=== block 1 ===
==> block_1/layer_met3.png <==
Bar = 50 um.
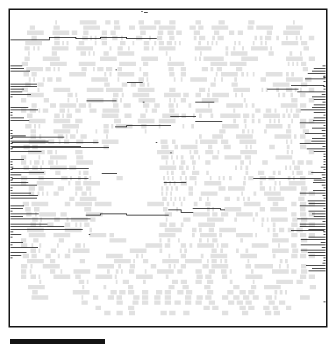

$ cat src/rtl/mem_arbiter_pkg.sv
// Shared encodings for the unified-memory arbiter between fetch and data ports.
package mem_arbiter_pkg;

  typedef enum logic [2:0] {
    ST_IDLE  = 3'd0,
    ST_ISSUE = 3'd1,
    ST_WAIT  = 3'd2,
    ST_DRAIN = 3'd3,
    ST_RESP  = 3'd4
  } state_e;

  typedef enum logic {
    OWNER_IF = 1'b0,
    OWNER_D  = 1'b1
  } owner_e;

endpackage

$ cat src/rtl/mem_arbiter.sv
// Arbitrates one outstanding transaction on a single-port memory between the
// instruction-fetch and data ports; data wins ties, fetch can be flushed.
module mem_arbiter
  import mem_arbiter_pkg::*;
#(
  parameter int unsigned ADDR_W = 32,
  parameter int unsigned DATA_W = 32
) (
  input  logic              clk,
  input  logic              rst_n,
  input  logic              if_req,
  input  logic [ADDR_W-1:0] if_addr,
  input  logic              if_kill,
  output logic [DATA_W-1:0] if_rdata,
  output logic              if_ready,
  input  logic              d_req,
  input  logic              d_we,
  input  logic [ADDR_W-1:0] d_addr,
  input  logic [DATA_W-1:0] d_wdata,
  output logic [DATA_W-1:0] d_rdata,
  output logic              d_ready,
  output logic              mem_req,
  output logic              mem_we,
  output logic [ADDR_W-1:0] mem_addr,
  output logic [DATA_W-1:0] mem_wdata,
  input  logic              mem_gnt,
  input  logic [DATA_W-1:0] mem_rdata,
  input  logic              mem_rvalid,
  output logic              stall_if,
  output logic              stall_mem,
  output logic              busy
);

  state_e              state_q,    state_d;
  owner_e              owner_q,    owner_d;
  logic [ADDR_W-1:0]   addr_q,     addr_d;
  logic                we_q,       we_d;
  logic [DATA_W-1:0]   wdata_q,    wdata_d;
  logic [DATA_W-1:0]   if_rdata_q, if_rdata_d;
  logic [DATA_W-1:0]   d_rdata_q,  d_rdata_d;
  logic                kill_if;

  // A flush only concerns a transaction the fetch port owns.
  assign kill_if = (owner_q == OWNER_IF) && if_kill;

  always_ff @(posedge clk or negedge rst_n) begin
    if (!rst_n) begin
      state_q    <= ST_IDLE;
      owner_q    <= OWNER_IF;
      addr_q     <= '0;
      we_q       <= 1'b0;
      wdata_q    <= '0;
      if_rdata_q <= '0;
      d_rdata_q  <= '0;
    end else begin
      state_q    <= state_d;
      owner_q    <= owner_d;
      addr_q     <= addr_d;
      we_q       <= we_d;
      wdata_q    <= wdata_d;
      if_rdata_q <= if_rdata_d;
      d_rdata_q  <= d_rdata_d;
    end
  end

  always_comb begin
    state_d    = state_q;
    owner_d    = owner_q;
    addr_d     = addr_q;
    we_d       = we_q;
    wdata_d    = wdata_q;
    if_rdata_d = if_rdata_q;
    d_rdata_d  = d_rdata_q;

    unique case (state_q)
      ST_IDLE: begin
        // Data belongs to the older instruction, so it wins a tie.
        if (d_req) begin
          owner_d = OWNER_D;
          addr_d  = d_addr;
          we_d    = d_we;
          wdata_d = d_wdata;
          state_d = ST_ISSUE;
        end else if (if_req && !if_kill) begin
          owner_d = OWNER_IF;
          addr_d  = if_addr;
          we_d    = 1'b0;
          state_d = ST_ISSUE;
        end
      end
      ST_ISSUE: begin
        if (kill_if) begin
          state_d = mem_gnt ? ST_DRAIN : ST_IDLE;
        end else if (mem_gnt) begin
          state_d = ST_WAIT;
        end
      end
      ST_WAIT: begin
        if (kill_if) begin
          state_d = mem_rvalid ? ST_IDLE : ST_DRAIN;
        end else if (mem_rvalid) begin
          if (owner_q == OWNER_D) begin
            d_rdata_d = mem_rdata;
          end else begin
            if_rdata_d = mem_rdata;
          end
          state_d = ST_RESP;
        end
      end
      ST_DRAIN: begin
        // Swallow the response of a flushed fetch already accepted by memory.
        if (mem_rvalid) begin
          state_d = ST_IDLE;
        end
      end
      ST_RESP: begin
        state_d = ST_IDLE;
      end
      default: begin
        state_d = ST_IDLE;
      end
    endcase
  end

  // The ready pulse is qualified by a same-cycle flush, so it is decoded from state.
  assign if_ready  = (state_q == ST_RESP) && (owner_q == OWNER_IF) && !if_kill;
  assign d_ready   = (state_q == ST_RESP) && (owner_q == OWNER_D);
  assign if_rdata  = if_rdata_q;
  assign d_rdata   = d_rdata_q;
  assign mem_req   = (state_q == ST_ISSUE);
  assign mem_we    = we_q && (owner_q == OWNER_D);
  assign mem_addr  = addr_q;
  assign mem_wdata = wdata_q;
  assign stall_if  = if_req && !if_ready;
  assign stall_mem = d_req && !d_ready;
  assign busy      = (state_q != ST_IDLE);

endmodule

$ cat config.mk
export PLATFORM = sky130hd
export DESIGN_NAME = mem_arbiter
export DESIGN_NICKNAME = d
export VERILOG_FILES = /design/src/rtl/mem_arbiter_pkg.sv /design/src/rtl/mem_arbiter.sv
export SDC_FILE = /design/constraint.sdc
export NUM_CORES = 1
export LEC_CHECK = 0
export ABC_AREA = 1
export CELL_PAD_IN_SITES_DETAIL_PLACEMENT = 1
export CELL_PAD_IN_SITES_GLOBAL_PLACEMENT = 2
export CORE_MARGIN = 5
export CORE_UTILIZATION = 24
export DETAILED_ROUTE_END_ITERATION = 10
export GPL_TIMING_DRIVEN = 0
export PLACE_DENSITY_LB_ADDON = 0.12
export SLEW_MARGIN = 20
export SYNTH_ARGS = -nofsm -noshare
export SYNTH_HDL_FRONTEND = slang
export SYNTH_SLANG_ARGS = --single-unit
$ cat constraint.sdc
create_clock -name clk -period 1.7 [get_ports clk]
set_input_delay 0.34 -clock clk [delete_from_list [all_inputs] [get_ports clk]]
set_output_delay 0.34 -clock clk [all_outputs]
set_load 0.02 [all_outputs]
=== block 2 ===
==> config.mk <==
export PLATFORM = sky130hd
export DESIGN_NAME = fmdll_lock_ctrl
export DESIGN_NICKNAME = d
export VERILOG_FILES = /design/src/rtl/fmdll_lock_ctrl.sv
export SDC_FILE = /design/constraint.sdc
export NUM_CORES = 1
export LEC_CHECK = 0
export CAP_MARGIN = 0
export CORE_ASPECT_RATIO = 0.7
export CORE_MARGIN = 2
export CORE_UTILIZATION = 39
export CTS_CLUSTER_SIZE = 24
export DETAILED_ROUTE_END_ITERATION = 12
export GPL_ROUTABILITY_DRIVEN = 0
export GPL_TIMING_DRIVEN = 0
export PLACE_DENSITY = 0.65
export SYNTH_ARGS = -nofsm -noshare
export SYNTH_HDL_FRONTEND = slang
export SYNTH_SLANG_ARGS = --single-unit
==> constraint.sdc <==
create_clock -name clk_ext -period 1.9 [get_ports clk_ext]
set_input_delay 0.57 -clock clk_ext [delete_from_list [all_inputs] [get_ports clk_ext]]
set_output_delay 0.57 -clock clk_ext [all_outputs]
set_load 0.01 [all_outputs]
==> src/rtl/fmdll_lock_ctrl.sv <==
`default_nettype none
//============================================================================
// Module   : fmdll_lock_ctrl
// Brief    : FMDLL lock controller - M/N frame counters, 10-step SAR search on
//            COMP, optional +/-1 tracking with lock detect (LOCK_CTRL_TRACK_EN).
// Revision : 1.0
//============================================================================
module fmdll_lock_ctrl #(
  parameter int QW       = 10,
  parameter int LOCK_CNT = 4
) (
  input  logic          clk_ext,
  input  logic          Reset_CTRL,
  input  logic          Enable,
  input  logic [1:0]    M,
  input  logic [3:0]    N,
  input  logic          COMP,
  output logic [1:0]    M_counter,
  output logic [3:0]    N_counter,
  output logic [QW-1:0] Q,
  output logic [QW-1:0] Q_next,
  output logic          Reset_PD,
  output logic          Locked,
  output logic          Cal_done
);

  localparam int            c_IW  = $clog2(QW);
  localparam logic [QW-1:0] c_ONE = {{(QW-1){1'b0}}, 1'b1};

  typedef enum logic [2:0] {
    S_IDLE  = 3'd0,
    S_PDRST = 3'd1,
    S_SAR   = 3'd2,
    S_TRACK = 3'd3,
    S_DONE  = 3'd4
  } state_t;

  state_t          r_state,       w_state_nxt;
  logic            r_pd_cnt,      w_pd_cnt_nxt;
  logic [1:0]      r_m_cnt,       w_m_cnt_nxt;
  logic [3:0]      r_n_cnt,       w_n_cnt_nxt;
  logic [1:0]      r_m_eff,       w_m_eff_nxt;
  logic [3:0]      r_n_eff,       w_n_eff_nxt;
  logic [QW-1:0]   r_q,           w_q_nxt;
  logic [QW-1:0]   r_q_next,      w_q_next_nxt;
  logic [c_IW-1:0] r_bit_idx,     w_bit_idx_nxt;
  logic            r_first_frame, w_first_frame_nxt;
  logic            r_reset_pd,    w_reset_pd_nxt;
  logic            r_locked,      w_locked_nxt;
  logic            r_cal_done,    w_cal_done_nxt;
`ifdef LOCK_CTRL_TRACK_EN
  localparam logic [3:0] c_LOCK_CNT = 4'(LOCK_CNT);
  logic [3:0]      r_rev_cnt,     w_rev_cnt_nxt;
  logic            r_last_up,     w_last_up_nxt;
  logic            r_dir_valid,   w_dir_valid_nxt;
`endif

  logic [1:0]    w_m_eff_in;
  logic [3:0]    w_n_eff_in;
  logic          w_wrap;
  logic          w_decide;
  logic [QW-1:0] w_q_sel;

  function automatic logic [QW-1:0] f_inc(input logic [QW-1:0] v);
    return (v == {QW{1'b1}}) ? v : v + 1'b1;
  endfunction

  function automatic logic [QW-1:0] f_dec(input logic [QW-1:0] v);
    return (v == '0) ? v : v - 1'b1;
  endfunction

  assign w_m_eff_in = (M == 2'd0) ? 2'd1 : M;
  assign w_n_eff_in = (N < 4'd2)  ? 4'd2 : N;
  // Last cycle of a frame: the next edge returns the counters to (1,1).
  assign w_wrap   = (r_n_cnt == r_n_eff) && (r_m_cnt == r_m_eff);
  assign w_decide = w_wrap && !r_first_frame;
  assign w_q_sel  = COMP ? r_q_next : r_q;

  always_comb begin
    w_state_nxt       = r_state;
    w_pd_cnt_nxt      = r_pd_cnt;
    w_m_cnt_nxt       = r_m_cnt;
    w_n_cnt_nxt       = r_n_cnt;
    w_m_eff_nxt       = r_m_eff;
    w_n_eff_nxt       = r_n_eff;
    w_q_nxt           = r_q;
    w_q_next_nxt      = r_q_next;
    w_bit_idx_nxt     = r_bit_idx;
    w_first_frame_nxt = r_first_frame;
    w_reset_pd_nxt    = r_reset_pd;
    w_locked_nxt      = r_locked;
    w_cal_done_nxt    = r_cal_done;
`ifdef LOCK_CTRL_TRACK_EN
    w_rev_cnt_nxt     = r_rev_cnt;
    w_last_up_nxt     = r_last_up;
    w_dir_valid_nxt   = r_dir_valid;
`endif

    if (!Enable) begin
      w_state_nxt    = S_IDLE;
      w_reset_pd_nxt = 1'b1;
      w_m_cnt_nxt    = 2'd1;
      w_n_cnt_nxt    = 4'd1;
      w_m_eff_nxt    = w_m_eff_in;
      w_n_eff_nxt    = w_n_eff_in;
      w_locked_nxt   = 1'b0;
      w_cal_done_nxt = 1'b0;
`ifdef LOCK_CTRL_TRACK_EN
      w_rev_cnt_nxt   = 4'd0;
      w_dir_valid_nxt = 1'b0;
`endif
    end else if (r_state == S_IDLE || r_state == S_PDRST) begin
      w_reset_pd_nxt = 1'b1;
      w_m_cnt_nxt    = 2'd1;
      w_n_cnt_nxt    = 4'd1;
      w_m_eff_nxt    = w_m_eff_in;
      w_n_eff_nxt    = w_n_eff_in;
      if (r_state == S_IDLE) begin
        w_state_nxt  = S_PDRST;
        w_pd_cnt_nxt = 1'b0;
      end else begin
        w_q_nxt = '0;
        if (r_pd_cnt) begin
          w_state_nxt       = S_SAR;
          w_reset_pd_nxt    = 1'b0;
          w_bit_idx_nxt     = c_IW'(QW-1);
          w_q_next_nxt      = c_ONE << (QW-1);
          w_first_frame_nxt = 1'b1;
        end else begin
          w_pd_cnt_nxt = 1'b1;
        end
      end
    end else begin
      // Frame counters; new M/N only take effect on the wrap to (1,1).
      if (r_n_cnt == r_n_eff) begin
        w_n_cnt_nxt = 4'd1;
        if (r_m_cnt == r_m_eff) begin
          w_m_cnt_nxt = 2'd1;
          w_m_eff_nxt = w_m_eff_in;
          w_n_eff_nxt = w_n_eff_in;
        end else begin
          w_m_cnt_nxt = r_m_cnt + 2'd1;
        end
      end else begin
        w_n_cnt_nxt = r_n_cnt + 4'd1;
      end
      if (r_m_cnt == 2'd1 && r_n_cnt == 4'd1)
        w_first_frame_nxt = 1'b0;

      case (r_state)
        S_SAR: begin
          if (w_decide) begin
            w_q_nxt = w_q_sel;
            if (r_bit_idx == '0) begin
              w_cal_done_nxt = 1'b1;
`ifdef LOCK_CTRL_TRACK_EN
              w_state_nxt  = S_TRACK;
              w_q_next_nxt = f_inc(w_q_sel);
`else
              w_state_nxt  = S_DONE;
              w_q_next_nxt = w_q_sel;
              w_locked_nxt = 1'b1;
`endif
            end else begin
              w_bit_idx_nxt = r_bit_idx - 1'b1;
              w_q_next_nxt  = w_q_sel | (c_ONE << (r_bit_idx - 1'b1));
            end
          end
        end
`ifdef LOCK_CTRL_TRACK_EN
        S_TRACK: begin
          if (w_decide) begin
            w_q_nxt      = COMP ? f_inc(r_q) : f_dec(r_q);
            w_q_next_nxt = f_inc(w_q_nxt);
            if (r_dir_valid && (COMP != r_last_up))
              w_rev_cnt_nxt = (r_rev_cnt == 4'd15) ? r_rev_cnt : r_rev_cnt + 4'd1;
            else if (r_dir_valid)
              w_rev_cnt_nxt = 4'd0;
            w_last_up_nxt   = COMP;
            w_dir_valid_nxt = 1'b1;
            if (w_rev_cnt_nxt >= c_LOCK_CNT)
              w_locked_nxt = 1'b1;
          end
        end
`endif
        S_DONE:  ;
        default: w_state_nxt = S_IDLE;
      endcase
    end
  end

  always_ff @(posedge clk_ext) begin
    if (Reset_CTRL) begin
      r_state       <= S_IDLE;
      r_pd_cnt      <= 1'b0;
      r_m_cnt       <= 2'd1;
      r_n_cnt       <= 4'd1;
      r_m_eff       <= 2'd1;
      r_n_eff       <= 4'd2;
      r_q           <= '0;
      r_q_next      <= '0;
      r_bit_idx     <= '0;
      r_first_frame <= 1'b0;
      r_reset_pd    <= 1'b1;
      r_locked      <= 1'b0;
      r_cal_done    <= 1'b0;
`ifdef LOCK_CTRL_TRACK_EN
      r_rev_cnt     <= 4'd0;
      r_last_up     <= 1'b0;
      r_dir_valid   <= 1'b0;
`endif
    end else begin
      r_state       <= w_state_nxt;
      r_pd_cnt      <= w_pd_cnt_nxt;
      r_m_cnt       <= w_m_cnt_nxt;
      r_n_cnt       <= w_n_cnt_nxt;
      r_m_eff       <= w_m_eff_nxt;
      r_n_eff       <= w_n_eff_nxt;
      r_q           <= w_q_nxt;
      r_q_next      <= w_q_next_nxt;
      r_bit_idx     <= w_bit_idx_nxt;
      r_first_frame <= w_first_frame_nxt;
      r_reset_pd    <= w_reset_pd_nxt;
      r_locked      <= w_locked_nxt;
      r_cal_done    <= w_cal_done_nxt;
`ifdef LOCK_CTRL_TRACK_EN
      r_rev_cnt     <= w_rev_cnt_nxt;
      r_last_up     <= w_last_up_nxt;
      r_dir_valid   <= w_dir_valid_nxt;
`endif
    end
  end

  assign M_counter = r_m_cnt;
  assign N_counter = r_n_cnt;
  assign Q         = r_q;
  assign Q_next    = r_q_next;
  assign Reset_PD  = r_reset_pd;
  assign Locked    = r_locked;
  assign Cal_done  = r_cal_done;

endmodule
`default_nettype wire

=== block 3 ===
$ cat config.mk
export PLATFORM = sky130hd
export DESIGN_NAME = imem_loader
export DESIGN_NICKNAME = d
export VERILOG_FILES = /design/src/rtl/imem_loader.sv
export SDC_FILE = /design/constraint.sdc
export NUM_CORES = 1
export LEC_CHECK = 0
export CAP_MARGIN = 20
export CORE_ASPECT_RATIO = 0.5
export CORE_MARGIN = 4
export CORE_UTILIZATION = 57
export CTS_BUF_LIST = sky130_fd_sc_hd__clkbuf_4
export DETAILED_ROUTE_END_ITERATION = 12
export PLACE_DENSITY = 0.83
export SYNTH_ARGS = -nofsm -noshare
export SYNTH_HDL_FRONTEND = slang
export SYNTH_SLANG_ARGS = --single-unit
export TNS_END_PERCENT = 5
$ cat constraint.sdc
create_clock -name clk -period 4.25 [get_ports clk]
set_input_delay 0.6375 -clock clk [delete_from_list [all_inputs] [get_ports clk]]
set_output_delay 0.6375 -clock clk [all_outputs]
set_load 0.005 [all_outputs]
$ cat src/rtl/imem_loader.sv
// rtl/imem_loader.sv - byte-stream instruction memory loader with checksum gate
//
// Receives a framed program over a byte stream (header, 16 instruction bytes,
// modulo-256 checksum) into a 16 x 8 instruction store and holds the core in
// reset until a frame with a matching checksum has been loaded.
//
// Ports:
//   clk          - single clock, rising-edge
//   reset        - asynchronous active-high reset
//   in_valid     - upstream byte valid
//   in_data      - upstream byte, taken when in_valid & in_ready
//   in_ready     - loader accepts a byte this cycle
//   rd_addr      - core fetch address
//   rd_inst      - instruction at rd_addr (combinational read)
//   core_resetn  - active-low core reset, high only in RUN
//   done         - high while in RUN
//   error        - sticky checksum-failure flag, cleared by the next header
module imem_loader #(
    parameter logic [7:0] HDR = 8'hA5
) (
    input  logic       clk,
    input  logic       reset,
    input  logic       in_valid,
    input  logic [7:0] in_data,
    output logic       in_ready,
    input  logic [3:0] rd_addr,
    output logic [7:0] rd_inst,
    output logic       core_resetn,
    output logic       done,
    output logic       error
);

    typedef enum logic [1:0] {
        WAIT_HDR = 2'd0,
        LOAD     = 2'd1,
        CHECK    = 2'd2,
        RUN      = 2'd3
    } state_t;

    state_t      state_q, state_d;
    logic [3:0]  wr_ptr_q, wr_ptr_d;
    logic [7:0]  sum_q, sum_d;
    logic        error_q, error_d;
    logic        done_q, done_d;
    logic        core_resetn_q, core_resetn_d;
    logic [7:0]  mem_q [16];
    logic [7:0]  mem_d [16];
    logic        accept;

    // Every state can take a byte; bytes that mean nothing in a state are dropped.
    assign in_ready = 1'b1;
    assign accept   = in_valid & in_ready;

    always_comb begin
        state_d  = state_q;
        wr_ptr_d = wr_ptr_q;
        sum_d    = sum_q;
        error_d  = error_q;
        mem_d    = mem_q;

        case (state_q)
            WAIT_HDR, RUN: begin
                if (accept && in_data == HDR) begin
                    state_d  = LOAD;
                    wr_ptr_d = 4'd0;
                    sum_d    = 8'd0;
                    error_d  = 1'b0;
                end
            end
            LOAD: begin
                // A header-valued byte here is ordinary data; no resync.
                if (accept) begin
                    mem_d[wr_ptr_q] = in_data;
                    sum_d           = sum_q + in_data;
                    if (wr_ptr_q == 4'd15) begin
                        // Pointer is left at 15 so it can never wrap into a 17th write.
                        state_d = CHECK;
                    end else begin
                        wr_ptr_d = wr_ptr_q + 4'd1;
                    end
                end
            end
            CHECK: begin
                if (accept) begin
                    if (in_data == sum_q) begin
                        state_d = RUN;
                    end else begin
                        state_d = WAIT_HDR;
                        error_d = 1'b1;
                    end
                end
            end
            default: state_d = WAIT_HDR;
        endcase

        // Registered from next state so core_resetn rises on the edge RUN is entered.
        done_d        = (state_d == RUN);
        core_resetn_d = (state_d == RUN);
    end

    always_ff @(posedge clk or posedge reset) begin
        if (reset) begin
            state_q       <= WAIT_HDR;
            wr_ptr_q      <= 4'd0;
            sum_q         <= 8'd0;
            error_q       <= 1'b0;
            done_q        <= 1'b0;
            core_resetn_q <= 1'b0;
            for (int i = 0; i < 16; i++) begin
                mem_q[i] <= 8'h00;
            end
        end else begin
            state_q       <= state_d;
            wr_ptr_q      <= wr_ptr_d;
            sum_q         <= sum_d;
            error_q       <= error_d;
            done_q        <= done_d;
            core_resetn_q <= core_resetn_d;
            for (int i = 0; i < 16; i++) begin
                mem_q[i] <= mem_d[i];
            end
        end
    end

    assign rd_inst     = mem_q[rd_addr];
    assign core_resetn = core_resetn_q;
    assign done        = done_q;
    assign error       = error_q;

endmodule
=== block 4 ===
--- src/rtl/crc3_frame_sequencer.sv ---
`default_nettype none
// ----------------------------------------------------------------------------
// crc3_frame_sequencer : frames one message through an external CRC-3 engine.
// Optional shadow self-check under CRC_SELFCHECK_EN.            Rev 1.0
// ----------------------------------------------------------------------------
module crc3_frame_sequencer #(
  parameter int MAX_LEN = 16,
  parameter int LEN_W   = 5,
  parameter int CRC_W   = 3
) (
  input  logic             clk,
  input  logic             rst,
  input  logic             start,
  input  logic [LEN_W-1:0] msg_len,
  input  logic             abort,
  input  logic             msg_valid,
  input  logic             msg_bit,
  output logic             msg_ready,
  output logic             crc_clr,
  output logic             crc_en,
  output logic             crc_bit,
  input  logic [CRC_W-1:0] crc_rem,
  output logic             busy,
  output logic             err_len,
  output logic             res_valid,
  output logic [CRC_W-1:0] res_crc,
  output logic             res_err,
  input  logic             res_ack
);

  localparam logic [2:0] c_IDLE   = 3'd0;
  localparam logic [2:0] c_CLR    = 3'd1;
  localparam logic [2:0] c_MSG    = 3'd2;
  localparam logic [2:0] c_PAD    = 3'd3;
  localparam logic [2:0] c_SETTLE = 3'd4;
  localparam logic [2:0] c_DONE   = 3'd5;

  localparam logic [LEN_W-1:0] c_MAX_LEN  = LEN_W'(MAX_LEN);
  localparam logic [LEN_W-1:0] c_PAD_LAST = LEN_W'(CRC_W - 1);
  localparam logic [LEN_W-1:0] c_ONE      = LEN_W'(1);

  logic [2:0]       state_q, state_d;
  logic [LEN_W-1:0] len_q, len_d;
  logic [LEN_W-1:0] cnt_q, cnt_d;
  logic [CRC_W-1:0] res_crc_q, res_crc_d;
  logic             err_len_q, err_len_d;

  logic w_len_ok;
  logic w_hs;
  logic w_abortable;

  assign w_len_ok    = (msg_len != '0) && (msg_len <= c_MAX_LEN);
  assign w_hs        = (state_q == c_MSG) && msg_valid;
  assign w_abortable = (state_q == c_CLR) || (state_q == c_MSG) ||
                       (state_q == c_PAD) || (state_q == c_SETTLE);

  always_ff @(posedge clk) begin
    if (rst) begin
      state_q   <= c_IDLE;
      len_q     <= '0;
      cnt_q     <= '0;
      res_crc_q <= '0;
      err_len_q <= 1'b0;
    end else begin
      state_q   <= state_d;
      len_q     <= len_d;
      cnt_q     <= cnt_d;
      res_crc_q <= res_crc_d;
      err_len_q <= err_len_d;
    end
  end

  // cnt_q counts message bits in MSG, then is reused for the padding bits in PAD
  always_comb begin
    state_d   = state_q;
    len_d     = len_q;
    cnt_d     = cnt_q;
    res_crc_d = res_crc_q;
    err_len_d = 1'b0;
    case (state_q)
      c_IDLE: begin
        if (start) begin
          if (w_len_ok) begin
            len_d   = msg_len;
            cnt_d   = '0;
            state_d = c_CLR;
          end else begin
            err_len_d = 1'b1;
          end
        end
      end
      c_CLR: state_d = c_MSG;
      c_MSG: begin
        if (w_hs) begin
          cnt_d = cnt_q + c_ONE;
          if (cnt_q + c_ONE == len_q) begin
            cnt_d   = '0;
            state_d = c_PAD;
          end
        end
      end
      c_PAD: begin
        cnt_d = cnt_q + c_ONE;
        if (cnt_q == c_PAD_LAST) begin
          cnt_d   = '0;
          state_d = c_SETTLE;
        end
      end
      c_SETTLE: begin
        res_crc_d = crc_rem;
        state_d   = c_DONE;
      end
      c_DONE: begin
        if (res_ack) state_d = c_IDLE;
      end
      default: state_d = c_IDLE;
    endcase
    if (abort && w_abortable) begin
      state_d   = c_IDLE;
      cnt_d     = cnt_q;
      res_crc_d = res_crc_q;
    end
  end

  // crc_en depends only on state and msg_valid so the engine's gate enable stays clean
  always_comb begin
    msg_ready = (state_q == c_MSG);
    crc_clr   = (state_q == c_CLR);
    crc_en    = w_hs || (state_q == c_PAD);
    crc_bit   = w_hs && msg_bit;
    busy      = (state_q != c_IDLE);
    res_valid = (state_q == c_DONE);
  end

  assign err_len = err_len_q;
  assign res_crc = res_crc_q;

`ifdef CRC_SELFCHECK_EN
  localparam logic [CRC_W-1:0] c_POLY = CRC_W'(3'b011);

  logic [CRC_W-1:0] shadow_q, shadow_d;
  logic             res_err_q, res_err_d;

  always_ff @(posedge clk) begin
    if (rst) begin
      shadow_q  <= '0;
      res_err_q <= 1'b0;
    end else begin
      shadow_q  <= shadow_d;
      res_err_q <= res_err_d;
    end
  end

  always_comb begin
    shadow_d  = shadow_q;
    res_err_d = res_err_q;
    if (crc_clr) begin
      shadow_d = '0;
    end else if (crc_en) begin
      shadow_d = {shadow_q[CRC_W-2:0], crc_bit} ^ (shadow_q[CRC_W-1] ? c_POLY : '0);
    end
    if ((state_q == c_SETTLE) && !abort) begin
      res_err_d = (shadow_q != crc_rem);
    end else if ((state_q == c_DONE) && res_ack) begin
      res_err_d = 1'b0;
    end
  end

  assign res_err = res_err_q;
`else
  assign res_err = 1'b0;
`endif

endmodule
`default_nettype wire

--- config.mk ---
export PLATFORM = sky130hd
export DESIGN_NAME = crc3_frame_sequencer
export DESIGN_NICKNAME = d
export VERILOG_FILES = /design/src/rtl/crc3_frame_sequencer.sv
export SDC_FILE = /design/constraint.sdc
export NUM_CORES = 1
export LEC_CHECK = 0
export ABC_AREA = 1
export ABC_CLOCK_PERIOD_IN_PS = 4400
export CORE_MARGIN = 2
export CORE_UTILIZATION = 53
export CTS_CLUSTER_SIZE = 25
export DETAILED_ROUTE_END_ITERATION = 8
export PLACE_DENSITY = 0.82
export RECOVER_POWER = 25
export SYNTH_ARGS = -nofsm -noshare
export SYNTH_HDL_FRONTEND = slang
export SYNTH_SLANG_ARGS = --single-unit
--- constraint.sdc ---
create_clock -name clk -period 4.4 [get_ports clk]
set_clock_uncertainty 0.05 [all_clocks]
set_input_delay 0.44 -clock clk [delete_from_list [all_inputs] [get_ports clk]]
set_output_delay 0.44 -clock clk [all_outputs]
set_load 0.01 [all_outputs]

==> gallery <==
Metal 2.
Plate I
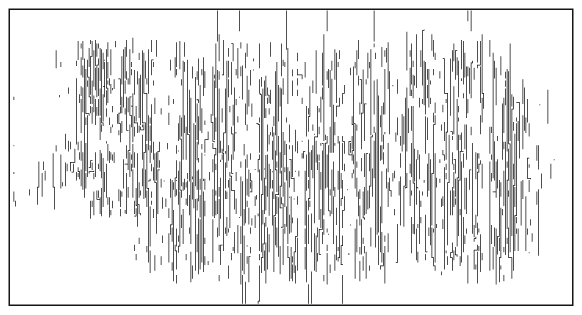
Plate II
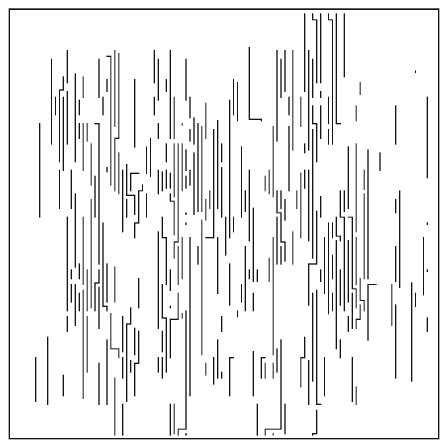
Plate III
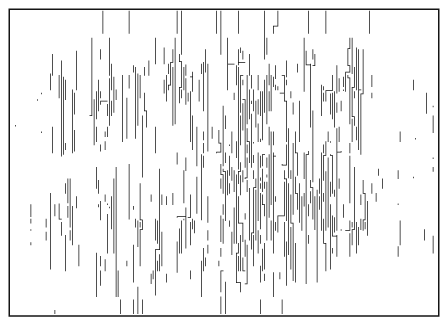
Plate IV
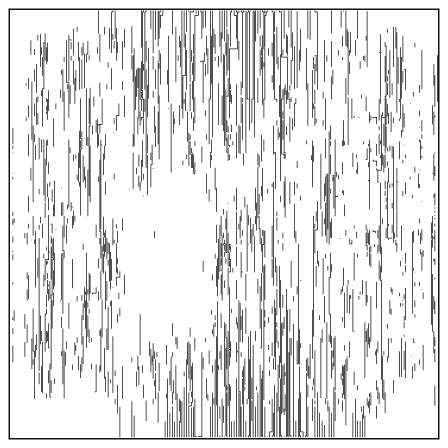
Plate IV comes from block 1.
Plate II comes from block 4.
Plate III comes from block 2.
Plate I comes from block 3.

Key to Plate I:
share of all routed wire: 47%
longest straight run: 45.6 um
wire length on this layer: 7070 um
nets with wire on the layer: 494
main direction: vertical

==> block_4/logic_types.png <==
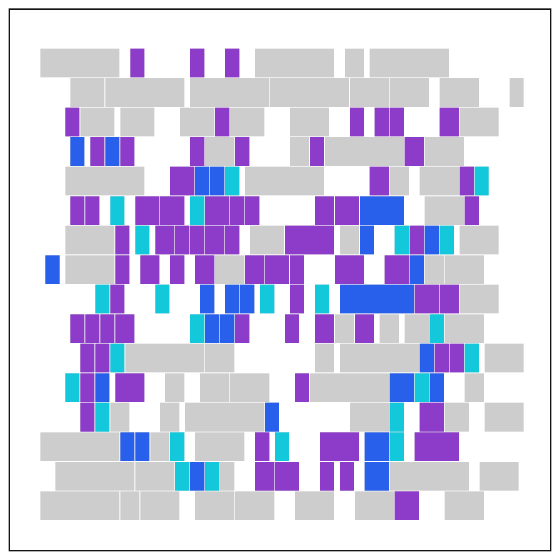
legend:
  inv cells:
    colour: cyan
    cells: 24
    most_used: inv_1
  nand cells:
    colour: purple
    cells: 74
    most_used: nand2_1
  nor cells:
    colour: blue
    cells: 25
    most_used: nor2_1
final non-filler cell total: 222
fraction of area in multi-input gates: 47.5%
dominant logic cell type in the layout: nand2_1

==> out/metrics.yaml, block 4 <==
fin_util_pct: 70.9
reg2reg_from: "cnt_q[0]$_SDFFE_PP0P_"
drive_gt1_share_pct: 13.3
core.rowCount: 16
met2_usage_pct: 44.9
ant_nets: 0
setup-tns-final_ps: 0
insertion_delay_ps: 290
top_layer: "met4"
io_buffers: 24
p_comb_share_pct: 26.3
fmax_mhz: 439
cts_setup_buffers: 0
clk_pin_slew_ps: 100
switching_share_pct: 30.8
max_cap_violations: 0
async_flop_share_pct: 0
placed_cell_area_mm2: 0.00137
required_ps: 3910
syn_area_mm2: 0.00111
top_cells_by_count: "nand2_1, nor2_1, inv_1"
core_mm2: 0.00196
antenna_found_initial: 0
finalHoldViolCount: 0
status: "finished clean"
[block 4: layout make-up]
cell class                      instances  area, um^2
Clock buffer                            4        26.3
Fill cell                             179         571
Inverter                               24        90.1
Multi-Input combinational cell        126         661
Sequential cell                        17         340
Tap cell                               27        33.8
Timing Repair Buffer                   24         240
[block 4: final timing paths]
kind	slack, ps	endpoint
min reg2reg	420	res_crc[0]$_SDFFE_PP0P_
max reg2reg	2470	cnt_q[1]$_SDFFE_PP0P_
max	2120	crc_bit
min	420	res_crc[0]$_SDFFE_PP0P_
[block 4: cell families after synthesis]
group           synth area share (%)
compound gates                  13.4
buf+inv                         9.58
flops                           30.7
other cells                    0.338
simple gates                    43.7
fa+ha+maj                       2.25
[block 4: state kept, by name (all words and copies together) (netlist names)]
register and flops:
cnt_q 5, len_q 5, res_crc 3, state_q 3, err_len 1
[block 4: metrics by stage]
step | hold WS, ps | worst slack (ps)
floorplan | 393 | 2720
global placement | 399 | 2280
global route | 443 | 2060
detailed placement | 411 | 2220
finish | 423 | 2120
CTS | 424 | 2120
[block 4: worst max-delay path, delay by kind of cell, from the launching register on]
kind	cells	cell delay, ps
buf+inv	1	530
simple gates	3	500
flops	1	470
==> block_2/layer_met3.png <==
Bar = 20 um.
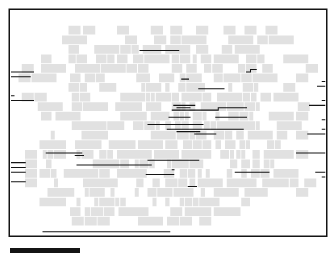
main direction: horizontal
nets with wire on the layer: 36
share of all routed wire: 5.6%

==> block_2/layer_met1.png <==
Supply wires on this layer in grey.
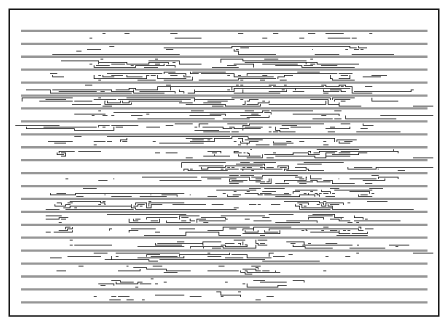
share of all routed wire: 50%
nets with wire on the layer: 257
longest straight run: 31.3 um
DR vias: 1855
final wirelength: 5100 um
met1 usage: 25.9%

==> out/metrics.yaml, block 2 <==
finalSetupViolations: 0
reg2reg_to: "Q[1]$_SDFFE_PP0P_"
io_pins: 39
p_comb_share_pct: 6.9
dominant_cells: "multi-input combinational cells"
worst_path_dominant_cell_family: "simple AND/OR/NAND/NOR gates"
worst-path-stages: 6
worstMarginPinSlew_ps: 564
finalNonFillerCells: 337
drive_gt1_share_pct: 23.1
dr.pass1.iters: 5
post-synth-top-count-cell: "dfxtp_1"
holdCritPathClass: "flop to flop"
grt_pass1_vias: 1657
yosysUniqueCellTypes: 44
finalClockPeriodUsage_pct: 98.7
cp.buffers_inverters: 1
min_period_ps: 1880
top_cells_by_count: "dfxtp_1, nor2_1, nand2_1"
critical_path.slowest_cell: "or4_4"
status: "finished clean"
async_flop_share_pct: 0
grt.busiest_layer: "met1"
detail_route.drc_violations: 0
cp-start-kind: "flop"
holdWs_ps: 466
-- block 2: registers in the layout, indices dropped and copies added (netlist names), 2 cells and up --
signal	flops
M_counter	2
r_bit_idx	4
r_n_eff	4
Q	10
N_counter	4
Q_next	10
r_state	3
r_m_eff	2
-- block 2: metal layers --
| layer | wire length, um | share of wire [%] |
|---|---|---|
| met1 | 2550 | 50 |
| met2 | 2220 | 44 |
| met3 | 282 | 5.5 |
| met4 | 39 | 0.77 |
| met5 | 0 | 0 |
-- block 2: logic make-up after synthesis --
| family | after synthesis | share of synthesized area (%) |
|---|---|---|
| buf+inv | 14 | 2.97 |
| compound gates | 58 | 22.4 |
| fa+ha+maj | 8 | 4.95 |
| mux | 3 | 1.49 |
| xor+xnor | 8 | 3.47 |
| flops | 43 | 42.6 |
| simple gates | 78 | 22.2 |
-- block 2: timing repair --
action,CTS,global route
resized,18,35
gates cloned,1,1
setup buffers,1,9
hold buffers,0,0
endpoints found under the setup margin,27,27
pin swaps,2,12
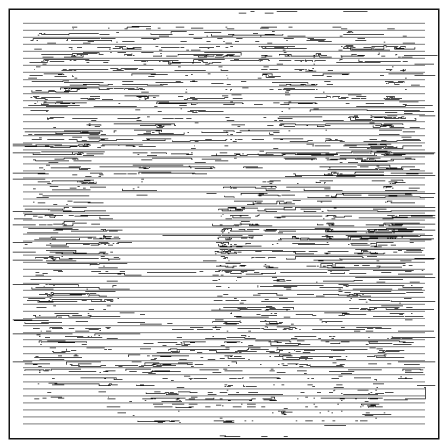
(block_1/layer_met1.png)
Supply wires on this layer in grey.
nets with wire on the layer: 919
main direction: horizontal

==> block_1/clocks.png <==
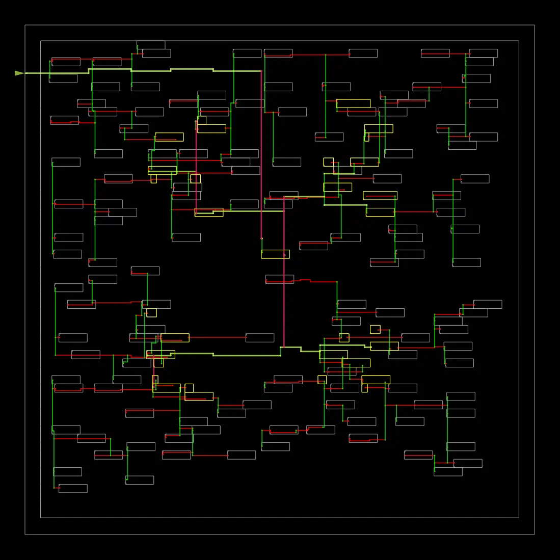
TritonCTS Buffers: 17
# clk buffers: 18
Late-Pin Clk Latency: 410 ps

## Picture notes: block_1/layer_met3.png
wire length on this layer: 1490 um
share of all routed wire: 7.1%
main direction: horizontal
longest straight run: 50.6 um
nets with wire on the layer: 144
final wirelength: 21100 um
GRT met3 Usage: 5.82%
DR vias: 5203

==> out/metrics.yaml, block 1 <==
status: "complete, but fails checks"
violations: "setup timing"
cp-end-kind: "primary output"
drt_iter0_markers: 174
critical_path_class: "flop to primary output"
gp_congestion: 0.779
clk_pin_slew_ps: 60
io_buffers: 269
rsz0062_at_grt: "true"
timing.final.ws_setup_ps: -117
drive_gt1_share_pct: 18.4
cts_sinks: 133
rr_worst_depth: 7
top_area_cell: "dfrtp_1"
nets: 1015
dr.pass1.iters: 4
total_power_mw: 17.1
grt-ovfl-total: 0
dieArea_mm2: 0.0274
finalSetupViolations: 3
crit_arrival_ps: 1480
-- block 1: per-layer routing --
layer / vias up / routed length [um] / track usage, % / share of wire (%)
met2: 165 / 10600 / 26.8 / 50
met1: 2544 / 8730 / 18.0 / 41
met4: 2 / 230 / 3.52 / 1.1
met3: 17 / 1490 / 5.82 / 7.1
met5: - / 7 / 0 / 0.033
li1: 2475 / - / - / -
-- block 1: power by group --
group	internal (mW)	total (mW)	switching, mW
registers	4.67	5.47	0.804
logic	3.06	7.90	4.84
clock network	2.17	3.68	1.50
total	9.90	17.1	7.15
-- block 1: logic make-up (layout without fill, tap and decap cells) --
group | count (synthesis) | after routing | share of synthesized area, %
AOI/OAI and AO/OA | 103 | 103 | 13.0
buffers and inverters | 78 | 389 | 7.43
DFF | 133 | 133 | 57.3
and+or+nand+nor | 235 | 235 | 16.8
muxes | 32 | 32 | 5.51
-- block 1: cell type report --
type / count / area share, %
Clock buffer: 18 / 4.54
Inverter: 45 / 1.79
Clock inverter: 14 / 1.59
Timing Repair Buffer: 279 / 27.8
Multi-Input combinational cell: 370 / 22.0
Tap cell: 324 / 4.29
Sequential cell: 133 / 35.2
Buffer: 33 / 2.78
==> block_3/layer_met4.png <==
Supply wires on this layer in grey.
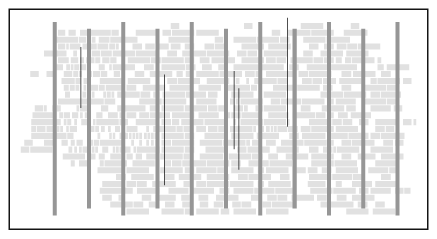
longest straight run: 43.5 um
main direction: vertical
nets with wire on the layer: 4
final wirelength: 15100 um
DR vias: 4190

==> block_3/clocks.png <==
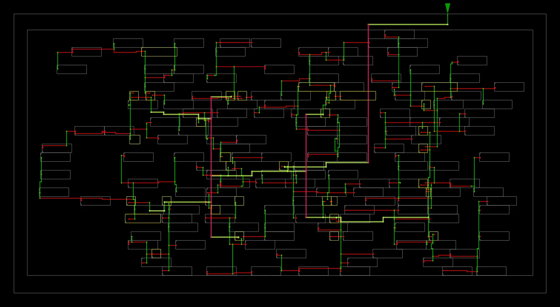
Sink Count: 144
FFs & Latches: 144
Clock Power: 1.03 mW

==> out/metrics.yaml, block 3 <==
status: "finished clean"
cts_tree: "built"
track_usage_pct: 23.1
final_cell_mix: "dfrtp_1, mux2_2, nand2_1"
grt-ovfl-total: 0
crit_arrival_ps: 2860
critical_path.slowest_cell: "clkdlybuf4s50_1"
finalHoldViolCount: 0
setup-tns-final_ps: 0
final_area_mm2: 0.00775
top_area_cell: "dfrtp_1"
area_growth_pct: 10.2
antenna_found_initial: 0
ys_seq_share_pct: 51.2
ys_area_mm2: 0.00704
holdWs_ps: 498
top_area_share_pct: 51.2
critical_path_class: "primary input to primary output"
skew_ps: 16.3
gp_congestion: 0.793
adder_share_pct: 2.60
fillers: 874
synth-edff-count: 0
worst_path_dominant_cell_family: "buffers and inverters"
die-width_um: 165
-- block 3: final timing paths --
kind | end | cells past startpoint
worst max-delay path | rd_inst[7] | 5
worst min-delay path | mem_q[23]$_DFFE_PP0P_ | 2
worst max register to register | mem_q[71]$_DFFE_PP0P_ | 5
worst min register to register | mem_q[23]$_DFFE_PP0P_ | 2
max in group asynchronous | mem_q[105]$_DFFE_PP0P_ | 3
min in group asynchronous | mem_q[120]$_DFFE_PP0P_ | 2
-- block 3: sequential cells by signal, summed over array words and instances (netlist names) --
name         count
wr_ptr_q         4
core_resetn      1
state_q          2
mem_q          128
sum_q            8
error            1
-- block 3: worst register-to-register path, cell delays in order (launching register included) --
cell,delay [ps]
dfrtp_1,410
inv_1,100
ha_1,440
nand2_1,250
nor3_2,790
mux2_2,420
-- block 3: final cells by class --
class	instances	area [um^2]	share of cell area, %
Tap cell	165	206	2.66
Clock buffer	18	135	1.74
Sequential cell	144	3600	46.5
Inverter	11	45.0	0.581
Timing Repair Buffer	33	330	4.26
Multi-Input combinational cell	299	3220	41.5
Clock inverter	14	214	2.76

=== block 5 ===
**src/rtl/alu_execute_if.sv**
```systemverilog
`default_nettype none
// +--------------------------------------------------------------------+
// | alu_execute_if : handshake, operand and bus bundle for alu_execute |
// | Revision 1.0                                                       |
// +--------------------------------------------------------------------+
interface alu_execute_if #(
  parameter int WIDTH = 16
);
  logic             i_START;
  logic [2:0]       i_ALUK;
  logic [WIDTH-1:0] i_SR1;
  logic [WIDTH-1:0] i_SR2;
  logic [WIDTH-1:0] i_IR;
  logic             i_LD_CC;
  logic [WIDTH-1:0] i_bus;
  logic [WIDTH-1:0] o_RESULT;
  logic             o_BUSY;
  logic             o_DONE;
  logic             o_N;
  logic             o_Z;
  logic             o_P;

  modport master (
    output i_START, i_ALUK, i_SR1, i_SR2, i_IR, i_LD_CC, i_bus,
    input  o_RESULT, o_BUSY, o_DONE, o_N, o_Z, o_P
  );

  modport slave (
    input  i_START, i_ALUK, i_SR1, i_SR2, i_IR, i_LD_CC, i_bus,
    output o_RESULT, o_BUSY, o_DONE, o_N, o_Z, o_P
  );
endinterface
`default_nettype wire

```
**src/rtl/alu_execute.sv**
```systemverilog
`default_nettype none
// +--------------------------------------------------------------------+
// | alu_execute : LC-3 execute stage (ALU, iterative MUL, N/Z/P regs)  |
// | Revision 1.0                                                       |
// +--------------------------------------------------------------------+
module alu_execute #(
  parameter int WIDTH      = 16,
  parameter bit ENABLE_MUL = 1'b1
) (
  input  wire logic     i_CLK,
  input  wire logic     i_RST_N,
  alu_execute_if.slave  bus_if
);

  localparam logic [1:0] c_S_IDLE    = 2'd0;
  localparam logic [1:0] c_S_MUL_RUN = 2'd1;
  localparam logic [1:0] c_S_DONE    = 2'd2;

  localparam logic [2:0] c_OP_ADD = 3'b000;
  localparam logic [2:0] c_OP_AND = 3'b001;
  localparam logic [2:0] c_OP_NOT = 3'b010;
  localparam logic [2:0] c_OP_MUL = 3'b100;

  localparam logic [3:0] c_LAST_ITER = 4'(WIDTH - 1);

  logic [1:0]       r_state;
  logic [1:0]       w_state_next;
  logic [WIDTH-1:0] r_result;
  logic [WIDTH-1:0] r_acc;
  logic [WIDTH-1:0] r_mcand;
  logic [WIDTH-1:0] r_mplier;
  logic [3:0]       r_count;
  logic             r_n;
  logic             r_z;
  logic             r_p;

  logic             w_accept;
  logic             w_is_mul;
  logic             w_last_iter;
  logic [WIDTH-1:0] w_op_a;
  logic [WIDTH-1:0] w_op_b;
  logic [WIDTH-1:0] w_alu_result;
  logic [WIDTH-1:0] w_acc_next;
  logic             w_busy;
  logic             w_done;
  logic             w_unused_ir;

  assign w_op_a = bus_if.i_SR1;
  assign w_op_b = bus_if.i_IR[5] ? {{(WIDTH-5){bus_if.i_IR[4]}}, bus_if.i_IR[4:0]}
                                 : bus_if.i_SR2;
  assign w_unused_ir = ^bus_if.i_IR[WIDTH-1:6];

  // Operands are only sampled from IDLE or DONE, so a START during MUL_RUN is dropped.
  assign w_accept    = bus_if.i_START && ((r_state == c_S_IDLE) || (r_state == c_S_DONE));
  assign w_is_mul    = ENABLE_MUL && (bus_if.i_ALUK == c_OP_MUL);
  assign w_last_iter = (r_count == c_LAST_ITER);
  assign w_acc_next  = r_mplier[0] ? (r_acc + r_mcand) : r_acc;

  always_comb begin
    w_alu_result = w_op_a;
    case (bus_if.i_ALUK)
      c_OP_ADD: w_alu_result = w_op_a + w_op_b;
      c_OP_AND: w_alu_result = w_op_a & w_op_b;
      c_OP_NOT: w_alu_result = ~w_op_a;
      default:  w_alu_result = w_op_a;
    endcase
  end

  always_ff @(posedge i_CLK or negedge i_RST_N) begin
    if (!i_RST_N) begin
      r_state <= c_S_IDLE;
    end else begin
      r_state <= w_state_next;
    end
  end

  always_comb begin
    w_state_next = c_S_IDLE;
    case (r_state)
      c_S_IDLE, c_S_DONE: begin
        if (w_accept) begin
          w_state_next = w_is_mul ? c_S_MUL_RUN : c_S_DONE;
        end else begin
          w_state_next = c_S_IDLE;
        end
      end
      c_S_MUL_RUN: w_state_next = w_last_iter ? c_S_DONE : c_S_MUL_RUN;
      default:     w_state_next = c_S_IDLE;
    endcase
  end

  always_comb begin
    w_busy = 1'b0;
    w_done = 1'b0;
    case (r_state)
      c_S_MUL_RUN: w_busy = 1'b1;
      c_S_DONE:    w_done = 1'b1;
      default: begin
        w_busy = 1'b0;
        w_done = 1'b0;
      end
    endcase
  end

  // Shift-add multiplier: one multiplier bit per cycle, low WIDTH bits kept.
  always_ff @(posedge i_CLK or negedge i_RST_N) begin
    if (!i_RST_N) begin
      r_result <= '0;
      r_acc    <= '0;
      r_mcand  <= '0;
      r_mplier <= '0;
      r_count  <= '0;
    end else if (w_accept) begin
      if (w_is_mul) begin
        r_acc    <= '0;
        r_mcand  <= w_op_a;
        r_mplier <= w_op_b;
        r_count  <= '0;
      end else begin
        r_result <= w_alu_result;
      end
    end else if (r_state == c_S_MUL_RUN) begin
      r_acc    <= w_acc_next;
      r_mcand  <= r_mcand << 1;
      r_mplier <= r_mplier >> 1;
      r_count  <= r_count + 4'd1;
      if (w_last_iter) begin
        r_result <= w_acc_next;
      end
    end
  end

  always_ff @(posedge i_CLK or negedge i_RST_N) begin
    if (!i_RST_N) begin
      r_n <= 1'b0;
      r_z <= 1'b1;
      r_p <= 1'b0;
    end else if (bus_if.i_LD_CC) begin
      r_n <= bus_if.i_bus[WIDTH-1];
      r_z <= (bus_if.i_bus == '0);
      r_p <= !bus_if.i_bus[WIDTH-1] && (bus_if.i_bus != '0);
    end
  end

  assign bus_if.o_RESULT = r_result;
  assign bus_if.o_BUSY   = w_busy;
  assign bus_if.o_DONE   = w_done;
  assign bus_if.o_N      = r_n;
  assign bus_if.o_Z      = r_z;
  assign bus_if.o_P      = r_p;

endmodule
`default_nettype wire

```
**src/flat_wrapper.sv**
```systemverilog
// flat-port wrapper written by rule: the top's interface ports become plain ports
module alu_execute_flat 
#(
  parameter int WIDTH      = 16,
  parameter bit ENABLE_MUL = 1'b1
)
  (i_CLK, i_RST_N, bus_if_i_START, bus_if_i_ALUK, bus_if_i_SR1, bus_if_i_SR2, bus_if_i_IR, bus_if_i_LD_CC, bus_if_i_bus, bus_if_o_RESULT, bus_if_o_BUSY, bus_if_o_DONE, bus_if_o_N, bus_if_o_Z, bus_if_o_P);
  alu_execute_if #(.WIDTH(WIDTH)) bus_if_i ();
  input  wire logic i_CLK;
  input  wire logic i_RST_N;
  input wire logic [$bits(bus_if_i.i_START)-1:0] bus_if_i_START;
  input wire logic [$bits(bus_if_i.i_ALUK)-1:0] bus_if_i_ALUK;
  input wire logic [$bits(bus_if_i.i_SR1)-1:0] bus_if_i_SR1;
  input wire logic [$bits(bus_if_i.i_SR2)-1:0] bus_if_i_SR2;
  input wire logic [$bits(bus_if_i.i_IR)-1:0] bus_if_i_IR;
  input wire logic [$bits(bus_if_i.i_LD_CC)-1:0] bus_if_i_LD_CC;
  input wire logic [$bits(bus_if_i.i_bus)-1:0] bus_if_i_bus;
  output wire logic [$bits(bus_if_i.o_RESULT)-1:0] bus_if_o_RESULT;
  output wire logic [$bits(bus_if_i.o_BUSY)-1:0] bus_if_o_BUSY;
  output wire logic [$bits(bus_if_i.o_DONE)-1:0] bus_if_o_DONE;
  output wire logic [$bits(bus_if_i.o_N)-1:0] bus_if_o_N;
  output wire logic [$bits(bus_if_i.o_Z)-1:0] bus_if_o_Z;
  output wire logic [$bits(bus_if_i.o_P)-1:0] bus_if_o_P;
  assign bus_if_i.i_START = bus_if_i_START;
  assign bus_if_i.i_ALUK = bus_if_i_ALUK;
  assign bus_if_i.i_SR1 = bus_if_i_SR1;
  assign bus_if_i.i_SR2 = bus_if_i_SR2;
  assign bus_if_i.i_IR = bus_if_i_IR;
  assign bus_if_i.i_LD_CC = bus_if_i_LD_CC;
  assign bus_if_i.i_bus = bus_if_i_bus;
  assign bus_if_o_RESULT = bus_if_i.o_RESULT;
  assign bus_if_o_BUSY = bus_if_i.o_BUSY;
  assign bus_if_o_DONE = bus_if_i.o_DONE;
  assign bus_if_o_N = bus_if_i.o_N;
  assign bus_if_o_Z = bus_if_i.o_Z;
  assign bus_if_o_P = bus_if_i.o_P;
  alu_execute #(.WIDTH(WIDTH), .ENABLE_MUL(ENABLE_MUL)) u_core (.i_CLK(i_CLK), .i_RST_N(i_RST_N), .bus_if(bus_if_i));
endmodule
```
**config.mk**
```make
export PLATFORM = sky130hd
export DESIGN_NAME = alu_execute_flat
export DESIGN_NICKNAME = d
export VERILOG_FILES = /design/src/rtl/alu_execute_if.sv /design/src/rtl/alu_execute.sv /design/src/flat_wrapper.sv
export SDC_FILE = /design/constraint.sdc
export NUM_CORES = 1
export LEC_CHECK = 0
export CORE_MARGIN = 2
export CORE_UTILIZATION = 49
export DETAILED_ROUTE_END_ITERATION = 8
export PLACE_DENSITY = 0.77
export SLEW_MARGIN = 20
export SYNTH_ARGS = -nofsm -noshare
export SYNTH_HDL_FRONTEND = slang
export SYNTH_SLANG_ARGS = --single-unit
```
**constraint.sdc**
```tcl
create_clock -name i_CLK -period 2.2 [get_ports i_CLK]
set_input_delay 0.44 -clock i_CLK [delete_from_list [all_inputs] [get_ports i_CLK]]
set_output_delay 0.44 -clock i_CLK [all_outputs]
set_load 0.02 [all_outputs]
```
=== block 6 ===
$ cat src/rtl/alu_arbiter.sv
// Two-requester ALU front end: grants one operation at a time with alternating
// priority, executes it in a fixed IDLE/EXEC/RESP sequence and holds the result.
module alu_arbiter #(
    parameter int unsigned CNT_W = 16
) (
    input  logic              clk,
    input  logic              rst_n,

    input  logic              req0_valid,
    input  logic [2:0]        req0_op,
    input  logic [31:0]       req0_a,
    input  logic [31:0]       req0_b,
    output logic              req0_ready,

    input  logic              req1_valid,
    input  logic [2:0]        req1_op,
    input  logic [31:0]       req1_a,
    input  logic [31:0]       req1_b,
    output logic              req1_ready,

    output logic              resp_valid,
    input  logic              resp_ready,
    output logic              resp_id,
    output logic [31:0]       resp_result,
    output logic              resp_zero,
    output logic              resp_err,
    output logic [CNT_W-1:0]  ops_done
);

    localparam int unsigned DATA_W = 32;
    localparam int unsigned OP_W   = 3;
    localparam int unsigned HALF_W = DATA_W / 2;

    localparam logic [OP_W-1:0] OP_ADD = 3'b000;
    localparam logic [OP_W-1:0] OP_SUB = 3'b100;
    localparam logic [OP_W-1:0] OP_AND = 3'b001;
    localparam logic [OP_W-1:0] OP_OR  = 3'b101;
    localparam logic [OP_W-1:0] OP_XOR = 3'b010;
    localparam logic [OP_W-1:0] OP_SHL = 3'b110;

    localparam logic [CNT_W-1:0] CNT_MAX = {CNT_W{1'b1}};

    typedef enum logic [1:0] {
        IDLE = 2'd0,
        EXEC = 2'd1,
        RESP = 2'd2
    } state_t;

    state_t              state;
    logic                prio;
    logic [OP_W-1:0]     op_q;
    logic [DATA_W-1:0]   a_q;
    logic [DATA_W-1:0]   b_q;
    logic                id_q;

    logic                grant0_c;
    logic                grant1_c;
    logic [DATA_W-1:0]   exec_result_c;
    logic                exec_err_c;

    // Grant decision; prio = 1 means requester 1 wins a tie.
    always_comb begin
        grant0_c = 1'b0;
        grant1_c = 1'b0;
        if (rst_n && (state == IDLE)) begin
            if (req0_valid && (!req1_valid || !prio)) begin
                grant0_c = 1'b1;
            end else if (req1_valid) begin
                grant1_c = 1'b1;
            end
        end
    end

    assign req0_ready = grant0_c;
    assign req1_ready = grant1_c;

    // Operation decode on the registered operands.
    always_comb begin
        exec_result_c = '0;
        exec_err_c    = 1'b0;
        case (op_q)
            OP_ADD:  exec_result_c = a_q + b_q;
            OP_SUB:  exec_result_c = a_q - b_q;
            OP_AND:  exec_result_c = a_q & b_q;
            OP_OR:   exec_result_c = a_q | b_q;
            OP_XOR:  exec_result_c = a_q ^ b_q;
            OP_SHL:  exec_result_c = {b_q[HALF_W-1:0], HALF_W'(0)};
            default: exec_err_c    = 1'b1;
        endcase
    end

    always_ff @(posedge clk) begin
        if (!rst_n) begin
            state       <= IDLE;
            prio        <= 1'b0;
            op_q        <= '0;
            a_q         <= '0;
            b_q         <= '0;
            id_q        <= 1'b0;
            resp_valid  <= 1'b0;
            resp_id     <= 1'b0;
            resp_result <= '0;
            resp_zero   <= 1'b1;
            resp_err    <= 1'b0;
            ops_done    <= '0;
        end else begin
            case (state)
                IDLE: begin
                    if (grant0_c || grant1_c) begin
                        op_q  <= grant1_c ? req1_op : req0_op;
                        a_q   <= grant1_c ? req1_a  : req0_a;
                        b_q   <= grant1_c ? req1_b  : req0_b;
                        id_q  <= grant1_c;
                        state <= EXEC;
                    end
                end
                EXEC: begin
                    resp_result <= exec_result_c;
                    resp_zero   <= (exec_result_c == '0);
                    resp_err    <= exec_err_c;
                    resp_id     <= id_q;
                    resp_valid  <= 1'b1;
                    state       <= RESP;
                end
                RESP: begin
                    // Completion hands priority to the other requester.
                    if (resp_ready) begin
                        resp_valid <= 1'b0;
                        prio       <= ~resp_id;
                        if (ops_done != CNT_MAX) begin
                            ops_done <= ops_done + CNT_W'(1);
                        end
                        state <= IDLE;
                    end
                end
                default: state <= IDLE;
            endcase
        end
    end

endmodule

$ cat config.mk
export PLATFORM = sky130hd
export DESIGN_NAME = alu_arbiter
export DESIGN_NICKNAME = d
export VERILOG_FILES = /design/src/rtl/alu_arbiter.sv
export SDC_FILE = /design/constraint.sdc
export NUM_CORES = 1
export LEC_CHECK = 0
export CORE_ASPECT_RATIO = 0.9
export CORE_UTILIZATION = 45
export CTS_BUF_LIST = sky130_fd_sc_hd__clkbuf_8
export CTS_CLUSTER_DIAMETER = 100
export CTS_CLUSTER_SIZE = 28
export DETAILED_ROUTE_END_ITERATION = 8
export GPL_ROUTABILITY_DRIVEN = 0
export HOLD_SLACK_MARGIN = 0.02
export PLACE_DENSITY = 0.76
export SKIP_CTS_REPAIR_TIMING = 1
export SYNTH_ARGS = -nofsm -noshare
export SYNTH_HDL_FRONTEND = slang
export SYNTH_SLANG_ARGS = --single-unit
$ cat constraint.sdc
create_clock -name clk -period 12.3 [get_ports clk]
set_input_delay 1.23 -clock clk [delete_from_list [all_inputs] [get_ports clk]]
set_output_delay 1.23 -clock clk [all_outputs]
set_load 0.005 [all_outputs]
=== block 7 ===
===== src/rtl/oam_dma_arbiter.sv =====
// OAM DMA engine and CPU/bus arbiter: a write to DMA_REG copies DMA_LEN bytes from
// page XX00 into OAM while the CPU is confined to the 0xFFxx page; otherwise the bus is a pass-through.
`timescale 1ns/1ps
module oam_dma_arbiter #(
  parameter int          DMA_LEN  = 160,
  parameter int          PHASES   = 4,
  parameter logic [15:0] OAM_BASE = 16'hFE00,
  parameter logic [15:0] DMA_REG  = 16'hFF46
) (
  input  logic        clk,
  input  logic        rst,
  input  logic        cpu_req,
  input  logic        cpu_we,
  input  logic [15:0] cpu_addr,
  input  logic [7:0]  cpu_wdata,
  output logic        cpu_gnt,
  output logic [7:0]  cpu_rdata,
  output logic [15:0] mem_addr,
  output logic [7:0]  mem_wdata,
  output logic        mem_we,
  input  logic [7:0]  mem_rdata,
  output logic        dma_active
);

  localparam logic [1:0] ST_IDLE  = 2'd0;
  localparam logic [1:0] ST_START = 2'd1;
  localparam logic [1:0] ST_XFER  = 2'd2;

  localparam logic [1:0] LAST_PH  = 2'(PHASES - 1);
  localparam logic [7:0] LAST_IDX = 8'(DMA_LEN - 1);

  logic [1:0]  state;
  logic [7:0]  page_q;
  logic [7:0]  idx;
  logic [1:0]  phase;
  logic [7:0]  data_q;
  logic        rd_ff46_q;

  logic        is_reg;
  logic        trig;
  logic        hi_page;
  logic        busy;
  logic        dma_rd;
  logic        dma_wr;
  logic        mem_we_raw;
  logic [7:0]  src_hi;
  logic [15:0] src_addr;
  logic [15:0] dst_addr;

  assign is_reg  = (cpu_addr == DMA_REG);
  assign trig    = cpu_req & cpu_we & is_reg;
  assign hi_page = (cpu_addr[15:8] == 8'hFF);
  assign busy    = (state != ST_IDLE);
  assign dma_rd  = (state == ST_XFER) && (phase == 2'd0);
  assign dma_wr  = (state == ST_XFER) && (phase == 2'd2);

  // Pages 0xE0-0xFF are echo RAM and fold back onto 0xC0-0xDF.
  assign src_hi   = (page_q < 8'hE0) ? page_q : (page_q - 8'h20);
  assign src_addr = {src_hi, idx};
  assign dst_addr = OAM_BASE + {8'h00, idx};

  // The DMA owns the bus on phases 0 and 2; the CPU may use the 0xFFxx page in
  // every other busy cycle. Trigger writes are always accepted but never reach the bus.
  always_comb begin
    mem_addr   = cpu_addr;
    mem_wdata  = cpu_wdata;
    mem_we_raw = 1'b0;
    cpu_gnt    = 1'b0;
    if (dma_rd) begin
      mem_addr = src_addr;
      cpu_gnt  = trig;
    end else if (dma_wr) begin
      mem_addr   = dst_addr;
      mem_wdata  = data_q;
      mem_we_raw = 1'b1;
      cpu_gnt    = trig;
    end else if (!busy || hi_page) begin
      cpu_gnt    = cpu_req;
      mem_we_raw = cpu_req & cpu_we & ~is_reg;
    end
  end

  assign mem_we     = mem_we_raw & rst;
  assign dma_active = busy & rst;
  assign cpu_rdata  = rd_ff46_q ? page_q : mem_rdata;

  always_ff @(posedge clk) begin
    if (!rst) begin
      state     <= ST_IDLE;
      page_q    <= 8'h00;
      idx       <= 8'h00;
      phase     <= 2'd0;
      data_q    <= 8'h00;
      rd_ff46_q <= 1'b0;
    end else begin
      rd_ff46_q <= cpu_gnt & ~cpu_we & is_reg;
      // A new trigger takes priority over everything, including the final phase.
      if (trig) begin
        page_q <= cpu_wdata;
        state  <= ST_START;
        phase  <= 2'd0;
        idx    <= 8'h00;
      end else begin
        case (state)
          ST_START: begin
            if (phase == LAST_PH) begin
              state <= ST_XFER;
              phase <= 2'd0;
            end else begin
              phase <= phase + 2'd1;
            end
          end
          ST_XFER: begin
            if (phase == 2'd1) begin
              data_q <= mem_rdata;
            end
            if (phase == LAST_PH) begin
              phase <= 2'd0;
              if (idx == LAST_IDX) begin
                state <= ST_IDLE;
              end else begin
                idx <= idx + 8'd1;
              end
            end else begin
              phase <= phase + 2'd1;
            end
          end
          default: begin
            state <= ST_IDLE;
            phase <= 2'd0;
          end
        endcase
      end
    end
  end

endmodule


===== config.mk =====
export PLATFORM = sky130hd
export DESIGN_NAME = oam_dma_arbiter
export DESIGN_NICKNAME = d
export VERILOG_FILES = /design/src/rtl/oam_dma_arbiter.sv
export SDC_FILE = /design/constraint.sdc
export NUM_CORES = 1
export LEC_CHECK = 0
export ABC_AREA = 1
export CAP_MARGIN = 20
export CORE_MARGIN = 4
export CORE_UTILIZATION = 41
export CTS_CLUSTER_SIZE = 28
export DETAILED_ROUTE_END_ITERATION = 8
export GPL_TIMING_DRIVEN = 0
export PLACE_DENSITY = 0.79
export SLEW_MARGIN = 25
export SYNTH_ARGS = -nofsm -noshare
export SYNTH_HDL_FRONTEND = slang
export SYNTH_SLANG_ARGS = --single-unit

===== constraint.sdc =====
create_clock -name clk -period 1.65 [get_ports clk]
set_clock_uncertainty 0.1 [all_clocks]
set_input_delay 0.165 -clock clk [delete_from_list [all_inputs] [get_ports clk]]
set_output_delay 0.165 -clock clk [all_outputs]
set_load 0.01 [all_outputs]

=== block 8 ===
**src/rtl/addsub_arbiter.sv**
```systemverilog
// addsub_arbiter: round-robin arbiter for two requesters sharing one registered add/subtract unit.
// Defining ADDSUB_ARB_OVF_EN adds the registered signed-overflow output 'ovf'.
module addsub_arbiter #(
   parameter int WIDTH = 32
) (
   input  logic             clock,
   input  logic             clear,
   input  logic             req0,
   input  logic             req1,
   input  logic             op0,
   input  logic             op1,
   input  logic [WIDTH-1:0] a0,
   input  logic [WIDTH-1:0] b0,
   input  logic [WIDTH-1:0] a1,
   input  logic [WIDTH-1:0] b1,
   output logic             gnt0,
   output logic             gnt1,
   output logic             done0,
   output logic             done1,
   output logic [WIDTH-1:0] result,
   output logic             cout,
   output logic             busy
`ifdef ADDSUB_ARB_OVF_EN
   ,
   output logic             ovf
`endif
);

   typedef enum logic [1:0] {IDLE, EXEC, DONE} state_t;

   state_t           state;
   logic             last_gnt;
   logic             cur_id;
   logic             cur_op;
   logic [WIDTH-1:0] cur_a;
   logic [WIDTH-1:0] cur_b;
   logic             pick1;
   logic [WIDTH-1:0] b_eff;
   logic [WIDTH:0]   sum;

   // Requester 1 wins when alone, or on a tie when requester 0 was granted last;
   // subtract reuses the adder as a + ~b + 1.
   always_comb begin
      pick1 = req1 & (~req0 | ~last_gnt);
      b_eff = cur_op ? ~cur_b : cur_b;
      sum   = {1'b0, cur_a} + {1'b0, b_eff} + {{WIDTH{1'b0}}, cur_op};
      busy  = (state != IDLE);
   end

   always_ff @(posedge clock) begin
      if (!clear) begin
         state    <= IDLE;
         last_gnt <= 1'b1;
         cur_id   <= 1'b0;
         cur_op   <= 1'b0;
         cur_a    <= '0;
         cur_b    <= '0;
         result   <= '0;
         cout     <= 1'b0;
         gnt0     <= 1'b0;
         gnt1     <= 1'b0;
         done0    <= 1'b0;
         done1    <= 1'b0;
`ifdef ADDSUB_ARB_OVF_EN
         ovf      <= 1'b0;
`endif
      end else begin
         gnt0  <= 1'b0;
         gnt1  <= 1'b0;
         done0 <= 1'b0;
         done1 <= 1'b0;
         case (state)
            IDLE: begin
               if (req0 | req1) begin
                  state    <= EXEC;
                  cur_id   <= pick1;
                  last_gnt <= pick1;
                  cur_op   <= pick1 ? op1 : op0;
                  cur_a    <= pick1 ? a1 : a0;
                  cur_b    <= pick1 ? b1 : b0;
                  gnt0     <= ~pick1;
                  gnt1     <= pick1;
               end
            end
            EXEC: begin
               state  <= DONE;
               result <= sum[WIDTH-1:0];
               cout   <= sum[WIDTH];
               done0  <= ~cur_id;
               done1  <= cur_id;
`ifdef ADDSUB_ARB_OVF_EN
               // Overflow when the effective operands agree in sign but the result does not.
               ovf    <= (cur_a[WIDTH-1] == b_eff[WIDTH-1]) && (sum[WIDTH-1] != cur_a[WIDTH-1]);
`endif
            end
            DONE: begin
               state <= IDLE;
            end
            default: begin
               state <= IDLE;
            end
         endcase
      end
   end

endmodule

```
**config.mk**
```make
export PLATFORM = sky130hd
export DESIGN_NAME = addsub_arbiter
export DESIGN_NICKNAME = d
export VERILOG_FILES = /design/src/rtl/addsub_arbiter.sv
export SDC_FILE = /design/constraint.sdc
export NUM_CORES = 1
export LEC_CHECK = 0
export CAP_MARGIN = 10
export CORE_MARGIN = 8
export CORE_UTILIZATION = 45
export CTS_CLUSTER_SIZE = 14
export DETAILED_ROUTE_END_ITERATION = 8
export PLACE_DENSITY = 0.86
export SYNTH_ARGS = -nofsm -noshare
export SYNTH_HDL_FRONTEND = slang
export SYNTH_SLANG_ARGS = --single-unit
```
**constraint.sdc**
```tcl
create_clock -name clock -period 3.4 [get_ports clock]
set_input_delay 0.68 -clock clock [delete_from_list [all_inputs] [get_ports clock]]
set_output_delay 0.68 -clock clock [all_outputs]
set_load 0.01 [all_outputs]
```

## Gallery

The metal 1 layer.
Supply wires on this layer in grey.
shot_01.png
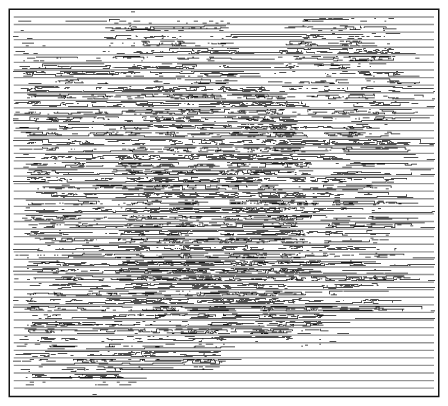
shot_02.png
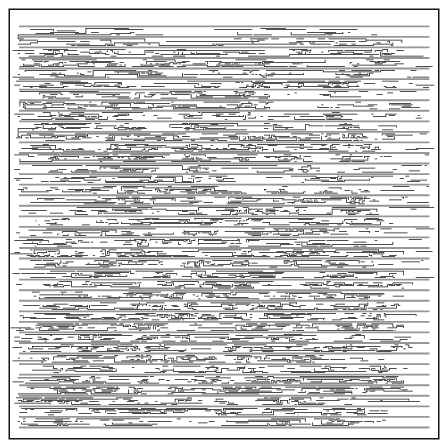
shot_03.png
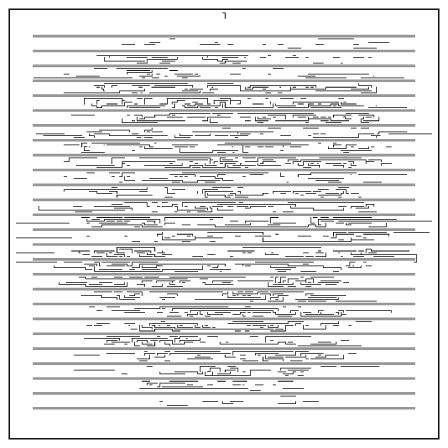
shot_04.png
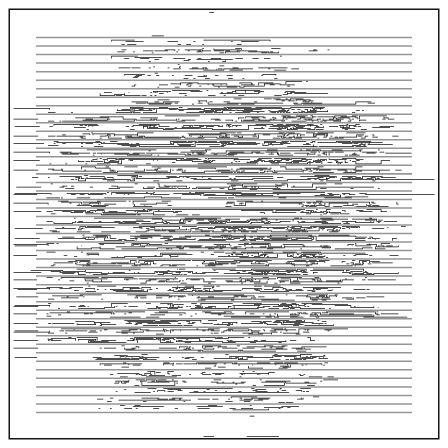
shot_01.png: block 6
shot_02.png: block 5
shot_04.png: block 8
shot_03.png: block 7

Key to shot_02.png:
share of all routed wire: 37%
nets with wire on the layer: 973
main direction: horizontal

==> block_5/layer_met4.png <==
Supply wires on this layer in grey.
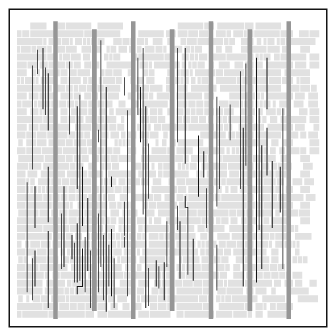
wire length on this layer: 1840 um
nets with wire on the layer: 67
share of all routed wire: 7.3%
longest straight run: 78.9 um
main direction: vertical

==> out/metrics.yaml, block 5 <==
status: "complete, but fails checks"
violations: "setup timing"
async_flop_share_pct: 100
finalSetupViolations: 23
comb_power_mw: 6.08
final_area_mm2: 0.00925
finalClockPeriodUsage_pct: 120
drive_gt1_share_pct: 38.6
core_mm2: 0.0109
cts_tree: "built"
timing.final.ws_setup_ps: -438
num-nonclk-inverters: 23
antenna_found_initial: 0
yosys_cells: 668
grt_pass1_wl_um: 34600
num_vias: 7000
block 5: stage by stage:
step / power (mW) / TNS [ps] / worst slack, ps / hold WS [ps] / cells
4_1_cts: 9.22 / -1930 / -261 / 47.4 / 1086
2_1_floorplan: 4.76 / -3210 / -458 / 144 / 668
3_3_place_gp: 6.93 / -15840 / -1150 / 402 / 1014
6_report: 10.1 / -4560 / -438 / 39.2 / 1094
5_1_grt: 10.5 / -6050 / -459 / 62.9 / 1094
3_5_place_dp: 7.10 / -17350 / -1270 / 416 / 1014
block 5: worst reg2reg max path, cell delays in order, from the launching register on:
cell and delay, ps:
dfrtp_2 460, buf_6 140, fa_2 410, a21oi_2 190, o211a_1 280, o21ai_4 110
a31oi_4 210, xnor2_2 140, a311oi_1 290, buf_4 160, o2bb2ai_2 40
block 5: kinds of logic after synthesis:
| family | count (synthesis) |
|---|---|
| mux | 47 |
| simple gates | 192 |
| flops | 73 |
| xor+xnor | 24 |
| fa+ha+maj | 34 |
| compound gates | 235 |
| buf+inv | 63 |
block 5: metal layers:
layer / vias up / GRT usage (%)
met5: - / 0
met4: 0 / 22.0
met3: 148 / 8.35
met2: 515 / 64.2
met1: 3343 / 44.1
li1: 2994 / -
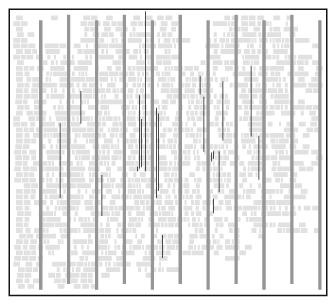
(block_6/layer_met4.png)
Supply wires on this layer in grey.
nets with wire on the layer: 14
longest straight run: 77.5 um
final wirelength: 29200 um
DR vias: 9593

==> block_6/layer_met2.png <==
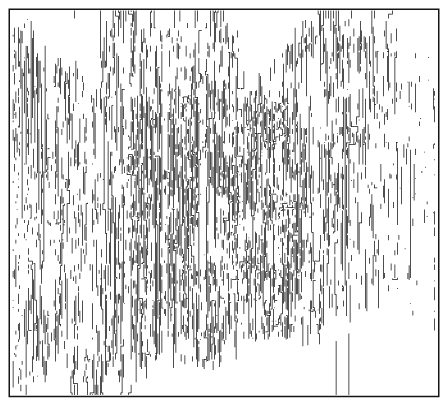
main direction: vertical
share of all routed wire: 41%
nets with wire on the layer: 1263

==> out/metrics.yaml, block 6 <==
top_area_cell: "dfxtp_1"
fillers: 1922
xor_share_pct: 5.83
finalSetupViolations: 0
max_stage_delay_ps: 1040
top_cells_by_count: "a21oi_1, nand2_1, dfxtp_1"
grt-ovfl-total: 0
worst-path-stages: 16
area_growth_pct: 26.2
finalNonFillerCells: 1619
synth-edff-count: 0
comb_power_uw: 667
drv_slew: 0
async_flop_share_pct: 0
status: "finished clean"
startpoint: "op_q[2]$_SDFFE_PN0P_"
core.rowCount: 49
synth-main-ff-cell: "dfxtp_1"
final_cell_mix: "clkdlybuf4s50_1, a21oi_1, nand2_1"
track_usage_pct: 27.6
pwr-share-clk_pct: 24.2
timing.final.ws_setup_ps: 6790
rr_worst_depth: 16
crit_top_cell: "a21oi_1"
route.met2.wl_um: 12100
==> block 6: state kept, by name, summed over array words and instances (netlist names) <==
signal and count:
b_q 32, resp_zero 1, resp_err 1, a_q 32, resp_id 1, resp_result 32
op_q 3, ops_done 16, resp_valid 1, state 2, id_q 1, prio 1
==> block 6: cells by family after synthesis <==
kind of cell / Yosys count
DFF: 123
muxes: 10
AOI/OAI and AO/OA: 417
buffers and inverters: 157
xor gates and xnor gates: 62
and+or+nand+nor: 342
adders and majority gates: 98
==> block 6: through the flow <==
stage	utilization (%)	instance area (um^2)
2_1_floorplan	-	9320
3_3_place_gp	56.5	11400
3_5_place_dp	56.5	11400
4_1_cts	58.4	11800
5_1_grt	58.4	11800
6_report	58.4	11800
==> block 6: layout make-up <==
cell class / count / area (um^2) / share of cell area (%)
multi-input combinational: 929 / 6280 / 53.4
timing repair buffer: 202 / 2000 / 17.0
inverter: 79 / 298 / 2.53
sequential: 123 / 2460 / 20.9
clock inverter: 13 / 153 / 1.30
tap: 255 / 319 / 2.71
clock buffer: 18 / 248 / 2.11
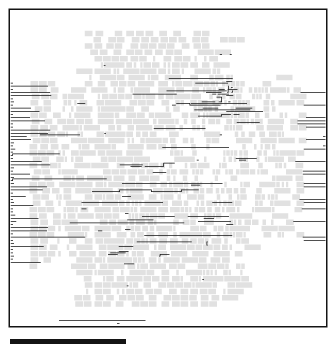
(block_8/layer_met3.png)
Bar = 50 um.
nets with wire on the layer: 133
wire length on this layer: 1370 um

==> out/metrics.yaml, block 8 <==
status: "finished clean"
finalSetupViolations: 0
top_cells_by_count: "nand2_1, dfxtp_1, o211a_1"
finalHoldViolCount: 0
setup-tns-final_ps: 0
use_met3_pct: 3.78
grt-ovfl-total: 0
holdPathEnd: "done0$_SDFF_PN0_"
yosysUniqueCellTypes: 59
clk_pin_slew_ps: 80
holdBufCountCts: 0
synth-main-ff-cell: "dfxtp_1"
area_leaders: "dfxtp_1, o211a_1, mux2i_1"
xor_share_pct: 6.42
warnings: 29
min_period_ps: 3030
grt.busiest_layer: "met2"
reg2reg_to: "result[22]$_SDFFE_PN0N_"
area_growth_pct: 33.4
drv_slew: 0
grt_pass1_wl_um: 29500
htreeDepth: 3
cts_setup_buffers: 0
core_mm2: 0.0144
root_buffer: "clkbuf_16"
==> block 8: report_power, final <==
part | switching, mW | leakage [nW] | total, mW | internal (mW)
clock | 0.495 | 0.160 | 1.15 | 0.655
combinational | 0.882 | 3.12 | 1.64 | 0.754
sequential | 0.114 | 0.877 | 1.51 | 1.40
total | 1.49 | 4.15 | 4.30 | 2.80
==> block 8: area by class of cell <==
class / count / area (um^2) / area share [%]
clock buffers: 9 / 225 / 2.58
multi-input cells: 575 / 4190 / 47.9
clock inverters: 6 / 100 / 1.15
inverters: 10 / 37.5 / 0.430
flip-flops and latches: 106 / 2120 / 24.3
well taps: 184 / 230 / 2.63
repair buffers: 183 / 1830 / 21.0
==> block 8: stage by stage <==
stage          cell area, um^2  power (mW)  utilization (%)  setup slack [ps]  cells
4_1_cts                   8740        4.29             60.8               397   1073
5_1_grt                   8740        4.52             60.8               203   1073
3_5_place_dp              8410        3.15             58.6               419   1058
2_1_floorplan             6550        2.56                -               487    744
6_report                  8740        4.30             60.8               370   1073
3_3_place_gp              8410        3.12             58.6               511   1058
==> block 8: registers in the layout, indices dropped and copies added, names as in the netlist, 2 cells and up <==
register,count
cur_a,32
cur_b,32
result,32
state,2
==> block_7/layer_met4.png <==
Supply wires on this layer in grey.
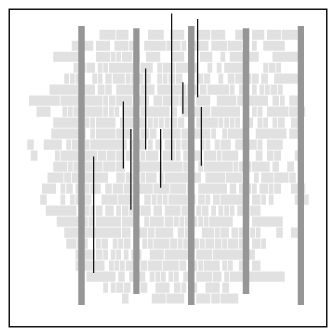
wire length on this layer: 175 um
share of all routed wire: 2.4%
final wirelength: 7190 um
DR vias: 2481

==> block_7/layer_met2.png <==
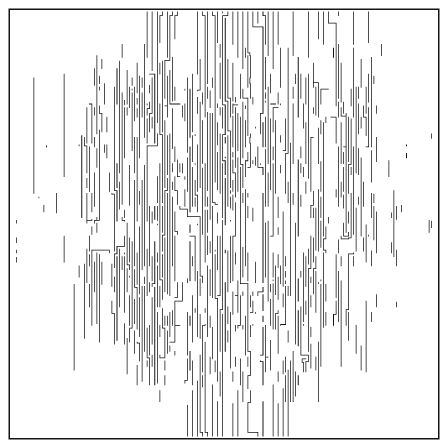
share of all routed wire: 52%
longest straight run: 30.4 um
wire length on this layer: 3740 um
nets with wire on the layer: 397
main direction: vertical
met2 Resource Use GR: 38.6%

==> out/metrics.yaml, block 7 <==
placed_cell_area_mm2: 0.00281
startpoint: "state[0]$_SDFFE_PN0P_"
ys_top_logic_family: "simple AND/OR/NAND/NOR gates"
timing.final.ws_setup_ps: -369
p_sw_uw: 399
wire_per_inst_um: 14.8
finalSetupViolations: 26
dieArea_mm2: 0.00612
core.rowCount: 25
grt_max_degree: 11
grt-ovfl-total: 0
fmax_mhz: 495
pwr-share-clk_pct: 36.5
grt_pass1_vias: 2407
status: "complete, but fails checks"
violations: "setup timing"
fin_util_pct: 69.2
block 7: through the flow:
stage,TNS (ps),setup WS [ps]
after global placement,-19660,-750
after global routing,-9940,-427
after detailed placement,-21110,-784
after CTS,-6780,-341
after floorplan,0,4.27
final,-8120,-369
block 7: sequential cells by signal, summed over array words and instances (netlist names):
register	cells
data_q	8
idx	8
page_q	8
phase	2
state	2
rd_ff46_q	1
block 7: what timing repair did:
action / in CTS / in global routing
pin swaps: 14 / 16
buffers inserted: 16 / 9
gates cloned: 1 / 0
gates resized: 173 / 57
endpoints found under the setup margin: 46 / 47
block 7: routing by layer:
layer	track usage [%]	vias to the layer above
met5	0	-
met4	9.09	0
met3	3.56	18
met2	38.6	108
met1	26.7	1163
li1	-	1192
block 7: area by class of cell:
type                    count  share of cell area, %
diodes                      1                 0.0761
inverters                  44                   5.56
repair inverters            1                  0.228
clock inverters             2                  0.304
flip-flops and latches     29                   18.1
repair buffers             92                   25.2
well taps                  67                   2.55
plain buffers              11                   2.82
clock buffers               6                   2.21
multi-input cells         231                   43.0

=== block 9 ===
==> block_9/layer_met3.png <==
Bar = 20 um.
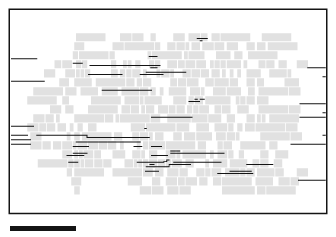

**src/rtl/turbo_pkg.sv**
```systemverilog
// Shared turbo-chain definitions: LTE constituent-code constants and encoder FSM states.
package turbo_pkg;

  localparam int unsigned LTE_MEM = 3;
  localparam int unsigned K_MAX   = 6144;

  // Bit j is the coefficient of D^j.
  localparam logic [3:0] LTE_G0 = 4'b1101;  // feedback   1 + D^2 + D^3
  localparam logic [3:0] LTE_G1 = 4'b1011;  // parity     1 + D + D^3

  typedef enum logic [1:0] {
    IDLE = 2'd0,
    DATA = 2'd1,
    TAIL = 2'd2,
    DONE = 2'd3
  } enc_state_e;

endpackage

```
**src/rtl/rsc_step.sv**
```systemverilog
// One combinational RSC trellis step.
// Ports:
//   state_i      current encoder state, bit j-1 holds s[j] (bit 0 newest)
//   u_i          information bit (ignored when tail_i = 1)
//   tail_i       termination step: u is forced so the feedback bit is 0
//   sys_o        systematic / tail feedback bit
//   par_o        parity bit
//   state_nxt_o  state after the step
module rsc_step #(
  parameter int unsigned      MEM     = 3,
  parameter logic [MEM:0]     FB_POLY = 4'b1101,
  parameter logic [MEM:0]     FF_POLY = 4'b1011
) (
  input  logic [MEM-1:0] state_i,
  input  logic           u_i,
  input  logic           tail_i,
  output logic           sys_o,
  output logic           par_o,
  output logic [MEM-1:0] state_nxt_o
);

  logic fb_c;
  logic u_c;
  logic a_c;

  // Feedback taps over s[1..MEM]; FB_POLY[0] is the implicit input tap.
  assign fb_c = ^(FB_POLY[MEM:1] & state_i);
  // In tail steps u equals the feedback sum, so the shifted-in bit is 0.
  assign u_c  = tail_i ? fb_c : u_i;
  assign a_c  = u_c ^ fb_c;

  assign sys_o       = u_c;
  assign par_o       = (FF_POLY[0] & a_c) ^ (^(FF_POLY[MEM:1] & state_i));
  assign state_nxt_o = (state_i << 1) | MEM'(a_c);

endmodule

```
**src/rtl/rsc_term_encoder.sv**
```systemverilog
// Streaming RSC constituent encoder with run-time block length and built-in
// trellis termination (MEM tail beats per block).
// Ports:
//   clk, rst             clock, asynchronous active-low reset
//   start, blk_len       block request and length, sampled in IDLE only
//   in_valid/in_ready    information-bit handshake, in_bit payload
//   out_valid/out_ready  output-beat handshake
//   sys_out, par_out     systematic (or tail feedback) bit and parity bit
//   tail_flag, out_last  beat is a tail beat / final tail beat
//   busy, done, err      not idle / block-finished pulse / illegal-length pulse
module rsc_term_encoder #(
  parameter int unsigned  MEM     = turbo_pkg::LTE_MEM,
  parameter logic [MEM:0] FB_POLY = turbo_pkg::LTE_G0,
  parameter logic [MEM:0] FF_POLY = turbo_pkg::LTE_G1,
  parameter int unsigned  K_MAX   = turbo_pkg::K_MAX,
  parameter int unsigned  K_W     = 13
) (
  input  logic           clk,
  input  logic           rst,
  input  logic           start,
  input  logic [K_W-1:0] blk_len,
  input  logic           in_valid,
  output logic           in_ready,
  input  logic           in_bit,
  output logic           out_valid,
  input  logic           out_ready,
  output logic           sys_out,
  output logic           par_out,
  output logic           tail_flag,
  output logic           out_last,
  output logic           busy,
  output logic           done,
  output logic           err
);
  import turbo_pkg::*;

  enc_state_e     state_q, state_d;
  logic [MEM-1:0] enc_q, enc_d;
  logic [K_W-1:0] cnt_q, cnt_d;
  logic           ov_q, ov_d;
  logic           sys_q, sys_d;
  logic           par_q, par_d;
  logic           tail_q, tail_d;
  logic           last_q, last_d;
  logic           busy_q, busy_d;
  logic           done_q, done_d;
  logic           err_q, err_d;

  logic           slot_free_c;
  logic           len_ok_c;
  logic           step_sys_c;
  logic           step_par_c;
  logic [MEM-1:0] step_nxt_c;

  rsc_step #(
    .MEM     (MEM),
    .FB_POLY (FB_POLY),
    .FF_POLY (FF_POLY)
  ) u_step (
    .state_i     (enc_q),
    .u_i         (in_bit),
    .tail_i      (state_q == TAIL),
    .sys_o       (step_sys_c),
    .par_o       (step_par_c),
    .state_nxt_o (step_nxt_c)
  );

  // Output register is free when empty or being drained this cycle.
  assign slot_free_c = !ov_q || out_ready;
  assign len_ok_c    = (blk_len != '0) && (32'(blk_len) <= K_MAX);
  assign in_ready    = (state_q == DATA) && slot_free_c;

  // Next-state and output-register logic.
  always_comb begin
    state_d = state_q;
    enc_d   = enc_q;
    cnt_d   = cnt_q;
    ov_d    = ov_q;
    sys_d   = sys_q;
    par_d   = par_q;
    tail_d  = tail_q;
    last_d  = last_q;
    done_d  = 1'b0;
    err_d   = 1'b0;

    // Beat drained with nothing new behind it: empty the slot.
    if (ov_q && out_ready) begin
      ov_d   = 1'b0;
      sys_d  = 1'b0;
      par_d  = 1'b0;
      tail_d = 1'b0;
      last_d = 1'b0;
    end

    case (state_q)
      IDLE: begin
        if (start) begin
          if (len_ok_c) begin
            enc_d   = '0;
            cnt_d   = blk_len;
            state_d = DATA;
          end else begin
            err_d = 1'b1;
          end
        end
      end
      DATA: begin
        if (in_valid && in_ready) begin
          enc_d  = step_nxt_c;
          ov_d   = 1'b1;
          sys_d  = step_sys_c;
          par_d  = step_par_c;
          tail_d = 1'b0;
          last_d = 1'b0;
          cnt_d  = cnt_q - K_W'(1);
          if (cnt_q == K_W'(1)) begin
            cnt_d   = K_W'(MEM);
            state_d = TAIL;
          end
        end
      end
      TAIL: begin
        if (slot_free_c) begin
          enc_d  = step_nxt_c;
          ov_d   = 1'b1;
          sys_d  = step_sys_c;
          par_d  = step_par_c;
          tail_d = 1'b1;
          last_d = (cnt_q == K_W'(1));
          cnt_d  = cnt_q - K_W'(1);
          if (cnt_q == K_W'(1)) begin
            state_d = DONE;
          end
        end
      end
      DONE: begin
        // Last beat is accepted now (or already gone).
        if (slot_free_c) begin
          done_d  = 1'b1;
          state_d = IDLE;
        end
      end
      default: state_d = IDLE;
    endcase

    busy_d = (state_d != IDLE);
  end

  // State and output registers.
  always_ff @(posedge clk or negedge rst) begin
    if (!rst) begin
      state_q <= IDLE;
      enc_q   <= '0;
      cnt_q   <= '0;
      ov_q    <= 1'b0;
      sys_q   <= 1'b0;
      par_q   <= 1'b0;
      tail_q  <= 1'b0;
      last_q  <= 1'b0;
      busy_q  <= 1'b0;
      done_q  <= 1'b0;
      err_q   <= 1'b0;
    end else begin
      state_q <= state_d;
      enc_q   <= enc_d;
      cnt_q   <= cnt_d;
      ov_q    <= ov_d;
      sys_q   <= sys_d;
      par_q   <= par_d;
      tail_q  <= tail_d;
      last_q  <= last_d;
      busy_q  <= busy_d;
      done_q  <= done_d;
      err_q   <= err_d;
    end
  end

  assign out_valid = ov_q;
  assign sys_out   = sys_q;
  assign par_out   = par_q;
  assign tail_flag = tail_q;
  assign out_last  = last_q;
  assign busy      = busy_q;
  assign done      = done_q;
  assign err       = err_q;

  // Termination must leave the trellis in the zero state.
  ap_term_zero: assert property (@(posedge clk) disable iff (!rst)
    (state_q == DONE) |-> (enc_q == '0));

endmodule

```
**config.mk**
```make
export PLATFORM = sky130hd
export DESIGN_NAME = rsc_term_encoder
export DESIGN_NICKNAME = d
export VERILOG_FILES = /design/src/rtl/turbo_pkg.sv /design/src/rtl/rsc_step.sv /design/src/rtl/rsc_term_encoder.sv
export SDC_FILE = /design/constraint.sdc
export NUM_CORES = 1
export LEC_CHECK = 0
export CAP_MARGIN = 15
export CORE_ASPECT_RATIO = 0.6
export CORE_MARGIN = 5
export CORE_UTILIZATION = 40
export DETAILED_ROUTE_END_ITERATION = 6
export HOLD_SLACK_MARGIN = 0.15
export PLACE_DENSITY = 0.66
export SYNTH_ARGS = -nofsm -noshare
export SYNTH_HDL_FRONTEND = slang
export SYNTH_SLANG_ARGS = --single-unit
```
**constraint.sdc**
```tcl
create_clock -name clk -period 2.1 [get_ports clk]
set_clock_uncertainty 0.2 [all_clocks]
set_input_delay 0.21 -clock clk [delete_from_list [all_inputs] [get_ports clk]]
set_output_delay 0.21 -clock clk [all_outputs]
set_load 0.005 [all_outputs]
```
=== block 10 ===
[src/rtl/clk_strobe_gen.sv]
// Multi-channel clock-enable generator: per-channel tick strobes and divided levels
// with glitch-free runtime divide updates. Optional mid-period strobe: CLK_STROBE_HALF_EN.
module clk_strobe_gen #(
  parameter int N_CHAN      = 4,
  parameter int DIV_W       = 8,
  parameter int DEFAULT_DIV = 1,
  localparam int CHAN_W     = (N_CHAN > 1) ? $clog2(N_CHAN) : 1
) (
  input  logic              clk,
  input  logic              rst,
  input  logic              cfg_valid,
  output logic              cfg_ready,
  input  logic [CHAN_W-1:0] cfg_chan,
  input  logic [DIV_W-1:0]  cfg_div,
  input  logic [N_CHAN-1:0] chan_en,
  output logic [N_CHAN-1:0] tick,
  output logic [N_CHAN-1:0] clk_out
`ifdef CLK_STROBE_HALF_EN
  ,
  output logic [N_CHAN-1:0] tick_half
`endif
);

  logic [DIV_W-1:0]  r_cnt      [N_CHAN];
  logic [DIV_W-1:0]  r_div_act  [N_CHAN];
  logic [DIV_W-1:0]  r_div_pend [N_CHAN];
  logic [N_CHAN-1:0] r_pend;
  logic [N_CHAN-1:0] r_tick;
  logic [N_CHAN-1:0] r_clk_out;
  logic [N_CHAN-1:0] r_tick_half;

  logic w_chan_ok;
  logic w_ready;
  logic w_accept;

  // Out-of-range channel numbers are always ready and silently dropped.
  assign w_chan_ok = (32'(cfg_chan) < N_CHAN);

  always_comb begin
    w_ready = 1'b1;
    if (w_chan_ok) w_ready = ~r_pend[cfg_chan];
  end

  assign w_accept  = cfg_valid & w_ready & w_chan_ok;
  assign cfg_ready = w_ready;

  always_ff @(posedge clk or posedge rst) begin
    if (rst) begin
      for (int unsigned i = 0; i < N_CHAN; i++) begin
        r_cnt[i]      <= '0;
        r_div_act[i]  <= DIV_W'(DEFAULT_DIV);
        r_div_pend[i] <= '0;
      end
      r_pend      <= '0;
      r_tick      <= '0;
      r_clk_out   <= '0;
      r_tick_half <= '0;
    end else begin
      for (int unsigned i = 0; i < N_CHAN; i++) begin
        if (chan_en[i]) begin
          r_tick_half[i] <= (r_cnt[i] == (r_div_act[i] >> 1));
          if (r_cnt[i] == r_div_act[i]) begin
            r_cnt[i]     <= '0;
            r_tick[i]    <= 1'b1;
            r_clk_out[i] <= ~r_clk_out[i];
            if (r_pend[i]) begin
              r_div_act[i] <= r_div_pend[i];
              r_pend[i]    <= 1'b0;
            end
          end else begin
            r_cnt[i]  <= r_cnt[i] + 1'b1;
            r_tick[i] <= 1'b0;
          end
        end else begin
          r_cnt[i]       <= '0;
          r_tick[i]      <= 1'b0;
          r_clk_out[i]   <= 1'b0;
          r_tick_half[i] <= 1'b0;
          if (r_pend[i]) begin
            r_div_act[i] <= r_div_pend[i];
            r_pend[i]    <= 1'b0;
          end
        end
        // Accept only happens while pend is clear, so it never collides with an apply.
        if (w_accept && (32'(cfg_chan) == i)) begin
          r_div_pend[i] <= cfg_div;
          r_pend[i]     <= 1'b1;
        end
      end
    end
  end

  assign tick    = r_tick;
  assign clk_out = r_clk_out;
`ifdef CLK_STROBE_HALF_EN
  assign tick_half = r_tick_half;
`endif

endmodule
[config.mk]
export PLATFORM = sky130hd
export DESIGN_NAME = clk_strobe_gen
export DESIGN_NICKNAME = d
export VERILOG_FILES = /design/src/rtl/clk_strobe_gen.sv
export SDC_FILE = /design/constraint.sdc
export NUM_CORES = 1
export LEC_CHECK = 0
export CORE_MARGIN = 2
export CORE_UTILIZATION = 55
export CTS_CLUSTER_DIAMETER = 150
export DETAILED_ROUTE_END_ITERATION = 10
export GPL_TIMING_DRIVEN = 0
export PLACE_DENSITY = 0.74
export SYNTH_ARGS = -nofsm -noshare
export SYNTH_HDL_FRONTEND = slang
export SYNTH_SLANG_ARGS = --single-unit
[constraint.sdc]
create_clock -name clk -period 4.8 [get_ports clk]
set_input_delay 0.72 -clock clk [delete_from_list [all_inputs] [get_ports clk]]
set_output_delay 0.72 -clock clk [all_outputs]
set_load 0.03 [all_outputs]
=== block 11 ===
===== src/rtl/fs_ctrl_pkg.sv =====
// Shared definitions for the bit-serial subtraction controller: FSM states and default width.
package fs_ctrl_pkg;

  localparam int DEF_WIDTH = 8;

  typedef enum logic [1:0] {
    IDLE = 2'd0,
    RUN  = 2'd1,
    DONE = 2'd2
  } state_t;

endpackage


===== src/rtl/fs_serial_sub_ctrl_fs.sv =====
// 1-bit full subtractor cell: dif = A - B - C, bor set when the result underflows.
module fs (
  input  logic A,
  input  logic B,
  input  logic C,
  output logic bor,
  output logic dif
);

  assign dif = A ^ B ^ C;
  assign bor = (~A & B) | (~(A ^ B) & C);

endmodule


===== src/rtl/fs_serial_sub_ctrl.sv =====
// Bit-serial WIDTH-bit subtractor: one fs cell fed LSB first, borrow rippled through a register.
// Handshake is start (sampled in IDLE) -> busy for WIDTH cycles -> one-cycle done pulse.
module fs_serial_sub_ctrl
  import fs_ctrl_pkg::*;
#(
  parameter int WIDTH = DEF_WIDTH,
  parameter int CNT_W = $clog2(WIDTH + 1)
) (
  input  logic             clk,
  input  logic             rst_n,
  input  logic             start,
  input  logic [WIDTH-1:0] a,
  input  logic [WIDTH-1:0] b,
  output logic             busy,
  output logic             done,
  output logic [WIDTH-1:0] diff,
  output logic             borrow_out
);

  state_t             state;
  logic [WIDTH-1:0]   sa;
  logic [WIDTH-1:0]   sb;
  logic [WIDTH-1:0]   res;
  logic               brw;
  logic [CNT_W-1:0]   count;
  logic               fs_dif;
  logic               fs_bor;
  logic [WIDTH-1:0]   res_next;
  logic               last_bit;

  fs u_fs (
    .A   (sa[0]),
    .B   (sb[0]),
    .C   (brw),
    .bor (fs_bor),
    .dif (fs_dif)
  );

  // Difference bits enter at the MSB so after WIDTH shifts bit 0 sits at the LSB.
  assign res_next = {fs_dif, res[WIDTH-1:1]};
  assign last_bit = (count == CNT_W'(WIDTH - 1));

  always_ff @(posedge clk or negedge rst_n) begin
    if (!rst_n) begin
      state      <= IDLE;
      busy       <= 1'b0;
      done       <= 1'b0;
      diff       <= '0;
      borrow_out <= 1'b0;
      sa         <= '0;
      sb         <= '0;
      res        <= '0;
      brw        <= 1'b0;
      count      <= '0;
    end else begin
      case (state)
        IDLE: begin
          done <= 1'b0;
          if (start) begin
            sa    <= a;
            sb    <= b;
            brw   <= 1'b0;
            count <= '0;
            res   <= '0;
            busy  <= 1'b1;
            state <= RUN;
          end
        end
        RUN: begin
          res   <= res_next;
          sa    <= sa >> 1;
          sb    <= sb >> 1;
          brw   <= fs_bor;
          count <= count + CNT_W'(1);
          if (last_bit) begin
            diff       <= res_next;
            borrow_out <= fs_bor;
            busy       <= 1'b0;
            done       <= 1'b1;
            state      <= DONE;
          end
        end
        DONE: begin
          done  <= 1'b0;
          state <= IDLE;
        end
        default: begin
          busy  <= 1'b0;
          done  <= 1'b0;
          state <= IDLE;
        end
      endcase
    end
  end

endmodule


===== config.mk =====
export PLATFORM = sky130hd
export DESIGN_NAME = fs_serial_sub_ctrl
export DESIGN_NICKNAME = d
export VERILOG_FILES = /design/src/rtl/fs_ctrl_pkg.sv /design/src/rtl/fs_serial_sub_ctrl_fs.sv /design/src/rtl/fs_serial_sub_ctrl.sv
export SDC_FILE = /design/constraint.sdc
export NUM_CORES = 1
export LEC_CHECK = 0
export ABC_AREA = 1
export CAP_MARGIN = 20
export CORE_MARGIN = 2
export CORE_UTILIZATION = 35
export CTS_CLUSTER_DIAMETER = 30
export DETAILED_ROUTE_END_ITERATION = 12
export SLEW_MARGIN = 25
export SYNTH_ARGS = -nofsm -noshare
export SYNTH_HDL_FRONTEND = slang
export SYNTH_SLANG_ARGS = --single-unit

===== constraint.sdc =====
create_clock -name clk -period 1.6 [get_ports clk]
set_clock_uncertainty 0.05 [all_clocks]
set_input_delay 0.32 -clock clk [delete_from_list [all_inputs] [get_ports clk]]
set_output_delay 0.32 -clock clk [all_outputs]
set_load 0.005 [all_outputs]

==> block_11/layer_met2.png <==
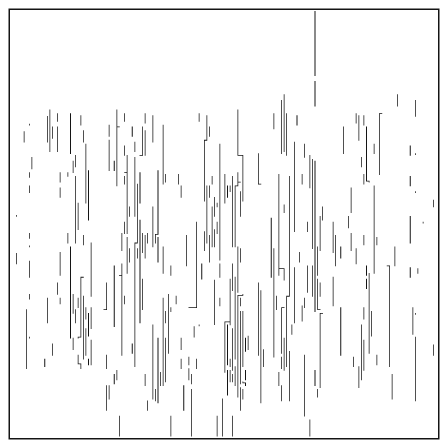
nets with wire on the layer: 187
wire length on this layer: 1440 um
DR vias: 1318
final wirelength: 3120 um
met2 Resource Use GR: 19.3%

==> out/metrics.yaml, block 11 <==
io_pins: 30
drive_gt1_share_pct: 16.4
p_comb_share_pct: 43.6
root_buffer: "clkbuf_8"
final-comb-area_um2: 634
finalNonFillerCells: 302
critical_path_class: "flop to primary output"
max_stage_delay_ps: 510
r2r_slack_ps: 230
fin_util_pct: 45.3
io_buffers: 29
grt_pass1_vias: 1306
wire_per_inst_um: 10.3
adder_share_pct: 1.77
cts_sinks: 41
rr_worst_depth: 6
status: "finished clean"
holdWs_ps: 38.5
cp_cell_sequence: "clkdlybuf4s50_1"
fmax_mhz: 661
block 11: per-layer routing:
metal	share of wire [%]	vias to the layer above	track usage (%)
met5	0	-	0
li1	-	685	-
met1	49	605	16.4
met2	46	26	19.3
met4	1.3	0	5.45
met3	3.8	2	4.27
block 11: state kept, by name, summed over array words and instances (netlist names):
register    count
done            1
res             7
sa              8
diff            8
brw             1
count           4
borrow_out      1
sb              8
state           2
busy            1
block 11: cells in the mapped netlist (all sizes together):
cell	instances	area, um^2
dfrtp	41	1030
nand2	40	173
nor2	34	143
inv	29	109
o21ai	26	175
o22ai	8	56.3
buf	7	70.1
nand3	7	40.0
a21oi	1	8.76
fa	1	20.0
ha	1	12.5
nand4	1	6.26
block 11: how the worst max path moves through the flow:
stage | start | endpoint | slack (ps) | cells past startpoint
after floorplan | count[0]$_DFFE_PN0P_ | borrow_out$_DFFE_PN0P_ | 350 | 6
final | done$_DFFE_PN0P_ | done | 90 | 1
after global routing | done$_DFFE_PN0P_ | done | 8 | 1
after CTS | busy$_DFFE_PN0P_ | busy | 70 | 1
after global placement | start | sb[2]$_DFFE_PN0P_ | 30 | 4
after detailed placement | start | sb[2]$_DFFE_PN0P_ | -3 | 4
==> block_10/layer_met3.png <==
Bar = 20 um.
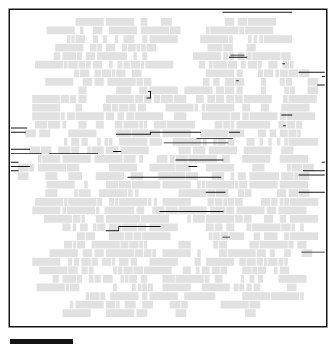
wire length on this layer: 288 um
main direction: horizontal
share of all routed wire: 3.0%

==> out/metrics.yaml, block 10 <==
wire_per_inst_um: 15.5
adder_share_pct: 0.980
p_seq_share_pct: 55.0
drive_gt1_share_pct: 13.1
syn_area_mm2: 0.00510
status: "finished clean"
power.density_mw_per_mm2: 355
cts_sinks: 108
n_clock_buffer: 10
grt_pass1_wl_um: 16700
slew_headroom_pct: 60.1
synth-main-ff-cell: "dfrtp_1"
io_pins: 26
skew_ps: 13.6
clockNetworkAreaShare_pct: 3.90
ys_area_mm2: 0.00510
finalClockPeriodUsage_pct: 66.7
==> block 10: power groups by stage <==
stage	Clock (mW)	Combinational (mW)	Sequential [mW]
6_report	0.616	0.302	1.12
5_1_grt	0.669	0.343	1.14
4_1_cts	0.634	0.307	1.12
3_5_place_dp	0	0.305	1.14
3_3_place_gp	0	0.291	1.13
2_1_floorplan	0	0.241	1.11
==> block 10: cell usage in the layout (no fill, tap or decap), types with 8 or more instances in the layout <==
cell             count
xnor2_1             36
clkbuf_1            12
buf_2               11
nand2_1             41
xor2_1              20
nor2_1              28
nand4_1              8
clkdlybuf4s50_1     24
nand3_1             20
nand2b_1            24
and3_1               8
dfrtp_1            104
clkbuf_8            10
mux2_2              29
o211ai_1            64
==> block 10: metrics by stage <==
step / TNS [ps] / worst slack [ps] / hold WS, ps
2_1_floorplan: 0 / 1240 / 458
3_3_place_gp: -26980 / -265 / 471
3_5_place_dp: 0 / 1600 / 478
4_1_cts: 0 / 1600 / 503
6_report: 0 / 1600 / 497
5_1_grt: 0 / 1550 / 509
==> block 10: critical path: stages <==
cell and delay (ps):
clkdlybuf4s50_1 650, mux4_2 380, inv_1 70, clkdlybuf4s50_1 660
==> block_9/clocks.png <==
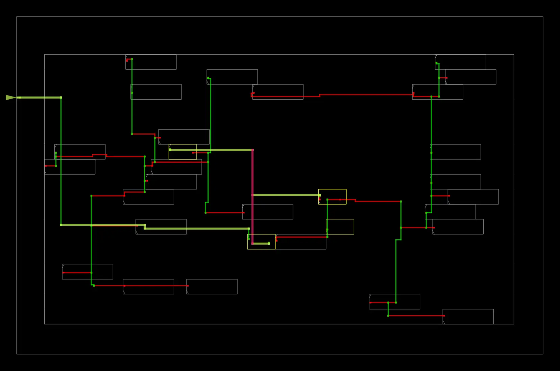
Sink Count: 26
FFs & Latches: 26
TritonCTS Buffers: 3
# clk buffers: 4

Notes on block_9/layer_met3.png above:
nets with wire on the layer: 39
share of all routed wire: 6.2%
main direction: horizontal
wire length on this layer: 342 um

==> out/metrics.yaml, block 9 <==
nets: 316
final_common_cell: "buf_4"
holdCritPathClass: "flop to flop"
finalNonFillerCells: 348
top_area_cell: "dfrtp_1"
comb_share_pct: 41.4
min_period_ps: 2240
reg2reg_from: "cnt_q[5]$_DFFE_PN0P_"
fillers: 337
startpoint: "cnt_q[5]$_DFFE_PN0P_"
status: "complete, but fails checks"
rr_worst_depth: 6
async_flop_share_pct: 100
dominant_cells: "multi-input combinational cells"
register_area_um2: 651
seq_share_pct: 23.0
synth-edff-count: 0
timing.final.ws_setup_ps: -139
finalSetupViolations: 14
worstMarginPinSlew_ps: 355
detail_route.drc_violations: 0
grt_pass1_vias: 1744
crit_arrival_ps: 2210
synthMuxAreaShare_pct: 1.93
area_leaders: "dfrtp_1, o2bb2ai_1, ha_1"
violations: "setup timing"
num-nonclk-inverters: 11
track_usage_pct: 19.5
-- block 9: stage by stage --
stage          TNS (ps)  worst slack [ps]  power [mW]  util, %  area, um^2
4_1_cts           -1050              -123        3.36     63.4        2640
5_1_grt           -2490              -234        3.91     67.9        2830
3_5_place_dp      -2760              -190        2.93     60.9        2540
6_report          -1260              -139        3.65     67.9        2830
2_1_floorplan     -1350              -137        2.05        -        1810
3_3_place_gp      -1990              -147        2.88     60.9        2540
-- block 9: where the power goes --
group	switching [mW]	internal (mW)	leakage, nW
sequential	0.130	0.678	0.338
clock	0.179	0.168	0.0288
combinational	1.21	1.29	0.914
-- block 9: layer usage --
metal | vias up | share of wire, % | track usage [%]
met4 | 0 | 1.2 | 5.26
li1 | 923 | - | -
met1 | 917 | 48 | 28.0
met2 | 77 | 44 | 30.3
met3 | 11 | 6.2 | 3.79
met5 | - | 0 | 0
-- block 9: flip-flops by register name, indices dropped and copies added (netlist names) --
register / count
out_last: 1
cnt_q: 13
par_out: 1
state_q: 2
out_valid: 1
enc_q: 3
sys_out: 1
done: 1
busy: 1
err: 1
tail_flag: 1

## Gallery

The metal 1 layer.
Supply wires on this layer in grey.
image #1
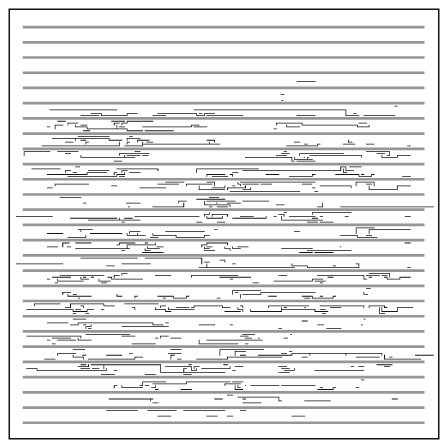
image #2
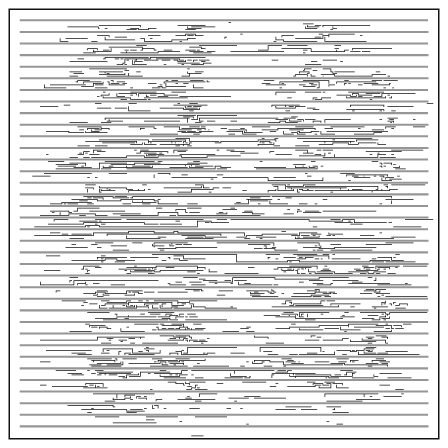
image #3
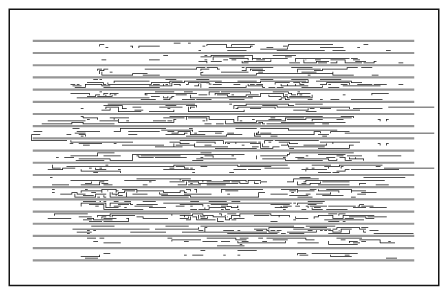
Image #2 comes from block 10.
Image #1 comes from block 11.
Image #3 comes from block 9.


=== block 12 ===
**src/rtl/pipe_addsub.sv**
```systemverilog
`default_nettype none
// ============================================================================
// Module : pipe_addsub
// Skewed-pipeline add/subtract: one LIMB-bit ripple segment per register stage,
// with a valid/ready handshake, carry/borrow in/out and signed overflow.
// Revision: 1.0
// ============================================================================
module pipe_addsub #(
    parameter int WIDTH = 64,
    parameter int LIMB  = 32
) (
    input  logic             clk,
    input  logic             rst_n,
    input  logic             in_valid,
    output logic             in_ready,
    input  logic [WIDTH-1:0] a,
    input  logic [WIDTH-1:0] b,
    input  logic             sub,
    input  logic             cin,
    output logic             out_valid,
    input  logic             out_ready,
    output logic [WIDTH-1:0] result,
    output logic             cout,
    output logic             ovf
);
    // WIDTH is expected to be an exact multiple of LIMB.
    localparam int STAGES = WIDTH / LIMB;

    for (genvar k = 0; k < STAGES; k++) begin : g_stage
        // Operand limbs k..STAGES-1 are still unresolved when entering stage k.
        localparam int OPW = WIDTH - k * LIMB;

        logic                  adv;
        logic                  v_q;
        logic                  sub_q;
        logic                  c_q;
        logic [(k+1)*LIMB-1:0] r_q;
        logic                  v_in;
        logic                  sub_in;
        logic                  c_in;
        logic [OPW-1:0]        a_in;
        logic [OPW-1:0]        b_in;
        logic [LIMB-1:0]       b_eff;
        logic [LIMB:0]         sum_d;
        logic [(k+1)*LIMB-1:0] r_d;

        if (k == 0) begin : g_head
            // Internal carry is the inverted borrow when subtracting.
            assign v_in   = in_valid;
            assign a_in   = a;
            assign b_in   = b;
            assign sub_in = sub;
            assign c_in   = cin ^ sub;
            assign r_d    = sum_d[LIMB-1:0];
        end else begin : g_body
            assign v_in   = g_stage[k-1].v_q;
            assign a_in   = g_stage[k-1].g_mid.a_q;
            assign b_in   = g_stage[k-1].g_mid.b_q;
            assign sub_in = g_stage[k-1].sub_q;
            assign c_in   = g_stage[k-1].c_q;
            assign r_d    = {sum_d[LIMB-1:0], g_stage[k-1].r_q};
        end

        assign b_eff = b_in[LIMB-1:0] ^ {LIMB{sub_in}};
        assign sum_d = {1'b0, a_in[LIMB-1:0]} + {1'b0, b_eff} + {{LIMB{1'b0}}, c_in};

        always_ff @(posedge clk or negedge rst_n) begin
            if (!rst_n) begin
                v_q   <= 1'b0;
                sub_q <= 1'b0;
                c_q   <= 1'b0;
                r_q   <= '0;
            end else if (adv) begin
                v_q <= v_in;
                if (v_in) begin
                    sub_q <= sub_in;
                    c_q   <= sum_d[LIMB];
                    r_q   <= r_d;
                end
            end
        end

        if (k == STAGES - 1) begin : g_tail
            logic ovf_d;
            logic ovf_q;

            assign adv   = out_ready | ~v_q;
            // The top limb is resolved here, so all three sign bits are at hand.
            assign ovf_d = ((a_in[LIMB-1] ^ b_in[LIMB-1]) == sub_in) &&
                           (sum_d[LIMB-1] != a_in[LIMB-1]);

            always_ff @(posedge clk or negedge rst_n) begin
                if (!rst_n) begin
                    ovf_q <= 1'b0;
                end else if (adv && v_in) begin
                    ovf_q <= ovf_d;
                end
            end
        end else begin : g_mid
            logic [OPW-LIMB-1:0] a_q;
            logic [OPW-LIMB-1:0] b_q;

            assign adv = g_stage[k+1].adv | ~v_q;

            always_ff @(posedge clk or negedge rst_n) begin
                if (!rst_n) begin
                    a_q <= '0;
                    b_q <= '0;
                end else if (adv && v_in) begin
                    a_q <= a_in[OPW-1:LIMB];
                    b_q <= b_in[OPW-1:LIMB];
                end
            end
        end
    end

    assign in_ready  = g_stage[0].adv;
    assign out_valid = g_stage[STAGES-1].v_q;
    assign result    = g_stage[STAGES-1].r_q;
    assign cout      = g_stage[STAGES-1].c_q ^ g_stage[STAGES-1].sub_q;
    assign ovf       = g_stage[STAGES-1].g_tail.ovf_q;

endmodule
`default_nettype wire

```
**config.mk**
```make
export PLATFORM = sky130hd
export DESIGN_NAME = pipe_addsub
export DESIGN_NICKNAME = d
export VERILOG_FILES = /design/src/rtl/pipe_addsub.sv
export SDC_FILE = /design/constraint.sdc
export NUM_CORES = 1
export LEC_CHECK = 0
export ABC_AREA = 1
export CAP_MARGIN = 20
export CORE_UTILIZATION = 54
export CTS_CLUSTER_SIZE = 16
export DETAILED_ROUTE_END_ITERATION = 10
export PLACE_DENSITY_LB_ADDON = 0.25
export SKIP_LAST_GASP = 1
export SLEW_MARGIN = 15
export SYNTH_ARGS = -nofsm -noshare
export SYNTH_HDL_FRONTEND = slang
export SYNTH_SLANG_ARGS = --single-unit
```
**constraint.sdc**
```tcl
create_clock -name clk -period 2.92 [get_ports clk]
set_input_delay 0.584 -clock clk [delete_from_list [all_inputs] [get_ports clk]]
set_output_delay 0.584 -clock clk [all_outputs]
set_load 0.05 [all_outputs]
```
=== block 13 ===
[src/rtl/phase_commit_scheduler.sv]
// Double-buffered phase bank: writes land in a shadow bank, and a commit copies
// the whole shadow bank into the active bank only at a PWM counter wrap.
//
// Ports:
//   clk, rst        PWM clock, asynchronous active-high reset
//   cnt             free-running PWM counter shared with the PWM channels
//   wr_valid/ready  phase write handshake (ready drops while a commit is pending)
//   wr_channel      target channel index
//   wr_phase        phase value
//   commit_req      strobe: shadow bank complete, schedule a commit
//   commit_pending  commit scheduled, not yet applied
//   commit_pulse    one-cycle strobe in the cycle the active bank updates
//   phases_flat     active bank, channel i at [i*CLK_CNT_W +: CLK_CNT_W]
//   overrun         sticky: commit_req while a commit was already pending
//   bad_channel     sticky: accepted write addressed a non-existent channel
//   overrun_cnt     saturating count of overrun events
//   frame_cnt       wrapping count of completed commits
module phase_commit_scheduler #(
   parameter int NUM_CHANNELS = 128,
   parameter int CLK_CNT_W    = 8,
   parameter int CLK_CNT_MAX  = 255,
   parameter int MIN_PERIODS  = 1,
   parameter int CH_W         = $clog2(NUM_CHANNELS)
) (
   input  logic                              clk,
   input  logic                              rst,
   input  logic [CLK_CNT_W-1:0]              cnt,
   input  logic                              wr_valid,
   output logic                              wr_ready,
   input  logic [CH_W-1:0]                   wr_channel,
   input  logic [CLK_CNT_W-1:0]              wr_phase,
   input  logic                              commit_req,
   output logic                              commit_pending,
   output logic                              commit_pulse,
   output logic [NUM_CHANNELS*CLK_CNT_W-1:0] phases_flat,
   output logic                              overrun,
   output logic                              bad_channel,
   output logic [15:0]                       overrun_cnt,
   output logic [15:0]                       frame_cnt
);

   localparam int PS_W = (MIN_PERIODS > 1) ? $clog2(MIN_PERIODS) : 1;
   localparam logic [PS_W-1:0] PS_MAX = PS_W'(MIN_PERIODS - 1);
   localparam logic [CLK_CNT_W-1:0] CNT_WRAP = CLK_CNT_W'(CLK_CNT_MAX);

   typedef enum logic {
      S_IDLE    = 1'b0,
      S_PENDING = 1'b1
   } state_t;

   state_t               r_state;
   state_t               w_state_nxt;
   logic [CLK_CNT_W-1:0] r_shadow [NUM_CHANNELS];
   logic [CLK_CNT_W-1:0] r_active [NUM_CHANNELS];
   logic [PS_W-1:0]      r_periods_since;
   logic                 r_pulse;
   logic                 r_overrun;
   logic                 r_bad;
   logic [15:0]          r_ovr_cnt;
   logic [15:0]          r_frame_cnt;

   logic w_wrap;
   logic w_wr_acc;
   logic w_ch_ok;
   logic w_commit;
   logic w_ovr_evt;

   // Exact match only: counter values past the terminal value never wrap.
   assign w_wrap   = (cnt == CNT_WRAP);
   assign w_wr_acc = wr_valid && (r_state == S_IDLE);
   assign w_ch_ok  = ({{(32-CH_W){1'b0}}, wr_channel} < 32'(NUM_CHANNELS));

   always_comb begin
      w_state_nxt = r_state;
      w_commit    = 1'b0;
      w_ovr_evt   = 1'b0;
      unique case (r_state)
         S_IDLE: begin
            if (commit_req) w_state_nxt = S_PENDING;
         end
         S_PENDING: begin
            // A request while pending is only counted, even in the commit cycle.
            w_ovr_evt = commit_req;
            if (w_wrap && (r_periods_since == PS_MAX)) begin
               w_commit    = 1'b1;
               w_state_nxt = S_IDLE;
            end
         end
         default: begin
            w_state_nxt = S_IDLE;
         end
      endcase
   end

   always_ff @(posedge clk or posedge rst) begin
      if (rst) begin
         r_state         <= S_IDLE;
         r_pulse         <= 1'b0;
         r_overrun       <= 1'b0;
         r_bad           <= 1'b0;
         r_ovr_cnt       <= '0;
         r_frame_cnt     <= '0;
         r_periods_since <= PS_MAX;
      end else begin
         r_state <= w_state_nxt;
         r_pulse <= w_commit;
         if (w_wr_acc && !w_ch_ok) r_bad <= 1'b1;
         if (w_ovr_evt) begin
            r_overrun <= 1'b1;
            if (r_ovr_cnt != 16'hFFFF) r_ovr_cnt <= r_ovr_cnt + 16'd1;
         end
         if (w_commit) begin
            r_frame_cnt     <= r_frame_cnt + 16'd1;
            r_periods_since <= '0;
         end else if (w_wrap && (r_periods_since != PS_MAX)) begin
            r_periods_since <= r_periods_since + 1'b1;
         end
      end
   end

   // Shadow is frozen while pending, so the copy always sees a complete frame.
   always_ff @(posedge clk or posedge rst) begin
      if (rst) begin
         for (int i = 0; i < NUM_CHANNELS; i++) begin
            r_shadow[i] <= '0;
            r_active[i] <= '0;
         end
      end else begin
         if (w_wr_acc && w_ch_ok) r_shadow[wr_channel] <= wr_phase;
         if (w_commit) r_active <= r_shadow;
      end
   end

   for (genvar g = 0; g < NUM_CHANNELS; g++) begin : g_flat
      assign phases_flat[g*CLK_CNT_W +: CLK_CNT_W] = r_active[g];
   end

   assign wr_ready       = (r_state == S_IDLE);
   assign commit_pending = (r_state == S_PENDING);
   assign commit_pulse   = r_pulse;
   assign overrun        = r_overrun;
   assign bad_channel    = r_bad;
   assign overrun_cnt    = r_ovr_cnt;
   assign frame_cnt      = r_frame_cnt;

endmodule

[config.mk]
export PLATFORM = sky130hd
export DESIGN_NAME = phase_commit_scheduler
export DESIGN_NICKNAME = d
export VERILOG_FILES = /design/src/rtl/phase_commit_scheduler.sv
export SDC_FILE = /design/constraint.sdc
export NUM_CORES = 2
export LEC_CHECK = 0
export CORE_MARGIN = 2
export CORE_UTILIZATION = 43
export DETAILED_ROUTE_END_ITERATION = 16
export HOLD_SLACK_MARGIN = 0.12
export PLACE_DENSITY = 0.67
export SKIP_LAST_GASP = 1
export SLEW_MARGIN = 25
export SYNTH_ARGS = -nofsm -noshare
export SYNTH_HDL_FRONTEND = slang
export SYNTH_SLANG_ARGS = --single-unit
[constraint.sdc]
create_clock -name clk -period 193.2 [get_ports clk]
set_clock_uncertainty 0.2 [all_clocks]
set_input_delay 28.98 -clock clk [delete_from_list [all_inputs] [get_ports clk]]
set_output_delay 28.98 -clock clk [all_outputs]
set_load 0.01 [all_outputs]
==> block_13/layer_met1.png <==
Supply wires on this layer in grey.
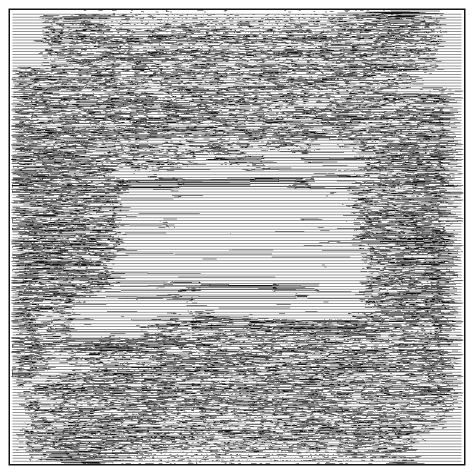
wire length on this layer: 100 mm
share of all routed wire: 41%
met1 usage: 33.9%
DR vias: 54008

==> out/metrics.yaml, block 13 <==
holdBufCountCts: 0
wire_per_inst_um: 23.7
holdWs_ps: 224
leakage_nw: 52.0
cts_setup_buffers: 0
io_buffers: 1086
final_area_mm2: 0.0988
final_common_cell: "nand2_1"
synth-main-ff-cell: "dfrtp_1"
synth-edff-count: 0
status: "finished clean"
pg_seq_uw: 440
syn_area_per_cell_um2: 11.5
ys_area_mm2: 0.0785
drt_iter0_markers: 4378
floorplan.core_util_pct: 43.4
crit_arrival_ps: 34580
finalHoldViolCount: 0
## block 13: how the worst min path moves through the flow
stage                              startpoint                            end  slack, ps  cells past startpoint
detailed placement    r_shadow[0]$_DFFE_PP0P_  phases_flat[1016]$_DFFE_PP0P_        240                      2
finish              r_shadow[950]$_DFFE_PP0P_    phases_flat[78]$_DFFE_PP0P_        220                      2
CTS                 r_shadow[950]$_DFFE_PP0P_    phases_flat[78]$_DFFE_PP0P_        230                      2
global placement    r_shadow[530]$_DFFE_PP0P_   phases_flat[490]$_DFFE_PP0P_        240                      2
global route        r_shadow[950]$_DFFE_PP0P_    phases_flat[78]$_DFFE_PP0P_        270                      2
floorplan           r_shadow[528]$_DFFE_PP0P_   phases_flat[488]$_DFFE_PP0P_        230                      2
## block 13: per-layer routing
metal	track usage (%)	up-vias	wire [um]
li1	-	23815	-
met1	33.9	28006	100000
met2	42.1	1676	118000
met3	4.42	509	13600
met4	15.2	2	15700
met5	0	-	10
## block 13: through the flow
step	power (mW)	instances
global route	0.910	10398
CTS	0.891	10395
detailed placement	0.472	10014
floorplan	0.462	6843
finish	0.883	10402
global placement	0.471	10013
==> block_12/layer_met2.png <==
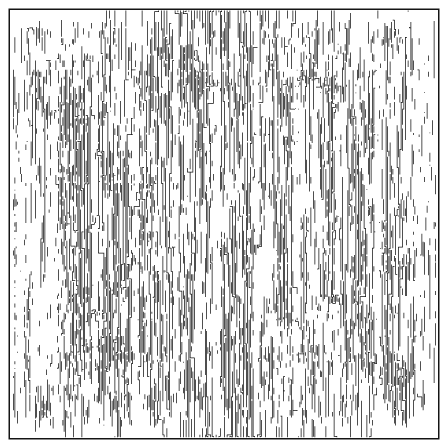
main direction: vertical
nets with wire on the layer: 1572
longest straight run: 54.8 um
share of all routed wire: 49%
wire length on this layer: 15000 um
DR vias: 10512
met2 Resource Use GR: 54.0%
final wirelength: 30700 um

==> out/metrics.yaml, block 12 <==
skew_ps: 10.8
root_buffer: "clkbuf_16"
p_seq_share_pct: 28.2
die-width_um: 144
syn_area_mm2: 0.0108
clk_pin_slew_ps: 70
detail_route.drc_violations: 0
cts_tree: "built"
status: "finished clean"
adder_share_pct: 7.89
insertion_delay_ps: 440
cts_setup_buffers: 0
fin_util_pct: 70.9
fillers: 1626
htreeDepth: 4
ys_sh_simple_pct: 30.5
timing.final.ws_setup_ps: 247
antenna_cells: 0
ctsResizeCount: 0
finalHoldViolCount: 0
final_cell_mix: "nand2_1, clkdlybuf4s50_1, dfrtp_1"
vdd_drop_max_uv: 435
min_period_ps: 2670
dieArea_mm2: 0.0206
drv_slew: 0
top_area_cell: "dfrtp_1"
p_comb_share_pct: 51.3
core.rowCount: 51
block 12: cell usage after synthesis, drive strengths merged:
cell    count
nand2     613
dfrtp     167
inv       110
a21oi      90
nor2       84
o21ai      84
nand3      75
xor2       66
ha         62
buf        23
xnor2      22
clkbuf     19
nor3       14
nand4      10
o21a        9
nand3b      8
o21bai      6
or2         6
a31oi       5
a21o        4
fa          4
a211oi      2
o31ai       2
a22oi       1
nor4        1
block 12: per-layer routing:
metal  part of all wire, %  routed length, um  global-route usage, %
met2                    49              15000                   54.0
met3                   4.6               1420                   4.10
met5                     0                  0                      0
met4                   3.6               1120                   13.6
met1                    43              13200                   38.3
block 12: worst max-delay path, delay by kind of cell, from the launching register on:
family,cells,cell delay [ps]
compound gates,3,640
xor+xnor,1,180
fa+ha+maj,2,950
flops,1,430
simple gates,5,370
block 12: registers in the layout, summed over array words and instances (netlist names):
name	count
g_stage.g_mid.b_q	32
out_valid	1
g_stage.g_mid.a_q	32
result	64
g_stage.v_q	1
g_stage.sub_q	2
g_stage.r_q	32
g_stage.c_q	2
ovf	1


==> notes/layouts.md <==
Pictures saved along the way, in no particular order.

M3 wires.
(a)
Bar = 20 um.
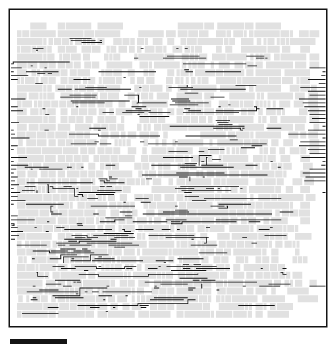
(b)
Bar = 20 um.
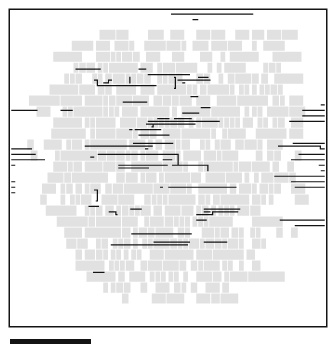
(c)
Bar = 50 um.
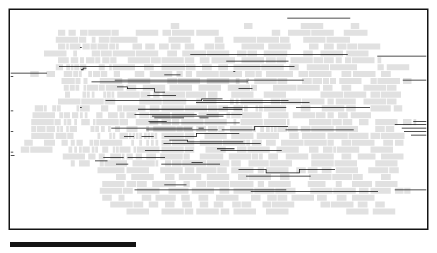
(d)
Bar = 100 um.
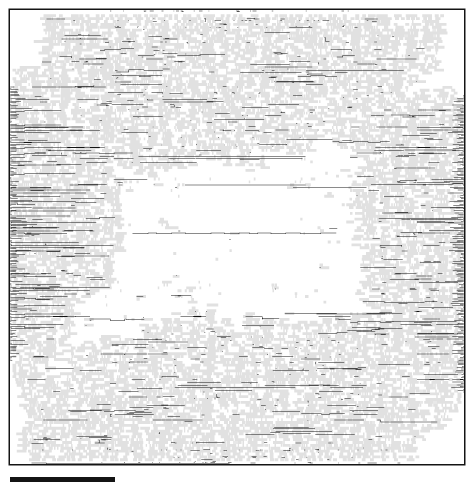
(e)
Bar = 10 um.
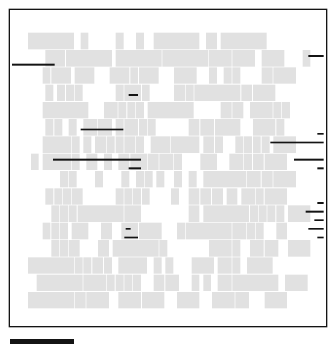
(f)
Bar = 50 um.
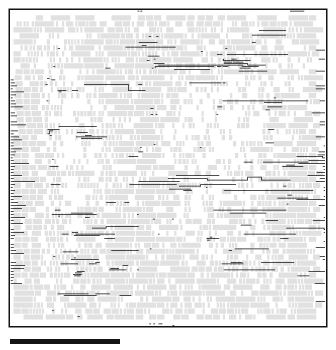
For block 7, see (b).
For block 13, see (d).
For block 5, see (a).
For block 4, see (e).
For block 3, see (c).
For block 12, see (f).
The one with the largest die is (d).


==> gallery <==
Gate-type map.
picture 1
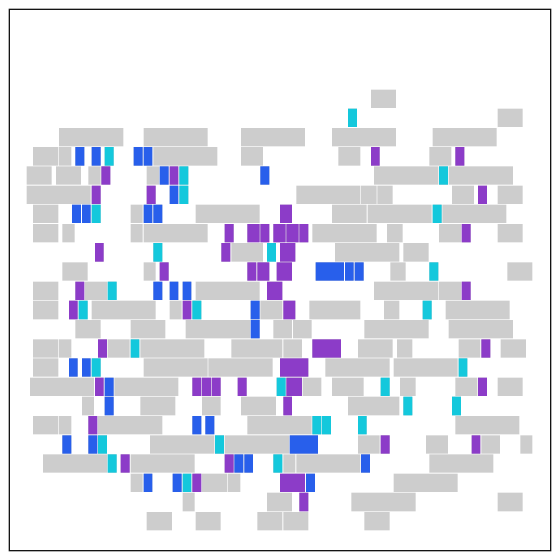
picture 2
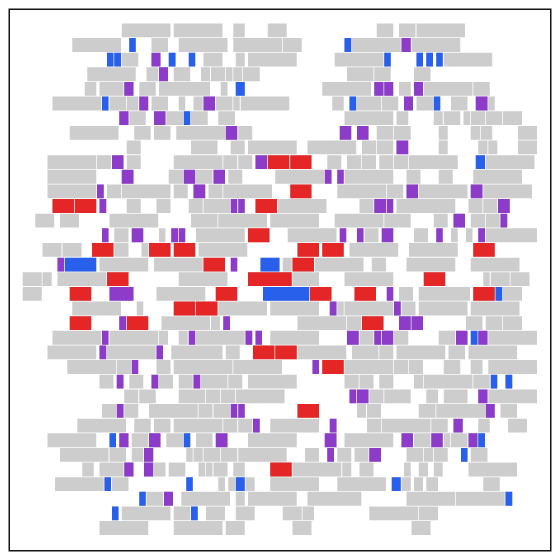
picture 3
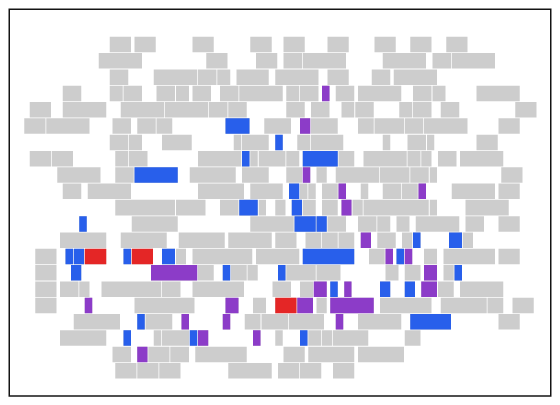
picture 4
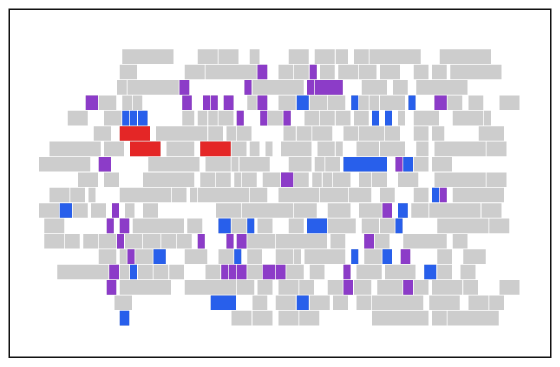
- most cells: picture 2
Picture 3 is block 2.
Picture 4 is block 9.
Picture 1 is block 11.
Picture 2 is block 10.

No activity file was given, so power comes from the tool's default toggle rates.
